######## block 1 ########
Figure 1. Met2 routing (block 1).
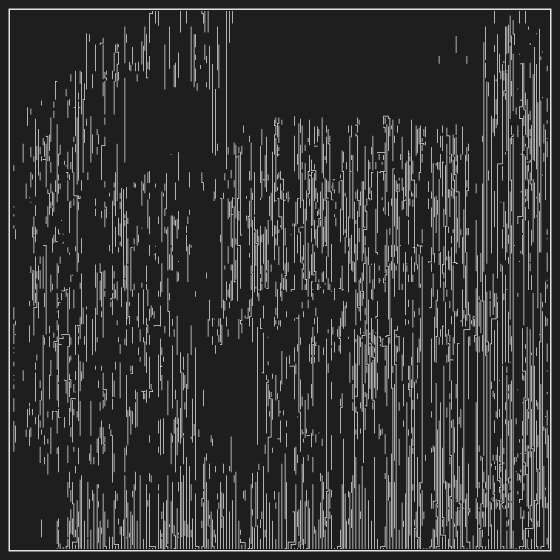

[src/rtl/cpu_types_pkg.sv]
// cpu_types_pkg
// Shared types for the memory subsystem.
//   ramstate_t  : status reported by the RAM model on its single port.
//   arb_state_t : grant state of the icache/dcache memory arbiter.
package cpu_types_pkg;

    typedef enum logic [1:0] {
        FREE   = 2'd0,
        BUSY   = 2'd1,
        ACCESS = 2'd2,
        ERROR  = 2'd3
    } ramstate_t;

    typedef enum logic [1:0] {
        IDLE   = 2'd0,
        IGRANT = 2'd1,
        DGRANT = 2'd2
    } arb_state_t;

endpackage

[src/rtl/arb_counters.sv]
// arb_counters
// Statistics counters for the memory arbiter.
//   CLK, RST  : clock, synchronous active-high reset
//   i_done    : one-cycle pulse per completed icache word
//   d_done    : one-cycle pulse per completed dcache beat
//   err       : one-cycle pulse per ERROR response from RAM
//   icount    : completed icache words (wraps)
//   dcount    : completed dcache beats (wraps)
//   errcount  : ERROR responses seen (saturates at 0xFFFF)
module arb_counters (
    input  logic        CLK,
    input  logic        RST,
    input  logic        i_done,
    input  logic        d_done,
    input  logic        err,
    output logic [31:0] icount,
    output logic [31:0] dcount,
    output logic [15:0] errcount
);

    always_ff @(posedge CLK) begin
        if (RST) begin
            icount   <= '0;
            dcount   <= '0;
            errcount <= '0;
        end else begin
            if (i_done) icount <= icount + 32'd1;
            if (d_done) dcount <= dcount + 32'd1;
            if (err && (errcount != 16'hFFFF)) errcount <= errcount + 16'd1;
        end
    end

endmodule

[src/rtl/mem_arbiter.sv]
// mem_arbiter
// Single-port RAM arbiter between the icache (single-word reads) and the
// dcache (bursts of up to BURST_LEN beats). The dcache has priority; after
// STARVE_MAX consecutive dcache bursts with an icache request waiting, the
// next arbitration goes to the icache.
//
// Ports:
//   CLK, RST                  : clock, synchronous active-high reset
//   iREN, iaddr               : icache read request / word address
//   iwait, iload              : icache stall / read data
//   dREN, dWEN, daddr, dstore : dcache read/write request, address, data
//   dwait, dload              : dcache stall / read data
//   ramREN, ramWEN            : RAM strobes
//   ramaddr, ramstore         : RAM address / write data
//   ramload, ramstate         : RAM read data / status
//   icount, dcount, errcount  : statistics
//   state                     : current arbiter state (debug visibility)
//
// Handshake: a requester holds its request and address stable while its
// wait is high; wait low for exactly one cycle marks a completed word/beat,
// with the read data valid in that same cycle. Dropping a request before
// completion abandons it with no count.
module mem_arbiter
    import cpu_types_pkg::*;
#(
    parameter int STARVE_MAX = 4,
    parameter int BURST_LEN  = 2
) (
    input  logic        CLK,
    input  logic        RST,
    input  logic        iREN,
    input  logic [31:0] iaddr,
    output logic        iwait,
    output logic [31:0] iload,
    input  logic        dREN,
    input  logic        dWEN,
    input  logic [31:0] daddr,
    input  logic [31:0] dstore,
    output logic        dwait,
    output logic [31:0] dload,
    output logic        ramREN,
    output logic        ramWEN,
    output logic [31:0] ramaddr,
    output logic [31:0] ramstore,
    input  logic [31:0] ramload,
    input  ramstate_t   ramstate,
    output logic [31:0] icount,
    output logic [31:0] dcount,
    output logic [15:0] errcount,
    output arb_state_t  state
);

    localparam logic [31:0] STARVE_U = 32'(STARVE_MAX);
    localparam logic [31:0] BURST_U  = 32'(BURST_LEN);

    arb_state_t  state_q, state_d;
    logic [31:0] beat_q, beat_d;
    logic [31:0] starve_q, starve_d;
    logic        i_done, d_done, err;
    logic        d_exit;
    logic        dreq;

    assign dreq  = dREN | dWEN;
    assign state = state_q;

    always_ff @(posedge CLK) begin
        if (RST) begin
            state_q  <= IDLE;
            beat_q   <= '0;
            starve_q <= '0;
        end else begin
            state_q  <= state_d;
            beat_q   <= beat_d;
            starve_q <= starve_d;
        end
    end

    always_comb begin
        state_d  = state_q;
        beat_d   = beat_q;
        starve_d = starve_q;
        ramREN   = 1'b0;
        ramWEN   = 1'b0;
        ramaddr  = '0;
        ramstore = '0;
        iwait    = 1'b1;
        dwait    = 1'b1;
        iload    = '0;
        dload    = '0;
        i_done   = 1'b0;
        d_done   = 1'b0;
        err      = 1'b0;
        d_exit   = 1'b0;

        case (state_q)
            IDLE: begin
                if (iREN && (starve_q == STARVE_U)) begin
                    state_d = IGRANT;
                end else if (dreq) begin
                    state_d = DGRANT;
                    beat_d  = '0;
                end else if (iREN) begin
                    state_d = IGRANT;
                end
            end

            IGRANT: begin
                if (!iREN) begin
                    state_d = IDLE;
                end else if (ramstate == ERROR) begin
                    err     = 1'b1;
                    state_d = IDLE;
                end else begin
                    ramREN  = 1'b1;
                    ramaddr = iaddr;
                    if (ramstate == ACCESS) begin
                        iwait    = 1'b0;
                        iload    = ramload;
                        i_done   = 1'b1;
                        starve_d = '0;
                        state_d  = IDLE;
                    end
                end
            end

            DGRANT: begin
                // A burst counts toward icache starvation once at least one
                // beat of it has completed, however it ends.
                if (!dreq) begin
                    state_d = IDLE;
                    d_exit  = (beat_q != '0);
                end else if (ramstate == ERROR) begin
                    err     = 1'b1;
                    state_d = IDLE;
                    d_exit  = (beat_q != '0);
                end else begin
                    ramWEN  = dWEN;
                    ramREN  = dREN & ~dWEN;
                    ramaddr = daddr;
                    if (dWEN) ramstore = dstore;
                    if (ramstate == ACCESS) begin
                        dwait  = 1'b0;
                        dload  = ramload;
                        d_done = 1'b1;
                        beat_d = beat_q + 32'd1;
                        // Staying here is provisional: if the request drops
                        // next cycle, the !dreq branch closes the burst.
                        if (!((beat_q + 32'd1) < BURST_U)) begin
                            state_d = IDLE;
                            d_exit  = 1'b1;
                        end
                    end
                end
            end

            default: state_d = IDLE;
        endcase

        if (d_exit && iREN && (starve_q < STARVE_U))
            starve_d = starve_q + 32'd1;
    end

    arb_counters u_counters (
        .CLK      (CLK),
        .RST      (RST),
        .i_done   (i_done),
        .d_done   (d_done),
        .err      (err),
        .icount   (icount),
        .dcount   (dcount),
        .errcount (errcount)
    );

endmodule

[config.mk]
export PLATFORM = sky130hd
export DESIGN_NAME = mem_arbiter
export DESIGN_NICKNAME = d
export VERILOG_FILES = /design/src/rtl/cpu_types_pkg.sv /design/src/rtl/arb_counters.sv /design/src/rtl/mem_arbiter.sv
export SDC_FILE = /design/constraint.sdc
export NUM_CORES = 1
export LEC_CHECK = 0
export CELL_PAD_IN_SITES_DETAIL_PLACEMENT = 0
export CELL_PAD_IN_SITES_GLOBAL_PLACEMENT = 1
export CORE_MARGIN = 2
export CORE_UTILIZATION = 33
export DETAILED_ROUTE_END_ITERATION = 12
export GPL_ROUTABILITY_DRIVEN = 0
export PLACE_DENSITY = 0.84
export SLEW_MARGIN = 20
export SYNTH_ARGS = -nofsm -noshare
export SYNTH_HDL_FRONTEND = slang
export SYNTH_SLANG_ARGS = --single-unit
[constraint.sdc]
create_clock -name CLK -period 7.8 [get_ports CLK]
set_input_delay 1.56 -clock CLK [delete_from_list [all_inputs] [get_ports CLK]]
set_output_delay 1.56 -clock CLK [all_outputs]
set_load 0.1 [all_outputs]
######## block 2 ########
## src/rtl/trigger_sequencer_pkg.sv

```systemverilog
// Shared definitions for the trigger sequencer: state encoding, counter and
// pulse index widths, and the parameter range helper.
package trig_pkg;

    localparam int unsigned CNT_W = 8;
    localparam int unsigned IDX_W = 4;

    typedef logic [CNT_W-1:0] cnt_t;
    typedef logic [IDX_W-1:0] idx_t;

    localparam logic [1:0] ST_IDLE  = 2'd0;
    localparam logic [1:0] ST_DELAY = 2'd1;
    localparam logic [1:0] ST_HIGH  = 2'd2;
    localparam logic [1:0] ST_LOW   = 2'd3;

    function automatic bit in_range(input int unsigned v, input int unsigned hi);
        return (v >= 1) && (v <= hi);
    endfunction

endpackage

```

## src/rtl/trigger_sequencer_if.sv

```systemverilog
// Control/status bundle between a sequencer user (master) and the
// trigger_sequencer block (slave).
interface trigger_sequencer_if;
    import trig_pkg::*;

    logic on;
    logic start;
    logic signal;
    logic busy;
    logic done;
    idx_t pulse_idx;

    modport master (
        output on,
        output start,
        input  signal,
        input  busy,
        input  done,
        input  pulse_idx
    );

    modport slave (
        input  on,
        input  start,
        output signal,
        output busy,
        output done,
        output pulse_idx
    );

endinterface

```

## src/rtl/trigger_sequencer_counter.sv

```systemverilog
// Loadable down-counter shared by the DELAY, HIGH and LOW phases; it saturates
// at zero instead of wrapping.
module cycle_counter
    import trig_pkg::*;
#(
    parameter int unsigned WIDTH = CNT_W
) (
    input  logic             clk,
    input  logic             rst_n,
    input  logic             load,
    input  logic             en,
    input  logic [WIDTH-1:0] load_val,
    output logic             zero
);

    logic [WIDTH-1:0] count;

    always_ff @(posedge clk or negedge rst_n) begin
        if (!rst_n) begin
            count <= '0;
        end else if (load) begin
            count <= load_val;
        end else if (en && (count != '0)) begin
            count <= count - WIDTH'(1);
        end
    end

    assign zero = (count == '0);

endmodule

```

## src/rtl/trigger_sequencer.sv

```systemverilog
// Delayed pulse-train generator: after an accepted start it waits DELAY_CYC
// cycles, then emits PULSES high/low pulses on signal; on=0 aborts.
module trigger_sequencer
    import trig_pkg::*;
#(
    parameter int unsigned DELAY_CYC = 5,
    parameter int unsigned HIGH_CYC  = 3,
    parameter int unsigned LOW_CYC   = 3,
    parameter int unsigned PULSES    = 2
) (
    input  logic               clk,
    input  logic               rst_n,
    trigger_sequencer_if.slave bus
);

    if (!in_range(DELAY_CYC, 255)) begin : g_bad_delay
        $fatal(1, "trigger_sequencer: DELAY_CYC=%0d outside 1..255", DELAY_CYC);
    end
    if (!in_range(HIGH_CYC, 255)) begin : g_bad_high
        $fatal(1, "trigger_sequencer: HIGH_CYC=%0d outside 1..255", HIGH_CYC);
    end
    if (!in_range(LOW_CYC, 255)) begin : g_bad_low
        $fatal(1, "trigger_sequencer: LOW_CYC=%0d outside 1..255", LOW_CYC);
    end
    if (!in_range(PULSES, 15)) begin : g_bad_pulses
        $fatal(1, "trigger_sequencer: PULSES=%0d outside 1..15", PULSES);
    end

    localparam cnt_t DELAY_LD = cnt_t'(DELAY_CYC - 1);
    localparam cnt_t HIGH_LD  = cnt_t'(HIGH_CYC - 1);
    localparam cnt_t LOW_LD   = cnt_t'(LOW_CYC - 1);
    localparam idx_t LAST_IDX = idx_t'(PULSES - 1);

    logic [1:0] state;
    logic       signal_r;
    logic       busy_r;
    logic       done_r;
    idx_t       pulse_idx_r;

    logic       cnt_load;
    logic       cnt_en;
    cnt_t       cnt_val;
    logic       cnt_zero;

    logic       accept;
    logic       abort;
    logic       last_pulse;

    assign accept     = (state == ST_IDLE) && bus.start && bus.on;
    assign abort      = (state != ST_IDLE) && !bus.on;
    assign last_pulse = (pulse_idx_r == LAST_IDX);

    // The counter is reloaded on each phase entry with (length-1), so
    // expiry at zero marks the last cycle of the phase.
    always_comb begin
        cnt_load = 1'b0;
        cnt_en   = 1'b0;
        cnt_val  = '0;
        case (state)
            ST_IDLE: begin
                if (accept) begin
                    cnt_load = 1'b1;
                    cnt_val  = DELAY_LD;
                end
            end
            ST_DELAY, ST_LOW: begin
                if (bus.on) begin
                    if (cnt_zero) begin
                        cnt_load = 1'b1;
                        cnt_val  = HIGH_LD;
                    end else begin
                        cnt_en = 1'b1;
                    end
                end
            end
            ST_HIGH: begin
                if (bus.on) begin
                    if (cnt_zero) begin
                        cnt_load = !last_pulse;
                        cnt_val  = LOW_LD;
                    end else begin
                        cnt_en = 1'b1;
                    end
                end
            end
            default: ;
        endcase
    end

    cycle_counter #(
        .WIDTH (CNT_W)
    ) u_cnt (
        .clk      (clk),
        .rst_n    (rst_n),
        .load     (cnt_load),
        .en       (cnt_en),
        .load_val (cnt_val),
        .zero     (cnt_zero)
    );

    always_ff @(posedge clk or negedge rst_n) begin
        if (!rst_n) begin
            state       <= ST_IDLE;
            signal_r    <= 1'b0;
            busy_r      <= 1'b0;
            done_r      <= 1'b0;
            pulse_idx_r <= '0;
        end else begin
            done_r <= 1'b0;
            // Abort outranks every expiry, including the final one, so a
            // sequence cut short never strobes done.
            if (abort) begin
                state    <= ST_IDLE;
                signal_r <= 1'b0;
                busy_r   <= 1'b0;
            end else begin
                case (state)
                    ST_IDLE: begin
                        if (accept) begin
                            state       <= ST_DELAY;
                            busy_r      <= 1'b1;
                            pulse_idx_r <= '0;
                        end
                    end
                    ST_DELAY, ST_LOW: begin
                        if (cnt_zero) begin
                            state    <= ST_HIGH;
                            signal_r <= 1'b1;
                        end
                    end
                    ST_HIGH: begin
                        if (cnt_zero) begin
                            signal_r    <= 1'b0;
                            pulse_idx_r <= pulse_idx_r + idx_t'(1);
                            if (last_pulse) begin
                                state  <= ST_IDLE;
                                busy_r <= 1'b0;
                                done_r <= 1'b1;
                            end else begin
                                state <= ST_LOW;
                            end
                        end
                    end
                    default: begin
                        state    <= ST_IDLE;
                        signal_r <= 1'b0;
                        busy_r   <= 1'b0;
                    end
                endcase
            end
        end
    end

    assign bus.signal    = signal_r;
    assign bus.busy      = busy_r;
    assign bus.done      = done_r;
    assign bus.pulse_idx = pulse_idx_r;

endmodule

```

## src/flat_wrapper.sv

```systemverilog
// flat-port wrapper written by rule: the top's interface ports become plain ports
module trigger_sequencer_flat import trig_pkg::*;
#(
    parameter int unsigned DELAY_CYC = 5,
    parameter int unsigned HIGH_CYC  = 3,
    parameter int unsigned LOW_CYC   = 3,
    parameter int unsigned PULSES    = 2
)
  (clk, rst_n, bus_on, bus_start, bus_signal, bus_busy, bus_done, bus_pulse_idx);
  trigger_sequencer_if bus_i ();
  input  logic clk;
  input  logic rst_n;
  input wire logic [$bits(bus_i.on)-1:0] bus_on;
  input wire logic [$bits(bus_i.start)-1:0] bus_start;
  output wire logic [$bits(bus_i.signal)-1:0] bus_signal;
  output wire logic [$bits(bus_i.busy)-1:0] bus_busy;
  output wire logic [$bits(bus_i.done)-1:0] bus_done;
  output wire logic [$bits(bus_i.pulse_idx)-1:0] bus_pulse_idx;
  assign bus_i.on = bus_on;
  assign bus_i.start = bus_start;
  assign bus_signal = bus_i.signal;
  assign bus_busy = bus_i.busy;
  assign bus_done = bus_i.done;
  assign bus_pulse_idx = bus_i.pulse_idx;
  trigger_sequencer #(.DELAY_CYC(DELAY_CYC), .HIGH_CYC(HIGH_CYC), .LOW_CYC(LOW_CYC), .PULSES(PULSES)) u_core (.clk(clk), .rst_n(rst_n), .bus(bus_i));
endmodule
```

## config.mk

```make
export PLATFORM = sky130hd
export DESIGN_NAME = trigger_sequencer_flat
export DESIGN_NICKNAME = d
export VERILOG_FILES = /design/src/rtl/trigger_sequencer_pkg.sv /design/src/rtl/trigger_sequencer_if.sv /design/src/rtl/trigger_sequencer_counter.sv /design/src/rtl/trigger_sequencer.sv /design/src/flat_wrapper.sv
export SDC_FILE = /design/constraint.sdc
export NUM_CORES = 1
export LEC_CHECK = 0
export CAP_MARGIN = 25
export CORE_ASPECT_RATIO = 1.4
export CORE_MARGIN = 2
export CORE_UTILIZATION = 51
export DETAILED_ROUTE_END_ITERATION = 7
export PLACE_DENSITY_LB_ADDON = 0.12
export SETUP_SLACK_MARGIN = 0.3
export SYNTH_ARGS = -nofsm -noshare
export SYNTH_HDL_FRONTEND = slang
export SYNTH_SLANG_ARGS = --single-unit
export TNS_END_PERCENT = 100
```

## constraint.sdc

```tcl
create_clock -name clk -period 3.8 [get_ports clk]
set_clock_uncertainty 0.1 [all_clocks]
set_input_delay 0.38 -clock clk [delete_from_list [all_inputs] [get_ports clk]]
set_output_delay 0.38 -clock clk [all_outputs]
set_load 0.01 [all_outputs]
```

Figure 2. M3 wires (block 2).
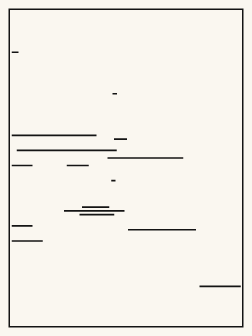
The longest straight run is 17.7 µm. 13 nets have wire on it. The layer carries 106 µm of wire. The layer holds 5.2% of the routed length. The wires run mostly horizontal.
via count: 824
Routed Wire Length: 2020 µm
GR Util met3: 2.89%

==> results.txt, block 2 <==
run results: Routed WL per cell=14.8 µm, die footprint=2380 µm², biggest area cells=dfrtp_1 42%, nor2_1 5.2%, ha_1 4.9%, xor2_1 3.4%, a21oi_1 2.9%, top-count cell post-synth=dfrtp_1, routability-driven placement congestion ratio=0.832, drt via density=6.01, AO/OA Area Share=16.2%, Inserted Clock Buffers=3, Core Area=1930 µm², Leak=0.000504 µW, most instantiated logic cell after routing=dfrtp_1, outcome=complete, no violations, Seq area share=37.0%, Adder Area Share=4.91%, busiest grt layer=met2, power consumption=739 µW, period utilisation layout=52.7%, YS warnings=0, Top delay family on crit path=simple AND/OR/NAND/NOR gates, area of the mapped netlist=1020 µm², synth unique cells=42, Final WS setup=1800 ps, initial antenna violation count=0, GR Util met1=22.4%, Switching Fraction=44.2%, area post-placement=1120 µm², Fillers=163
Figure 3. Signal wires on met1 (block 1).
Supply wires on this layer in grey.
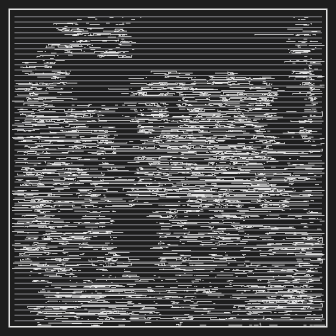
The wires run mostly horizontal. 1327 nets have wire on it. The layer holds 43% of the routed length. The layer carries 12800 µm of wire.
via count: 8436
Routed Wire Length: 30000 µm
GR Util met1: 27.7%

Notes on Figure 1 above:
The longest straight run is 114 µm. The layer carries 13500 µm of wire. The layer holds 45% of the routed length. The wires run mostly vertical. 1232 nets have wire on it.
met2 Usage GRT: 36.1%

==> results.txt, block 1 <==
run results: outcome=complete, no violations, GR Util met3=8.17%, worst hold stages=2, CP Depth=7, Routed WL per cell=17.8 µm, Setup crit start kind=primary input, R2R setup slack=3950 ps, later-pin clock latency in the skew report=430 ps, Signal buffers=355, FF+latch area=2920 µm², Synth Net Count=1183, top-count cell post-synth=dfxtp_1, Min Clock Period, post-route=6490 ps, Final ANT Viol Nets=0, drt via density=5.02, global-route wire length before repair=46300 µm, worst min path class=flip-flop to flip-flop, Max Cap Viol=0, Signal buf overhead=28.4%, Final setup viols=0

######## block 3 ########
Figure 4. Metal 4 (block 3).
The bar under the picture is 50 µm long. Supply wires on this layer in grey. Cells faint in the background.
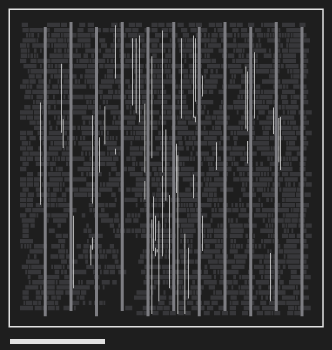

$ cat config.mk
export PLATFORM = sky130hd
export DESIGN_NAME = cdb_broadcast
export DESIGN_NICKNAME = d
export VERILOG_FILES = /design/src/rtl/cdb_broadcast_pkg.sv /design/src/rtl/rr_select.sv /design/src/rtl/cdb_broadcast.sv
export SDC_FILE = /design/constraint.sdc
export NUM_CORES = 1
export LEC_CHECK = 0
export CORE_AREA = 5 5 160 162
export CTS_CLUSTER_DIAMETER = 150
export DETAILED_ROUTE_END_ITERATION = 8
export DIE_AREA = 0 0 165 167
export PLACE_DENSITY_LB_ADDON = 0.05
export SLEW_MARGIN = 20
export SYNTH_ARGS = -nofsm -noshare
export SYNTH_HDL_FRONTEND = slang
export SYNTH_SLANG_ARGS = --single-unit
export TNS_END_PERCENT = 5
$ cat constraint.sdc
create_clock -name clock -period 4.5 [get_ports clock]
set_input_delay 0.45 -clock clock [delete_from_list [all_inputs] [get_ports clock]]
set_output_delay 0.45 -clock clock [all_outputs]
set_load 0.1 [all_outputs]
$ cat src/rtl/cdb_broadcast_pkg.sv
// Shared types and constants for the completion (common data bus) path.
// Holds the default machine widths, the big physical-register index type
// (wide enough for the "no destination" sentinel) and the CDB lane payload.
package cdb_broadcast_pkg;

    localparam int unsigned CDB_LANES        = 2;
    localparam int unsigned CDB_NUM_FU       = 4;
    localparam int unsigned PHYS_REG_SZ_R10K = 64;
    localparam int unsigned PHYS_REG_ID_BITS = 6;
    localparam int unsigned ROB_IDX_BITS     = 5;
    localparam int unsigned CDB_TAG_BITS     = PHYS_REG_ID_BITS + 1;
    localparam int unsigned CDB_DATA_BITS    = 32;

    // Physical register index with one extra bit so the sentinel fits.
    typedef logic [CDB_TAG_BITS-1:0] PHYS_REG_IDX_BIG;

    // Tag meaning "this result writes no physical register".
    localparam PHYS_REG_IDX_BIG NO_PREG = CDB_TAG_BITS'(PHYS_REG_SZ_R10K);

    // One completion as carried on a bus lane or held in a result buffer.
    typedef struct packed {
        logic                     valid;
        PHYS_REG_IDX_BIG          tag;
        logic [ROB_IDX_BITS-1:0]  rob_idx;
        logic [CDB_DATA_BITS-1:0] value;
    } CDB_PACKET;

endpackage

$ cat src/rtl/rr_select.sv
// Rotating-priority N-of-NUM_FU grant selector.
// Scans requesters starting at ptr_i and wrapping, granting the first N
// that request. Lane j receives the j-th grant in scan order.
// Ports:
//   req_i        - request vector, one bit per source
//   ptr_i        - scan start position
//   grant_c      - sources granted this cycle
//   lane_valid_c - lane j holds a grant
//   lane_src_c   - one-hot source index per lane
//   next_ptr_c   - one past the last granted source, or ptr_i if none
module rr_select #(
    parameter int unsigned NUM_FU = 4,
    parameter int unsigned N      = 2,
    localparam int unsigned PTR_W = (NUM_FU > 1) ? $clog2(NUM_FU) : 1
) (
    input  logic [NUM_FU-1:0]        req_i,
    input  logic [PTR_W-1:0]         ptr_i,
    output logic [NUM_FU-1:0]        grant_c,
    output logic [N-1:0]             lane_valid_c,
    output logic [N-1:0][NUM_FU-1:0] lane_src_c,
    output logic [PTR_W-1:0]         next_ptr_c
);

    // Wrapped scan; cnt tracks how many lanes are already filled.
    always_comb begin
        int unsigned      cnt;
        logic [PTR_W-1:0] idx;
        grant_c      = '0;
        lane_valid_c = '0;
        lane_src_c   = '0;
        next_ptr_c   = ptr_i;
        cnt          = 0;
        idx          = '0;
        for (int unsigned k = 0; k < NUM_FU; k++) begin
            idx = PTR_W'((32'(ptr_i) + k) % NUM_FU);
            if (req_i[idx] && (cnt < N)) begin
                grant_c[idx] = 1'b1;
                for (int unsigned j = 0; j < N; j++) begin
                    if (j == cnt) begin
                        lane_valid_c[j]    = 1'b1;
                        lane_src_c[j][idx] = 1'b1;
                    end
                end
                cnt        = cnt + 1;
                next_ptr_c = PTR_W'((32'(idx) + 1) % NUM_FU);
            end
        end
    end

endmodule

$ cat src/rtl/cdb_broadcast.sv
// Completion producer: buffers one finished result per functional unit and
// broadcasts up to N of them per cycle on the common data bus, chosen with
// rotating priority so no unit starves.
// Ports:
//   clock, reset  - clock and synchronous active-high reset
//   squash        - mispredict flush, drops buffered and outgoing results
//   fu_valid/tag/rob_idx/value - per-FU finished result
//   fu_ready      - per-FU buffer can take a result at this edge
//   cdb_valid/tag/rob_idx/value - registered N-lane broadcast
module cdb_broadcast
    import cdb_broadcast_pkg::*;
#(
    parameter int unsigned N           = CDB_LANES,
    parameter int unsigned NUM_FU      = CDB_NUM_FU,
    parameter int unsigned PHYS_REG_SZ = PHYS_REG_SZ_R10K,
    parameter int unsigned TAG_BITS    = CDB_TAG_BITS,
    parameter int unsigned ROB_BITS    = ROB_IDX_BITS
) (
    input  logic                                  clock,
    input  logic                                  reset,
    input  logic                                  squash,
    input  logic [NUM_FU-1:0]                     fu_valid,
    input  logic [NUM_FU-1:0][TAG_BITS-1:0]       fu_tag,
    input  logic [NUM_FU-1:0][ROB_BITS-1:0]       fu_rob_idx,
    input  logic [NUM_FU-1:0][CDB_DATA_BITS-1:0]  fu_value,
    output logic [NUM_FU-1:0]                     fu_ready,
    output logic [N-1:0]                          cdb_valid,
    output logic [N-1:0][TAG_BITS-1:0]            cdb_tag,
    output logic [N-1:0][ROB_BITS-1:0]            cdb_rob_idx,
    output logic [N-1:0][CDB_DATA_BITS-1:0]       cdb_value
);

    localparam int unsigned PTR_W = (NUM_FU > 1) ? $clog2(NUM_FU) : 1;
    localparam logic [TAG_BITS-1:0] SENTINEL = TAG_BITS'(PHYS_REG_SZ);
    localparam CDB_PACKET LANE_IDLE = '{valid: 1'b0, tag: SENTINEL, rob_idx: '0, value: '0};

    CDB_PACKET [NUM_FU-1:0] buf_q, buf_d;
    CDB_PACKET [N-1:0]      cdb_q, cdb_d;
    logic [PTR_W-1:0]       rr_ptr_q, rr_ptr_d;

    logic [NUM_FU-1:0]        buf_valid;
    logic [NUM_FU-1:0]        grant;
    logic [N-1:0]             lane_valid;
    logic [N-1:0][NUM_FU-1:0] lane_src;
    logic [PTR_W-1:0]         next_ptr;

    always_comb begin
        for (int unsigned i = 0; i < NUM_FU; i++) begin
            buf_valid[i] = buf_q[i].valid;
        end
    end

    rr_select #(
        .NUM_FU (NUM_FU),
        .N      (N)
    ) u_rr_select (
        .req_i        (buf_valid),
        .ptr_i        (rr_ptr_q),
        .grant_c      (grant),
        .lane_valid_c (lane_valid),
        .lane_src_c   (lane_src),
        .next_ptr_c   (next_ptr)
    );

    // A granted buffer drains this edge, so it can take a new result too.
    assign fu_ready = ~buf_valid | grant;

    // Next-state: lane loading, buffer drain/refill, pointer advance.
    always_comb begin
        buf_d    = buf_q;
        rr_ptr_d = rr_ptr_q;
        for (int unsigned j = 0; j < N; j++) begin
            cdb_d[j] = LANE_IDLE;
        end
        if (squash) begin
            // Offered results are dropped even where fu_ready is high.
            for (int unsigned i = 0; i < NUM_FU; i++) begin
                buf_d[i].valid = 1'b0;
            end
            rr_ptr_d = '0;
        end else begin
            for (int unsigned j = 0; j < N; j++) begin
                for (int unsigned i = 0; i < NUM_FU; i++) begin
                    if (lane_valid[j] && lane_src[j][i]) begin
                        cdb_d[j] = buf_q[i];
                    end
                end
            end
            // Payload is written whenever the slot frees; valid decides use.
            for (int unsigned i = 0; i < NUM_FU; i++) begin
                if (fu_ready[i]) begin
                    buf_d[i].valid   = fu_valid[i];
                    buf_d[i].tag     = fu_tag[i];
                    buf_d[i].rob_idx = fu_rob_idx[i];
                    buf_d[i].value   = fu_value[i];
                end
            end
            rr_ptr_d = next_ptr;
        end
    end

    always_ff @(posedge clock) begin
        if (reset) begin
            buf_q    <= '0;
            rr_ptr_q <= '0;
            for (int unsigned j = 0; j < N; j++) begin
                cdb_q[j] <= LANE_IDLE;
            end
        end else begin
            buf_q    <= buf_d;
            rr_ptr_q <= rr_ptr_d;
            cdb_q    <= cdb_d;
        end
    end

    always_comb begin
        for (int unsigned j = 0; j < N; j++) begin
            cdb_valid[j]   = cdb_q[j].valid;
            cdb_tag[j]     = cdb_q[j].tag;
            cdb_rob_idx[j] = cdb_q[j].rob_idx;
            cdb_value[j]   = cdb_q[j].value;
        end
    end

endmodule

######## block 4 ########
==> src/rtl/mnist_frame_ctrl.sv <==
// mnist_frame_ctrl: turns a UART byte stream into framed pixel strobes for the
// digit-recognition core. A sync byte opens a frame of PIXELS pixels. The block
// then waits for the core's result. Receive and result timeouts abort the
// frame, flush the core and report an error code.
module mnist_frame_ctrl #(
  parameter int          PIXELS      = 784,
  parameter logic [7:0]  SYNC_BYTE   = 8'hAA,
  parameter int          RX_TIMEOUT  = 5_000_000,
  parameter int          RES_TIMEOUT = 50_000_000
) (
  input  logic       sys_clk,
  input  logic       sys_rst_n,
  input  logic [7:0] rx_byte,
  input  logic       rx_valid,
  input  logic       core_result_valid,
  output logic       pix_valid,
  output logic [7:0] pix_data,
  output logic       core_flush,
  output logic       frame_done,
  output logic       frame_err,
  output logic [1:0] err_code,
  output logic       busy,
  output logic [7:0] drop_cnt
);

  localparam int PC_W    = $clog2(PIXELS + 1);
  localparam int TMO_MAX = (RX_TIMEOUT > RES_TIMEOUT) ? RX_TIMEOUT : RES_TIMEOUT;
  localparam int TMO_W   = $clog2(TMO_MAX + 1);

  localparam logic [PC_W-1:0]  LAST_PIX = PC_W'(PIXELS - 1);
  localparam logic [PC_W-1:0]  FULL_PIX = PC_W'(PIXELS);
  localparam logic [TMO_W-1:0] RX_LIM   = TMO_W'(RX_TIMEOUT);
  localparam logic [TMO_W-1:0] RES_LIM  = TMO_W'(RES_TIMEOUT);

  typedef enum logic [1:0] {
    IDLE     = 2'd0,
    RECV     = 2'd1,
    WAIT_RES = 2'd2
  } state_t;

  state_t             state;
  logic [PC_W-1:0]    pix_cnt;
  logic [TMO_W-1:0]   tmo_cnt;
  logic [TMO_W-1:0]   tmo_inc;

  // The counter leaves its state before it can pass the larger limit, so this
  // sum never wraps.
  assign tmo_inc = tmo_cnt + TMO_W'(1);

  // Dropped-byte counter sticks at 255 rather than wrapping.
  function automatic logic [7:0] sat_inc8(input logic [7:0] v);
    return (v == 8'hFF) ? v : v + 8'd1;
  endfunction

  // Frame FSM with all outputs registered; strobes default low every cycle.
  always_ff @(posedge sys_clk or negedge sys_rst_n) begin
    if (!sys_rst_n) begin
      state      <= IDLE;
      pix_cnt    <= '0;
      tmo_cnt    <= '0;
      pix_valid  <= 1'b0;
      pix_data   <= 8'd0;
      core_flush <= 1'b0;
      frame_done <= 1'b0;
      frame_err  <= 1'b0;
      err_code   <= 2'd0;
      busy       <= 1'b0;
      drop_cnt   <= 8'd0;
    end else begin
      pix_valid  <= 1'b0;
      core_flush <= 1'b0;
      frame_done <= 1'b0;
      frame_err  <= 1'b0;
      case (state)
        IDLE: begin
          if (rx_valid && rx_byte == SYNC_BYTE) begin
            state    <= RECV;
            busy     <= 1'b1;
            pix_cnt  <= '0;
            tmo_cnt  <= '0;
            drop_cnt <= 8'd0;
          end
        end
        RECV: begin
          // An arriving byte always beats a timeout firing in the same cycle;
          // sync bytes are ordinary pixels here.
          if (rx_valid) begin
            pix_valid <= 1'b1;
            pix_data  <= rx_byte;
            tmo_cnt   <= '0;
            if (pix_cnt == LAST_PIX) begin
              pix_cnt <= FULL_PIX;
              state   <= WAIT_RES;
            end else begin
              pix_cnt <= pix_cnt + PC_W'(1);
            end
          end else if (tmo_inc >= RX_LIM) begin
            frame_err  <= 1'b1;
            core_flush <= 1'b1;
            err_code   <= 2'd1;
            busy       <= 1'b0;
            tmo_cnt    <= '0;
            state      <= IDLE;
          end else begin
            tmo_cnt <= tmo_inc;
          end
        end
        WAIT_RES: begin
          // Bytes here are counted and discarded, even one coinciding with
          // the result strobe.
          if (rx_valid) begin
            drop_cnt <= sat_inc8(drop_cnt);
          end
          if (core_result_valid) begin
            frame_done <= 1'b1;
            busy       <= 1'b0;
            tmo_cnt    <= '0;
            state      <= IDLE;
          end else if (tmo_inc >= RES_LIM) begin
            frame_err  <= 1'b1;
            core_flush <= 1'b1;
            err_code   <= 2'd2;
            busy       <= 1'b0;
            tmo_cnt    <= '0;
            state      <= IDLE;
          end else begin
            tmo_cnt <= tmo_inc;
          end
        end
        default: begin
          state <= IDLE;
          busy  <= 1'b0;
        end
      endcase
    end
  end

endmodule

==> config.mk <==
export PLATFORM = sky130hd
export DESIGN_NAME = mnist_frame_ctrl
export DESIGN_NICKNAME = d
export VERILOG_FILES = /design/src/rtl/mnist_frame_ctrl.sv
export SDC_FILE = /design/constraint.sdc
export NUM_CORES = 1
export LEC_CHECK = 0
export CORE_UTILIZATION = 46
export DETAILED_ROUTE_END_ITERATION = 6
export GPL_ROUTABILITY_DRIVEN = 0
export PLACE_DENSITY = 0.67
export SETUP_SLACK_MARGIN = 0.5
export SYNTH_ARGS = -nofsm -noshare
export SYNTH_HDL_FRONTEND = slang
export SYNTH_SLANG_ARGS = --single-unit
==> constraint.sdc <==
create_clock -name sys_clk -period 6.6 [get_ports sys_clk]
set_input_delay 1.98 -clock sys_clk [delete_from_list [all_inputs] [get_ports sys_clk]]
set_output_delay 1.98 -clock sys_clk [all_outputs]
set_load 0.01 [all_outputs]

==> screenshots <==
M3 wires.
panel A
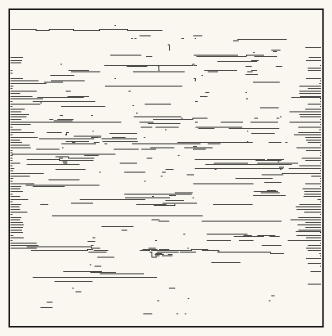
panel B
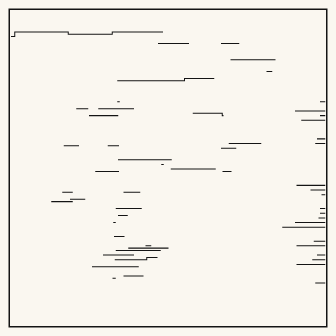
For block 4, see panel B.
For block 3, see panel A.

Key to panel A:
The wires run mostly horizontal. 260 nets have wire on it. The longest straight run is 79.4 µm. The layer holds 8.8% of the routed length.

Figure 5. Met2 routing (block 3).
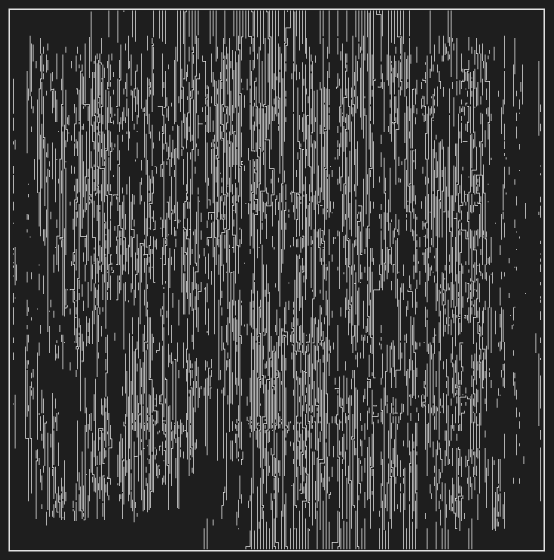
1456 nets have wire on it. The longest straight run is 51.2 µm. The layer carries 19600 µm of wire. The layer holds 47% of the routed length.
via count: 11.2k
met2 Usage GRT: 47.3%

About Figure 4:
35 nets have wire on it. The longest straight run is 83.6 µm.
Routed Wire Length: 41800 µm

==> results.txt, block 3 <==
run results: AO/OA Area Share=26.9%, Longest Clk Path Bufs=3, Tap Cells=324, Largest Register=buf_q, Final setup viols=0, # rows=57, GR Util met1=38.8%, vias in the first global route=11.3k, top power group=registers, largest net degree at the start of global routing=94, maximum level of the CTS H-tree=1, Avg Inst Size Synth=8.95 µm², die width=165 µm, Comb pwr share=19.3%, Simple Share, Synth=15.9%, area of the mapped netlist=12100 µm², comb_multi_in=949, Max Cap Viol=0, crit path max fanout=17, YS warnings=0, Setup Crit Path Kind=flip-flop to primary output, Clk. pwr=2320 µW, Top delay family on crit path=buffers and inverters, clock skew=31.6 ps, Tot GR Track Use=29.0%, Die Ht=167 µm, Root Driver=clkbuf_16, drt via density=5.82, R2R setup slack=490 ps, max reg flops=180, Area Growth Syn to Fin=33.8%, Top Layout Cells=320 x nand2_1, 272 x dfxtp_1, 271 x clkdlybuf4s50_1, Setup Buffers After CTS=0, clk sink count=272, layout cells sized above 1=13.3%, unrepaired setup endpoints after global routing=false, Pre-Repair DR Iteration Count=6, die footprint=27600 µm², busiest grt layer=met2, outcome=complete, no violations, Seq share, synth=45.1%, Leading cell kind=multi-input combinational cells, post-synth top area cell=dfxtp_1, WHS=362 ps
Figure 6. Wire density map (block 4).
The bar under the picture is 20 µm long. The die is cut into 18 by 18 equal tiles; dark purple is low, yellow is high, scaled to the fullest tile. Values are wire area over tile area, all layers added.
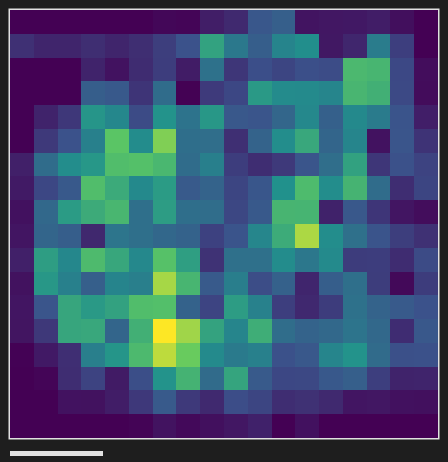
The mean over all tiles is 0.15. The fullest tile reaches 0.53. 19% of the tiles are over half the peak.
via count: 3223
Routed Wire Length: 8390 µm
Routed WL per cell: 15.3 µm

Figure 7. Clock wiring as the flow saved it (block 4).
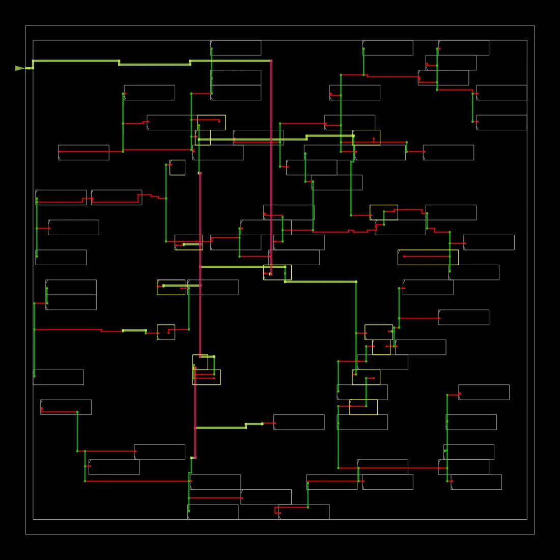
clkbuf count: 10
Clk. pwr: 347 µW
clock skew: 14.2 ps
clk sink count: 60

==> results.txt, block 4 <==
run results: outcome=complete, no violations, Comb/total area=48.2%, Area leader share=39.9%, Simple Share, Synth=27.5%, Top delay family on crit path=AND-OR/OR-AND gates, Final WS setup=2170 ps, hold_buf cts=0, Setup Crit Path Kind=primary input to flip-flop, Tap Cells=102, Setup TNS=0 ps, WHS=486 ps, sequential power share=39.6%, Largest Register=tmo_cnt, worst path bufs/invs=1, synth unique cells=63, Dominant combinational family=simple AND/OR/NAND/NOR gates, Longest Clk Path Bufs=2, power in sequential cells=447 µW, Root Driver=clkbuf_8

######## block 5 ########
Figure 8. Signal wires on met1 (block 5).
Supply wires on this layer in grey.
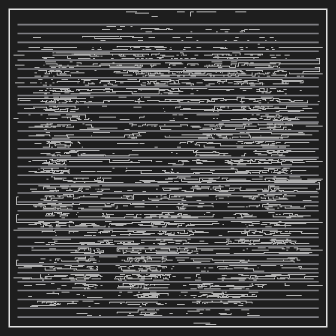

## config.mk

```make
export PLATFORM = sky130hd
export DESIGN_NAME = mcp_launch_arb
export DESIGN_NICKNAME = d
export VERILOG_FILES = /design/src/rtl/mcp_launch_arb_pkg.sv /design/src/rtl/mcp_launch_arb_rr.sv /design/src/rtl/mcp_launch_arb.sv
export SDC_FILE = /design/constraint.sdc
export NUM_CORES = 1
export LEC_CHECK = 0
export ABC_AREA = 1
export CORE_MARGIN = 2
export CORE_UTILIZATION = 46
export DETAILED_ROUTE_END_ITERATION = 8
export PLACE_DENSITY = 0.85
export SKIP_CTS_REPAIR_TIMING = 1
export SLEW_MARGIN = 20
export SYNTH_ARGS = -nofsm -noshare
export SYNTH_HDL_FRONTEND = slang
export SYNTH_SLANG_ARGS = --single-unit
```

## constraint.sdc

```tcl
create_clock -name l_clk -period 5.6 [get_ports l_clk]
set_input_delay 1.4 -clock l_clk [delete_from_list [all_inputs] [get_ports l_clk]]
set_output_delay 1.4 -clock l_clk [all_outputs]
set_load 0.03 [all_outputs]
```

## src/rtl/mcp_launch_arb_pkg.sv

```systemverilog
// Shared types and default constants for the MCP launch-side arbiter.
package mcp_launch_arb_pkg;

   // Default number of requesters, payload width and busy-handshake timeout.
   localparam int unsigned DefN      = 4;
   localparam int unsigned DefW      = 32;
   localparam int unsigned DefBusyTo = 8;

   // Arbiter FSM states.
   typedef enum logic [1:0] {
      StIdle     = 2'd0,
      StIssue    = 2'd1,
      StWaitBusy = 2'd2,
      StWaitDone = 2'd3
   } state_e;

   // Width of an index/counter able to hold 0..n-1; never narrower than one bit.
   function automatic int unsigned idx_width(input int unsigned n);
      return (n > 1) ? $clog2(n) : 1;
   endfunction

endpackage

```

## src/rtl/mcp_launch_arb_rr.sv

```systemverilog
// Combinational round-robin selector: the first active request at or after
// (i_ptr + 1) mod N wins. i_ptr is the index of the previous winner.
module mcp_launch_arb_rr
   import mcp_launch_arb_pkg::*;
#(
   parameter int unsigned N    = DefN,
   parameter int unsigned IdxW = idx_width(N)
) (
   input  logic [N-1:0]    i_req,
   input  logic [IdxW-1:0] i_ptr,
   output logic [N-1:0]    o_gnt_oh,
   output logic [IdxW-1:0] o_gnt_idx,
   output logic            o_gnt_vld
);

   logic [IdxW-1:0] w_slot;

   // Walk the N slots in rotating priority order and keep the first hit.
   always_comb begin
      o_gnt_oh  = '0;
      o_gnt_idx = '0;
      o_gnt_vld = 1'b0;
      w_slot    = '0;
      for (int unsigned k = 1; k <= N; k++) begin
         w_slot = IdxW'((32'(i_ptr) + k) % N);
         if (!o_gnt_vld && i_req[w_slot]) begin
            o_gnt_vld        = 1'b1;
            o_gnt_idx        = w_slot;
            o_gnt_oh[w_slot] = 1'b1;
         end
      end
   end

endmodule

```

## src/rtl/mcp_launch_arb.sv

```systemverilog
// Launch-side arbiter for a multi-cycle-path (MCP) synchroniser: picks one of
// N requesters round-robin, hands its payload to the MCP with a single pass
// pulse and then tracks the MCP busy handshake (with a timeout) before the
// next grant. All outputs are registered.
module mcp_launch_arb
   import mcp_launch_arb_pkg::*;
#(
   parameter int unsigned N       = DefN,
   parameter int unsigned W       = DefW,
   parameter int unsigned BUSY_TO = DefBusyTo
) (
   input  logic                  l_clk,
   input  logic                  l_rst,
   input  logic [N-1:0]          req_valid,
   input  logic [N-1:0][W-1:0]   req_data,
   output logic [N-1:0]          req_ack_r,
   input  logic                  l_busy_r,
   output logic                  l_in_pass_r,
   output logic [W-1:0]          l_in_r,
   output logic [$clog2(N)-1:0]  gnt_id_r,
   output logic                  idle_r,
   output logic                  to_err_r
);

   localparam int unsigned     IdxW    = idx_width(N);
   localparam int unsigned     CntW    = idx_width(BUSY_TO);
   localparam logic [CntW-1:0] CntLast = CntW'(BUSY_TO - 1);
   localparam logic [IdxW-1:0] PtrRst  = IdxW'(N - 1);

   state_e          r_state;
   logic [CntW-1:0] r_cnt;

   logic [N-1:0]    w_gnt_oh;
   logic [IdxW-1:0] w_gnt_idx;
   logic            w_gnt_vld;
   logic            w_launch;

   // gnt_id_r doubles as the round-robin pointer, so it only moves on a grant.
   mcp_launch_arb_rr #(
      .N    (N),
      .IdxW (IdxW)
   ) u_rr (
      .i_req     (req_valid),
      .i_ptr     (gnt_id_r),
      .o_gnt_oh  (w_gnt_oh),
      .o_gnt_idx (w_gnt_idx),
      .o_gnt_vld (w_gnt_vld)
   );

   // A stale busy from the previous transfer blocks any new grant.
   assign w_launch = w_gnt_vld & ~l_busy_r;

   // Arbiter FSM with registered outputs; pulses default low every cycle.
   always_ff @(posedge l_clk) begin
      if (!l_rst) begin
         r_state     <= StIdle;
         r_cnt       <= '0;
         req_ack_r   <= '0;
         l_in_pass_r <= 1'b0;
         l_in_r      <= '0;
         gnt_id_r    <= PtrRst;
         idle_r      <= 1'b1;
         to_err_r    <= 1'b0;
      end else begin
         req_ack_r   <= '0;
         l_in_pass_r <= 1'b0;
         to_err_r    <= 1'b0;
         unique case (r_state)
            StIdle: begin
               if (w_launch) begin
                  r_state   <= StIssue;
                  l_in_r    <= req_data[w_gnt_idx];
                  gnt_id_r  <= w_gnt_idx;
                  req_ack_r <= w_gnt_oh;
                  idle_r    <= 1'b0;
               end
            end
            StIssue: begin
               // Payload has been stable for a cycle; now tell the MCP to take it.
               r_state     <= StWaitBusy;
               l_in_pass_r <= 1'b1;
               r_cnt       <= '0;
            end
            StWaitBusy: begin
               if (l_busy_r) begin
                  r_state <= StWaitDone;
               end else if (r_cnt == CntLast) begin
                  // MCP never acknowledged the pass; give up and flag it.
                  r_state  <= StIdle;
                  to_err_r <= 1'b1;
                  idle_r   <= 1'b1;
               end else begin
                  r_cnt <= r_cnt + 1'b1;
               end
            end
            StWaitDone: begin
               if (!l_busy_r) begin
                  r_state <= StIdle;
                  idle_r  <= 1'b1;
               end
            end
            default: begin
               r_state <= StIdle;
               idle_r  <= 1'b1;
            end
         endcase
      end
   end

endmodule

```

######## block 6 ########
File: src/rtl/ex_shift_pipe_if.sv
// ex_shift_pipe_if: groups the ID/EX input bus, the EX/MEM result bus and the
// flush line of the two-stage shift unit. The slave modport is the unit's view.
// The master modport is the view of the surrounding pipeline.
interface ex_shift_pipe_if;
   logic        i_valid;
   logic        o_ready;
   logic [2:0]  i_op;
   logic [31:0] i_rs;
   logic [4:0]  i_amount;
   logic [4:0]  i_rd_addr;
   logic        i_flush;
   logic        o_valid;
   logic        i_ready;
   logic [31:0] o_result;
   logic [4:0]  o_rd_addr;

   modport slave (
      input  i_valid, i_op, i_rs, i_amount, i_rd_addr, i_flush, i_ready,
      output o_ready, o_valid, o_result, o_rd_addr
   );

   modport master (
      output i_valid, i_op, i_rs, i_amount, i_rd_addr, i_flush, i_ready,
      input  o_ready, o_valid, o_result, o_rd_addr
   );
endinterface

File: src/rtl/ex_shift_pipe.sv
// ex_shift_pipe: two-stage pipelined shift/rotate unit for the EX stage.
// Stage 1 applies the coarse shift levels (16, 8).
// Stage 2 applies the fine levels (4, 2, 1) and holds the registered output.
// Optional macro SHIFT_ROTATE_EN adds ROL (011) and ROR (100). Without it those
// codes are reserved and yield a zero result.
//
// Handshake: a transfer happens on a rising edge where valid and ready are both
// high. Upstream transfers when bus.i_valid & bus.o_ready. Downstream transfers
// when bus.o_valid & bus.i_ready. o_ready looks ahead through i_ready, so a full
// pipe can drain and refill in the same edge. A flush blocks the input and kills
// both stages at the next edge.
module ex_shift_pipe (
   input  logic           i_clk,
   input  logic           i_reset,
   ex_shift_pipe_if.slave bus
);

   localparam logic [2:0] OP_SLL = 3'b000;
   localparam logic [2:0] OP_SRL = 3'b001;
   localparam logic [2:0] OP_SRA = 3'b010;
`ifdef SHIFT_ROTATE_EN
   localparam logic [2:0] OP_ROL = 3'b011;
   localparam logic [2:0] OP_ROR = 3'b100;
`endif

   // Applies one shift level of n positions when en is set.
   // Reserved ops collapse to zero, so their result reaches the output as 0.
   // SRA fills from bit 31 of d. That bit still equals the original sign at
   // every level.
   function automatic logic [31:0] shift_level(input logic [31:0] d,
                                                input logic [2:0]  op,
                                                input logic        en,
                                                input int unsigned n);
      logic [31:0] r;
      r = d;
      case (op)
         OP_SLL: if (en) r = d << n;
         OP_SRL: if (en) r = d >> n;
         OP_SRA: if (en) r = $signed(d) >>> n;
`ifdef SHIFT_ROTATE_EN
         OP_ROL: if (en) r = (d << n) | (d >> (32 - n));
         OP_ROR: if (en) r = (d >> n) | (d << (32 - n));
`endif
         default: r = '0;
      endcase
      return r;
   endfunction

   logic        s1_valid;
   logic [2:0]  s1_op;
   logic [2:0]  s1_amount;
   logic [4:0]  s1_rd_addr;
   logic [31:0] s1_data;

   logic        s2_valid;
   logic [31:0] s2_result;
   logic [4:0]  s2_rd_addr;

   logic        s1_adv;
   logic        accept;
   logic [31:0] s1_lvl16;
   logic [31:0] s1_next;
   logic [31:0] s2_lvl4;
   logic [31:0] s2_lvl2;
   logic [31:0] s2_next;

   // Handshake terms: stage 1 moves on when stage 2 is empty or draining.
   always_comb begin
      s1_adv      = s1_valid & (!s2_valid | bus.i_ready);
      bus.o_ready = !bus.i_flush & (!s1_valid | s1_adv);
      accept      = bus.i_valid & bus.o_ready;
   end

   // Coarse shift datapath feeding the stage 1 register.
   always_comb begin
      s1_lvl16 = shift_level(bus.i_rs, bus.i_op, bus.i_amount[4], 16);
      s1_next  = shift_level(s1_lvl16, bus.i_op, bus.i_amount[3], 8);
   end

   // Fine shift datapath feeding the stage 2 register.
   always_comb begin
      s2_lvl4 = shift_level(s1_data, s1_op, s1_amount[2], 4);
      s2_lvl2 = shift_level(s2_lvl4, s1_op, s1_amount[1], 2);
      s2_next = shift_level(s2_lvl2, s1_op, s1_amount[0], 1);
   end

   // Stage 1 register: loads on accept, empties when it advances without refill.
   always_ff @(posedge i_clk) begin
      if (i_reset) begin
         s1_valid   <= 1'b0;
         s1_op      <= '0;
         s1_amount  <= '0;
         s1_rd_addr <= '0;
         s1_data    <= '0;
      end else if (bus.i_flush) begin
         s1_valid <= 1'b0;
      end else if (accept) begin
         s1_valid   <= 1'b1;
         s1_op      <= bus.i_op;
         s1_amount  <= bus.i_amount[2:0];
         s1_rd_addr <= bus.i_rd_addr;
         s1_data    <= s1_next;
      end else if (s1_adv) begin
         s1_valid <= 1'b0;
      end
   end

   // Stage 2 register: loads on advance and holds steady while the output stalls.
   always_ff @(posedge i_clk) begin
      if (i_reset) begin
         s2_valid   <= 1'b0;
         s2_result  <= '0;
         s2_rd_addr <= '0;
      end else if (bus.i_flush) begin
         s2_valid <= 1'b0;
      end else if (s1_adv) begin
         s2_valid   <= 1'b1;
         s2_result  <= s2_next;
         s2_rd_addr <= s1_rd_addr;
      end else if (bus.i_ready) begin
         s2_valid <= 1'b0;
      end
   end

   // Registered outputs come straight from stage 2.
   always_comb begin
      bus.o_valid   = s2_valid;
      bus.o_result  = s2_result;
      bus.o_rd_addr = s2_rd_addr;
   end

endmodule

File: src/flat_wrapper.sv
// flat-port wrapper written by rule: the top's interface ports become plain ports
module ex_shift_pipe_flat 
  (i_clk, i_reset, bus_i_valid, bus_i_op, bus_i_rs, bus_i_amount, bus_i_rd_addr, bus_i_flush, bus_i_ready, bus_o_ready, bus_o_valid, bus_o_result, bus_o_rd_addr);
  ex_shift_pipe_if bus_i ();
  input  logic i_clk;
  input  logic i_reset;
  input wire logic [$bits(bus_i.i_valid)-1:0] bus_i_valid;
  input wire logic [$bits(bus_i.i_op)-1:0] bus_i_op;
  input wire logic [$bits(bus_i.i_rs)-1:0] bus_i_rs;
  input wire logic [$bits(bus_i.i_amount)-1:0] bus_i_amount;
  input wire logic [$bits(bus_i.i_rd_addr)-1:0] bus_i_rd_addr;
  input wire logic [$bits(bus_i.i_flush)-1:0] bus_i_flush;
  input wire logic [$bits(bus_i.i_ready)-1:0] bus_i_ready;
  output wire logic [$bits(bus_i.o_ready)-1:0] bus_o_ready;
  output wire logic [$bits(bus_i.o_valid)-1:0] bus_o_valid;
  output wire logic [$bits(bus_i.o_result)-1:0] bus_o_result;
  output wire logic [$bits(bus_i.o_rd_addr)-1:0] bus_o_rd_addr;
  assign bus_i.i_valid = bus_i_valid;
  assign bus_i.i_op = bus_i_op;
  assign bus_i.i_rs = bus_i_rs;
  assign bus_i.i_amount = bus_i_amount;
  assign bus_i.i_rd_addr = bus_i_rd_addr;
  assign bus_i.i_flush = bus_i_flush;
  assign bus_i.i_ready = bus_i_ready;
  assign bus_o_ready = bus_i.o_ready;
  assign bus_o_valid = bus_i.o_valid;
  assign bus_o_result = bus_i.o_result;
  assign bus_o_rd_addr = bus_i.o_rd_addr;
  ex_shift_pipe u_core (.i_clk(i_clk), .i_reset(i_reset), .bus(bus_i));
endmodule
File: config.mk
export PLATFORM = sky130hd
export DESIGN_NAME = ex_shift_pipe_flat
export DESIGN_NICKNAME = d
export VERILOG_FILES = /design/src/rtl/ex_shift_pipe_if.sv /design/src/rtl/ex_shift_pipe.sv /design/src/flat_wrapper.sv
export SDC_FILE = /design/constraint.sdc
export NUM_CORES = 1
export LEC_CHECK = 0
export CORE_MARGIN = 3
export CORE_UTILIZATION = 30
export DETAILED_ROUTE_END_ITERATION = 10
export DONT_BUFFER_PORTS = 1
export PLACE_DENSITY = 0.49
export SYNTH_ARGS = -nofsm -noshare
export SYNTH_HDL_FRONTEND = slang
export SYNTH_SLANG_ARGS = --single-unit
File: constraint.sdc
create_clock -name i_clk -period 5.9 [get_ports i_clk]
set_clock_uncertainty 0.15 [all_clocks]
set_input_delay 1.18 -clock i_clk [delete_from_list [all_inputs] [get_ports i_clk]]
set_output_delay 1.18 -clock i_clk [all_outputs]
set_load 0.02 [all_outputs]
######## block 7 ########
===== src/rtl/polyphase_fir_mac.sv =====
// ----------------------------------------------------------------------------
// polyphase_fir_mac
//
// Polyphase FIR multiply-accumulate stage of the sample-rate converter. Takes
// one 4-sample window per stream over a req/ack handshake. It then multiplies
// the window by the 4-tap coefficient set of the current polyphase index. One
// multiplier is shared over 4 cycles. The sum is rounded half-up and saturated
// to DWIDTH, and the result is offered downstream with the same req/ack
// handshake.
//
// Ports:
//   clk         clock, all logic on posedge
//   rst         synchronous active-low reset
//   enable      high = run, low = freeze every register (incl. coefficient RAM)
//   req_in      block ready to accept a window
//   ack_in      upstream presents a window; transfer on req_in && ack_in
//   data_in     4 samples, sample k at bits [k*DWIDTH +: DWIDTH], k=0 newest
//   stream_in   stream index of the window
//   req_out     result valid
//   ack_out     downstream takes result; transfer on req_out && ack_out
//   data_out    filtered sample
//   stream_out  stream index of data_out
//   coef_we     coefficient write strobe (honoured only while idle)
//   coef_addr   coefficient address = phase*4 + tap
//   coef_data   coefficient value, Q1.(DWIDTH-1)
// ----------------------------------------------------------------------------
module polyphase_fir_mac #(
    parameter int unsigned DWIDTH         = 16,
    parameter int unsigned DDWIDTH        = 2 * DWIDTH,
    parameter int unsigned NR_STREAMS     = 16,
    parameter int unsigned NR_STREAMS_LOG = 4,
    parameter int unsigned L              = 3,
    parameter int unsigned COEF_ADDR_BITS = 4
) (
    input  logic                      clk,
    input  logic                      rst,
    input  logic                      enable,
    output logic                      req_in,
    input  logic                      ack_in,
    input  logic [0:4*DWIDTH-1]       data_in,
    input  logic [NR_STREAMS_LOG-1:0] stream_in,
    output logic                      req_out,
    input  logic                      ack_out,
    output logic [0:DWIDTH-1]         data_out,
    output logic [NR_STREAMS_LOG-1:0] stream_out,
    input  logic                      coef_we,
    input  logic [COEF_ADDR_BITS-1:0] coef_addr,
    input  logic [DWIDTH-1:0]         coef_data
);

    localparam int unsigned AccW    = DDWIDTH + 2;
    localparam int unsigned NrCoef  = 2 ** COEF_ADDR_BITS;
    localparam int unsigned NrUsed  = 4 * L;
    localparam int unsigned PhaseW  = (L > 1) ? $clog2(L) : 1;

    localparam logic signed [AccW-1:0] RoundK = AccW'(1) << (DWIDTH - 2);
    localparam logic signed [AccW-1:0] SatMax =
        {{(AccW - DWIDTH + 1){1'b0}}, {(DWIDTH - 1){1'b1}}};
    localparam logic signed [AccW-1:0] SatMin =
        {{(AccW - DWIDTH + 1){1'b1}}, {(DWIDTH - 1){1'b0}}};

    localparam logic [NR_STREAMS_LOG-1:0] LastStream = NR_STREAMS_LOG'(NR_STREAMS - 1);
    localparam logic [PhaseW-1:0]         LastPhase  = PhaseW'(L - 1);

    typedef enum logic [1:0] {StIdle, StMac, StRound, StOut} state_e;

    state_e                      state_q;
    logic                        req_in_q;
    logic                        req_out_q;
    logic [DWIDTH-1:0]           data_out_q;
    logic [NR_STREAMS_LOG-1:0]   stream_out_q;
    logic [NR_STREAMS_LOG-1:0]   stream_q;
    logic [PhaseW-1:0]           phase_q;
    logic [PhaseW-1:0]           cur_phase_q;   // phase latched at accept
    logic [1:0]                  tap_q;
    logic signed [AccW-1:0]      acc_q;
    logic signed [DWIDTH-1:0]    samp_q [4];

    // Coefficient RAM, deliberately not cleared by reset.
    logic signed [DWIDTH-1:0]    coef_mem [NrCoef];

    logic [COEF_ADDR_BITS-1:0]   coef_rd_addr;
    logic signed [DDWIDTH-1:0]   prod;
    logic signed [AccW-1:0]      acc_rnd;
    logic signed [AccW-1:0]      acc_shr;
    logic [DWIDTH-1:0]           sat_val;

    // {phase, tap} is phase*4 + tap.
    assign coef_rd_addr = COEF_ADDR_BITS'({cur_phase_q, tap_q});

    always_comb begin
        prod    = DDWIDTH'(samp_q[tap_q]) * DDWIDTH'(coef_mem[coef_rd_addr]);
        acc_rnd = acc_q + RoundK;
        acc_shr = acc_rnd >>> (DWIDTH - 1);
        sat_val = acc_shr[DWIDTH-1:0];
        if (acc_shr > SatMax) begin
            sat_val = SatMax[DWIDTH-1:0];
        end else if (acc_shr < SatMin) begin
            sat_val = SatMin[DWIDTH-1:0];
        end
    end

    // Writes land only while idle so an in-flight window sees a stable set.
    always_ff @(posedge clk) begin
        if (rst && enable && coef_we && (state_q == StIdle) && (32'(coef_addr) < NrUsed)) begin
            coef_mem[coef_addr] <= coef_data;
        end
    end

    always_ff @(posedge clk) begin
        if (!rst) begin
            state_q      <= StIdle;
            req_in_q     <= 1'b0;
            req_out_q    <= 1'b0;
            data_out_q   <= '0;
            stream_out_q <= '0;
            stream_q     <= '0;
            phase_q      <= '0;
            cur_phase_q  <= '0;
            tap_q        <= '0;
            acc_q        <= '0;
            for (int k = 0; k < 4; k++) begin
                samp_q[k] <= '0;
            end
        end else if (enable) begin
            case (state_q)
                StIdle: begin
                    if (req_in_q && ack_in) begin
                        for (int k = 0; k < 4; k++) begin
                            samp_q[k] <= data_in[k*DWIDTH +: DWIDTH];
                        end
                        stream_q    <= stream_in;
                        cur_phase_q <= phase_q;
                        acc_q       <= '0;
                        tap_q       <= '0;
                        req_in_q    <= 1'b0;
                        state_q     <= StMac;
                    end else begin
                        req_in_q <= 1'b1;
                    end
                end
                StMac: begin
                    acc_q <= acc_q + AccW'(prod);
                    tap_q <= tap_q + 2'd1;
                    if (tap_q == 2'd3) begin
                        state_q <= StRound;
                    end
                end
                StRound: begin
                    data_out_q   <= sat_val;
                    stream_out_q <= stream_q;
                    req_out_q    <= 1'b1;
                    state_q      <= StOut;
                end
                StOut: begin
                    if (ack_out) begin
                        req_out_q <= 1'b0;
                        req_in_q  <= 1'b1;
                        state_q   <= StIdle;
                        // A round ends when the last stream is handed off.
                        if (stream_out_q == LastStream) begin
                            phase_q <= (phase_q == LastPhase) ? '0 : phase_q + PhaseW'(1);
                        end
                    end
                end
                default: begin
                    state_q <= StIdle;
                end
            endcase
        end
    end

    assign req_in     = req_in_q;
    assign req_out    = req_out_q;
    assign data_out   = data_out_q;
    assign stream_out = stream_out_q;

endmodule


===== config.mk =====
export PLATFORM = sky130hd
export DESIGN_NAME = polyphase_fir_mac
export DESIGN_NICKNAME = d
export VERILOG_FILES = /design/src/rtl/polyphase_fir_mac.sv
export SDC_FILE = /design/constraint.sdc
export NUM_CORES = 1
export LEC_CHECK = 0
export CAP_MARGIN = 5
export CORE_MARGIN = 5
export CORE_UTILIZATION = 60
export DETAILED_ROUTE_END_ITERATION = 10
export PLACE_DENSITY = 0.87
export REMOVE_ABC_BUFFERS = 1
export SETUP_SLACK_MARGIN = 0.1
export SLEW_MARGIN = 20
export SYNTH_ARGS = -nofsm -noshare
export SYNTH_HDL_FRONTEND = slang
export SYNTH_SLANG_ARGS = --single-unit

===== constraint.sdc =====
create_clock -name clk -period 21.7 [get_ports clk]
set_clock_uncertainty 0.1 [all_clocks]
set_input_delay 3.255 -clock clk [delete_from_list [all_inputs] [get_ports clk]]
set_output_delay 3.255 -clock clk [all_outputs]
set_load 0.05 [all_outputs]

######## block 8 ########
--- src/rtl/fetch_unit_pkg.sv ---
// Shared system definitions for the fetch -> instruction buffer -> decode path:
// the fetch/IB packet and the fetch FSM state encoding.
package fetch_unit_pkg;

    localparam int INST_W = 32;

    typedef enum logic [1:0] {
        REQ   = 2'd0,
        WAIT  = 2'd1,
        DRAIN = 2'd2,
        OUT   = 2'd3
    } FETCH_STATE;

    typedef struct packed {
        logic              valid;
        logic [INST_W-1:0] inst;
        logic [INST_W-1:0] PC;
        logic [INST_W-1:0] NPC;
    } IF_IB_PACKET;

endpackage

--- src/rtl/fetch_unit_align.sv ---
// Splits a returned 64-bit block into the two instruction slots for the buffer.
// An odd-word fetch PC yields only slot0, carrying the upper word.
module fetch_align
    import fetch_unit_pkg::*;
#(
    parameter int XLEN = 32
) (
    input  logic [XLEN-1:0] fetch_pc_i,
    input  logic [63:0]     rdata_i,
    output IF_IB_PACKET     pair_o [0:1]
);

    always_comb begin
        pair_o[0]       = '0;
        pair_o[1]       = '0;
        pair_o[0].valid = 1'b1;
        pair_o[0].PC    = fetch_pc_i;
        pair_o[0].NPC   = fetch_pc_i + XLEN'(4);
        if (!fetch_pc_i[2]) begin
            pair_o[0].inst  = rdata_i[31:0];
            pair_o[1].valid = 1'b1;
            pair_o[1].inst  = rdata_i[63:32];
            pair_o[1].PC    = fetch_pc_i + XLEN'(4);
            pair_o[1].NPC   = fetch_pc_i + XLEN'(8);
        end else begin
            pair_o[0].inst  = rdata_i[63:32];
        end
    end

endmodule

--- src/rtl/fetch_unit.sv ---
// Dual-slot fetch stage: one aligned 64-bit request at a time, the returned pair
// is held until the instruction buffer accepts it; squash redirects and drains.
module fetch_unit
    import fetch_unit_pkg::*;
#(
    parameter int              XLEN     = 32,
    parameter logic [XLEN-1:0] RESET_PC = 32'h0
) (
    input  logic            clock,
    input  logic            reset,
    input  logic            squash,
    input  logic [XLEN-1:0] squash_pc,
    output logic            imem_req,
    output logic [XLEN-1:0] imem_addr,
    input  logic            imem_gnt,
    input  logic            imem_rvalid,
    input  logic [63:0]     imem_rdata,
    input  logic            ib_full,
    output IF_IB_PACKET     if_ib_packet [0:1],
    output FETCH_STATE      state_dbg
);

    // Handshakes: a request transfers on a cycle with imem_req & imem_gnt; the
    // response is the single cycle with imem_rvalid; the packet transfers on a
    // cycle with slot0.valid & !ib_full & !squash.

    FETCH_STATE      state_q, state_d;
    logic [XLEN-1:0] fetch_pc_q, fetch_pc_d;
    IF_IB_PACKET     pkt_q [0:1];
    IF_IB_PACKET     pkt_d [0:1];
    IF_IB_PACKET     aligned [0:1];

    logic unused_squash_low;
    assign unused_squash_low = ^squash_pc[1:0];

    fetch_align #(.XLEN(XLEN)) u_align (
        .fetch_pc_i (fetch_pc_q),
        .rdata_i    (imem_rdata),
        .pair_o     (aligned)
    );

    always_ff @(posedge clock) begin
        if (reset) begin
            state_q    <= REQ;
            fetch_pc_q <= RESET_PC;
            pkt_q[0]   <= '0;
            pkt_q[1]   <= '0;
        end else begin
            state_q    <= state_d;
            fetch_pc_q <= fetch_pc_d;
            pkt_q[0]   <= pkt_d[0];
            pkt_q[1]   <= pkt_d[1];
        end
    end

    always_comb begin
        state_d    = state_q;
        fetch_pc_d = fetch_pc_q;
        pkt_d[0]   = pkt_q[0];
        pkt_d[1]   = pkt_q[1];
        if (squash) begin
            // A grant or response coinciding with squash decides whether a stale
            // response is still owed, which is what DRAIN tracks.
            fetch_pc_d     = {squash_pc[XLEN-1:2], 2'b00};
            pkt_d[0].valid = 1'b0;
            pkt_d[1].valid = 1'b0;
            case (state_q)
                REQ:     state_d = imem_gnt ? DRAIN : REQ;
                WAIT:    state_d = imem_rvalid ? REQ : DRAIN;
                DRAIN:   state_d = imem_rvalid ? REQ : DRAIN;
                default: state_d = REQ;
            endcase
        end else begin
            case (state_q)
                REQ: begin
                    if (imem_gnt) state_d = WAIT;
                end
                WAIT: begin
                    if (imem_rvalid) begin
                        pkt_d[0] = aligned[0];
                        pkt_d[1] = aligned[1];
                        state_d  = OUT;
                    end
                end
                DRAIN: begin
                    if (imem_rvalid) state_d = REQ;
                end
                OUT: begin
                    if (pkt_q[0].valid && !ib_full) begin
                        pkt_d[0].valid = 1'b0;
                        pkt_d[1].valid = 1'b0;
                        fetch_pc_d     = {fetch_pc_q[XLEN-1:3], 3'b000} + XLEN'(8);
                        state_d        = REQ;
                    end
                end
                default: state_d = REQ;
            endcase
        end
    end

    always_comb begin
        imem_req        = (state_q == REQ);
        imem_addr       = {fetch_pc_q[XLEN-1:3], 3'b000};
        if_ib_packet[0] = pkt_q[0];
        if_ib_packet[1] = pkt_q[1];
        state_dbg       = state_q;
    end

    a_addr_aligned: assert property (@(posedge clock) disable iff (reset)
        imem_addr[2:0] == 3'b000);
    a_slot_order: assert property (@(posedge clock) disable iff (reset)
        pkt_q[1].valid |-> pkt_q[0].valid);
    a_single_outstanding: assert property (@(posedge clock) disable iff (reset)
        (state_q == WAIT || state_q == DRAIN) |-> !imem_req);
    a_rvalid_protocol: assert property (@(posedge clock) disable iff (reset)
        !(imem_rvalid && (state_q == REQ || state_q == OUT)));

endmodule

--- config.mk ---
export PLATFORM = sky130hd
export DESIGN_NAME = fetch_unit
export DESIGN_NICKNAME = d
export VERILOG_FILES = /design/src/rtl/fetch_unit_pkg.sv /design/src/rtl/fetch_unit_align.sv /design/src/rtl/fetch_unit.sv
export SDC_FILE = /design/constraint.sdc
export NUM_CORES = 1
export LEC_CHECK = 0
export CAP_MARGIN = 40
export CORE_MARGIN = 5
export CORE_UTILIZATION = 45
export DETAILED_ROUTE_END_ITERATION = 8
export GPL_ROUTABILITY_DRIVEN = 0
export GPL_TIMING_DRIVEN = 0
export PLACE_DENSITY = 0.79
export SLEW_MARGIN = 25
export SYNTH_ARGS = -nofsm -noshare
export SYNTH_HDL_FRONTEND = slang
export SYNTH_SLANG_ARGS = --single-unit
--- constraint.sdc ---
create_clock -name clock -period 5.9 [get_ports clock]
set_input_delay 1.18 -clock clock [delete_from_list [all_inputs] [get_ports clock]]
set_output_delay 1.18 -clock clock [all_outputs]
set_load 0.05 [all_outputs]
Figure 9. Metal 4 (block 6).
The bar under the picture is 50 µm long. Supply wires on this layer in grey. Cells faint in the background.
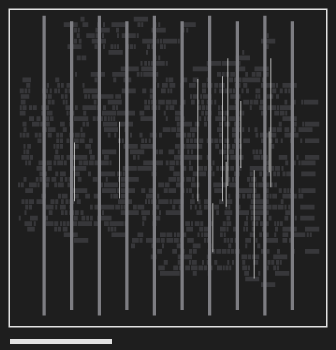
The longest straight run is 63.2 µm. The layer holds 1.8% of the routed length. 10 nets have wire on it. The layer carries 464 µm of wire.
Routed Wire Length: 25500 µm
via count: 7198

==> results.txt, block 6 <==
run results: Seq area share=23.2%, Yosys chip area=6700 µm², Pwr Density=214 nW/µm², later-pin clock latency in the skew report=350 ps, Setup crit start kind=primary input, net switching power=493 µW, final hold vios=0, synth unique cells=80, Signal buffers=17, crit path max fanout=22, total grt overflow=0, Tap Cells=280, worst reg2reg endpoint=u_core.bus.o_result[10], Max Cap Viol=0, area of the mapped netlist=6700 µm², CTS tree=yes, unrepaired setup endpoints after global routing=false, Clk. pwr=578 µW, Leak=0.00225 µW, asr flop ratio synth=0%, Comb area=4570 µm², outcome=complete, no violations
Figure 10. Met2 routing (block 7).
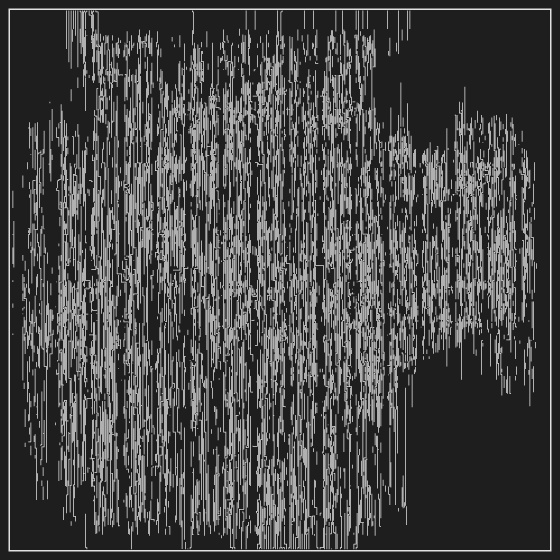
The layer holds 52% of the routed length. The longest straight run is 70.2 µm.
met2 Usage GRT: 47.7%
Routed Wire Length: 64300 µm
via count: 17.6k

Figure 11. Signal wires on met1 (block 7).
Supply wires on this layer in grey.
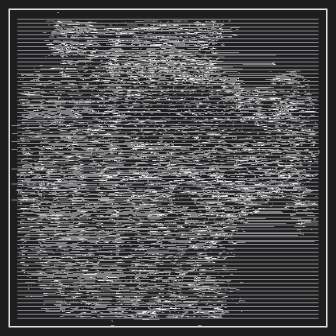
The longest straight run is 67.6 µm. 2694 nets have wire on it. The layer carries 22.1 mm of wire. The layer holds 34% of the routed length. The wires run mostly horizontal.
GR Util met1: 32.2%

==> results.txt, block 7 <==
run results: Signal buf overhead=4.78%, diode count=0, worst hold stages=2, drt via density=5.86, Metal-1 WL=22100 µm, Clk. pwr=682 µW, Placed Cells=2925, DP Wirelength=46100 µm, net switching power=1270 µW, Combinational Power=1650 µW, worst path bufs/invs=6, CP Depth=25, Switching Fraction=39.9%, Pwr Density=105 nW/µm², asr flop ratio synth=0%, Comb pwr share=52.0%, Largest regs=coef_mem x256, samp_q x64, acc_q x34, maximum level of the CTS H-tree=2, clk sink count=390, most instantiated logic cell after routing=inv_1, Core Area=44200 µm², later-pin clock latency in the skew report=580 ps, port bufs=115, Critical Path Source=tap_q[0], WL met3=4970 µm, area of the mapped netlist=26800 µm², Synth flops=390, R2R setup slack=13180 ps, outcome=complete, no violations, busiest grt layer=met2, Avg Inst Size Synth=12.2 µm², Rel. slew slack=19.9%, Clock Power Share=21.5%, die footprint=49000 µm², layout cells sized above 1=10.5%, top power group=combinational logic
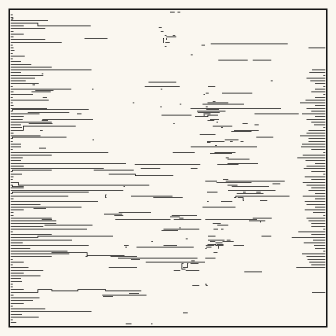
Figure 12: block 8, M3 wires.
The longest straight run is 64.6 µm. The layer carries 3600 µm of wire. 293 nets have wire on it.
GR Util met3: 7.47%
Routed Wire Length: 35500 µm
via count: 9816

Figure 13. Signal wires on met1 (block 8).
Supply wires on this layer in grey.
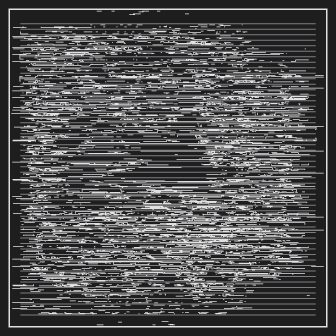
The layer carries 13700 µm of wire. The layer holds 39% of the routed length. The wires run mostly horizontal. The longest straight run is 51.1 µm.
GR Util met1: 33.9%

==> results.txt, block 8 <==
run results: highest routed layer=met4, Area leader share=44.8%, Avg Inst Size Synth=8.22 µm², cell area after layout=13900 µm², global-route wire length before repair=53400 µm, pre-CTS setup slack=2280 ps, maximum vdd drop=0.219 mV, worst hold stages=2, Worst Max-Slew Pin Slew=894 ps, R2R setup slack=3020 ps, fin cells=1819, Inserted Clock Buffers=24, outcome=complete, no violations, Comb area=4570 µm², worst min path class=flip-flop to flip-flop, Signal buffers=468, later-pin clock latency in the skew report=510 ps, crit path to=imem_addr[3], Metal-1 WL=13700 µm, power in sequential cells=1520 µW, maximum level of the CTS H-tree=1, Worst-path clk slew=60 ps, xor+xnor area frac=7.08%, total grt overflow=0, Comb/total area=32.8%, critical-path cell list=buf_4, clkdlybuf4s50_1, Top Layout Cells=315 x clkdlybuf4s50_1, 216 x dfxtp_1, 190 x nand2_1, Signal buf overhead=28.2%, sequential power share=43.2%, post_cts resized=0, busiest grt layer=met2, asr flop ratio synth=0%, unrepaired setup endpoints after global routing=false, # IOs=331, Final setup viols=0, Longest Clk Path Bufs=3, clock skew=7.29 ps
Figure 14. Met2 routing (block 5).
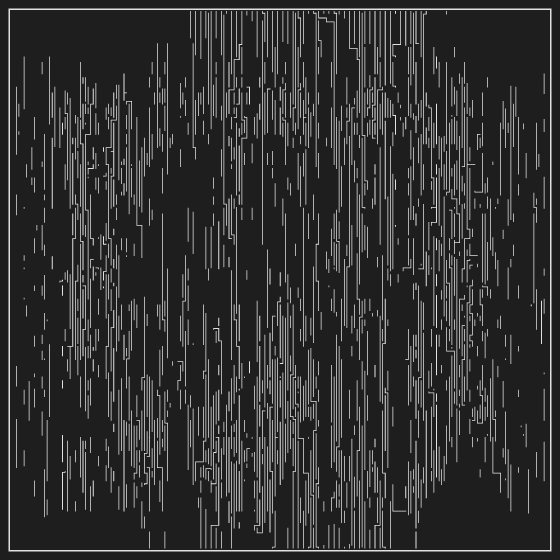
The layer holds 49% of the routed length. 759 nets have wire on it.
via count: 4800
met2 Usage GRT: 47.8%

Figure 15. M3 wires (block 5).
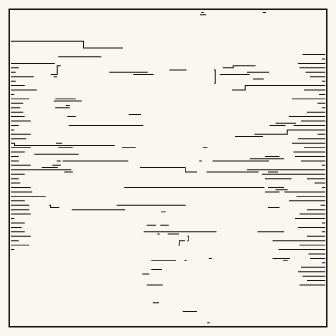
The longest straight run is 42.8 µm. The layer carries 1100 µm of wire. The wires run mostly horizontal.
Routed Wire Length: 12700 µm
GR Util met3: 4.91%

## Picture notes: Figure 8
The wires run mostly horizontal. The longest straight run is 35.5 µm.
GR Util met1: 31.2%

==> results.txt, block 5 <==
run results: Max Cap Viol=0, final net count=958, crit path to=l_in_r[3], Simple Share, Synth=40.4%, Tap Cells=105, biggest area cells=dfxtp_1 23%, inv_1 15%, nand2_1 13%, nand3_1 13%, nand4_1 9.1%, net switching power=2160 µW, power consumption=3780 µW, outcome=complete, no violations, Critical Path Source=req_valid[1], Gate Count Post-Synth=660, Pwr Density=654 nW/µm², Largest Register=l_in_r, Worst Max-Slew Pin Slew=886 ps, Setup TNS=0 ps, later-pin clock latency in the skew report=300 ps, OpenROAD warnings=37, FF+latch area=921 µm², vias in the first global route=4570, layout cells sized above 1=5.19%, diode count=0, Critical Path End Type=flip-flop, met2 wire length=6220 µm, Signal buffers=183, top power group=combinational logic, worst hold stages=1, R2R setup slack=1820 ps, # rows=33, Area leader share=23.2%, Signal buf overhead=31.3%, Largest regs=l_in_r x32, req_ack_r x4, r_cnt x3, die footprint=9400 µm², Flops=46, CP dominant cell by count=nand2_1, Worst-path clk slew=90 ps, Final WS setup=1310 ps

## Gallery

Clock wiring as the flow saved it.
image #1
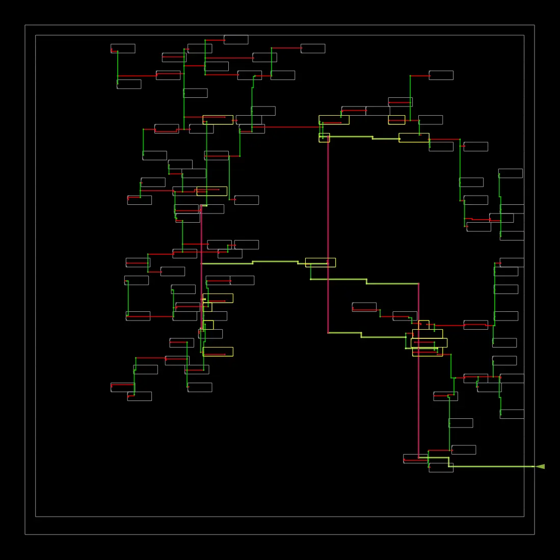
image #2
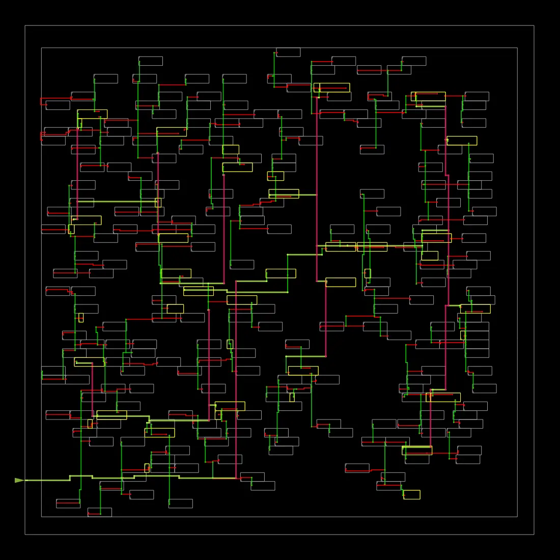
image #3
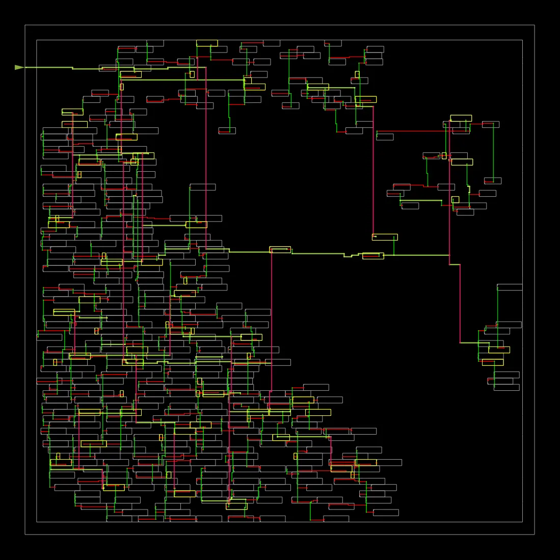
image #4
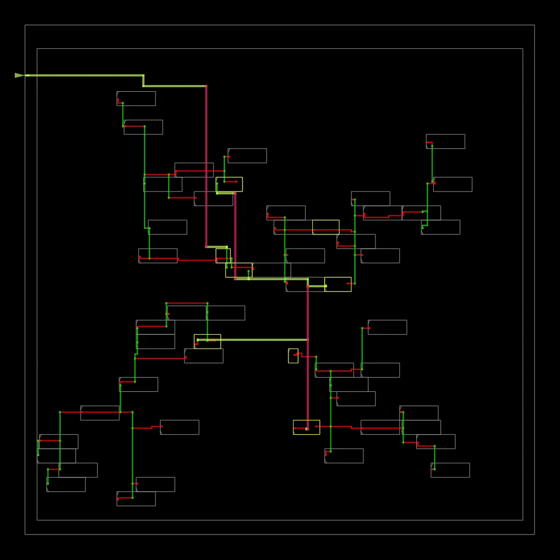
block 7: image #3
block 5: image #4
block 8: image #2
block 6: image #1



==> layout pictures side by side <==
M3 wires.
picture 1
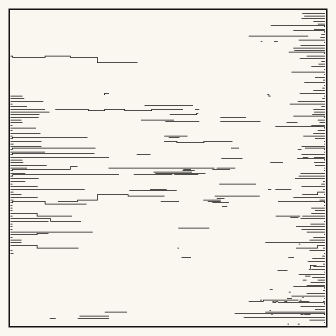
picture 2
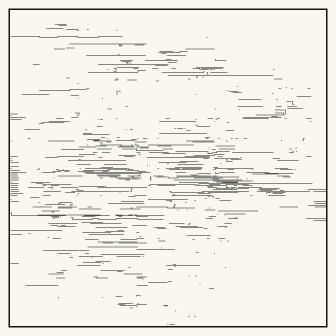
picture 3
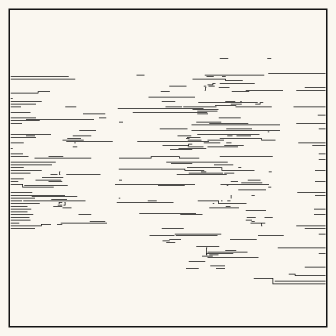
Block 6 is picture 3.
Block 7 is picture 2.
Block 1 is picture 1.


==> layout pictures side by side <==
Signal wires on met1.
Supply wires on this layer in grey.
(a)
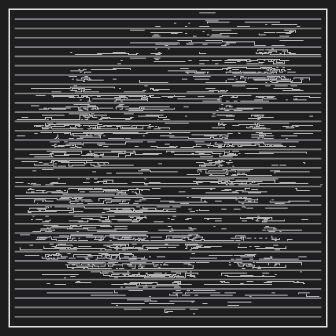
(b)
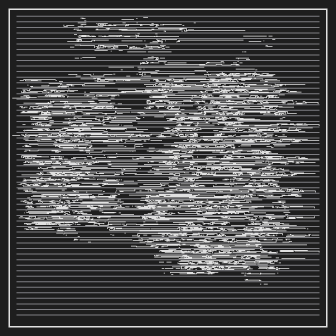
(c)
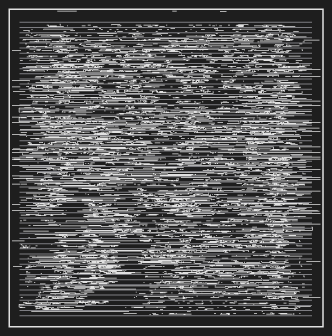
(d)
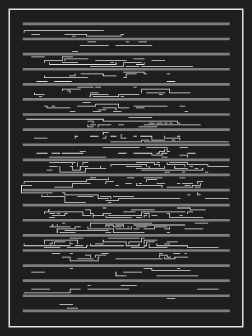
- (b) = block 6
- (c) = block 3
- (d) = block 2
- (a) = block 4

No activity file was given, so power comes from the tool's default toggle rates.
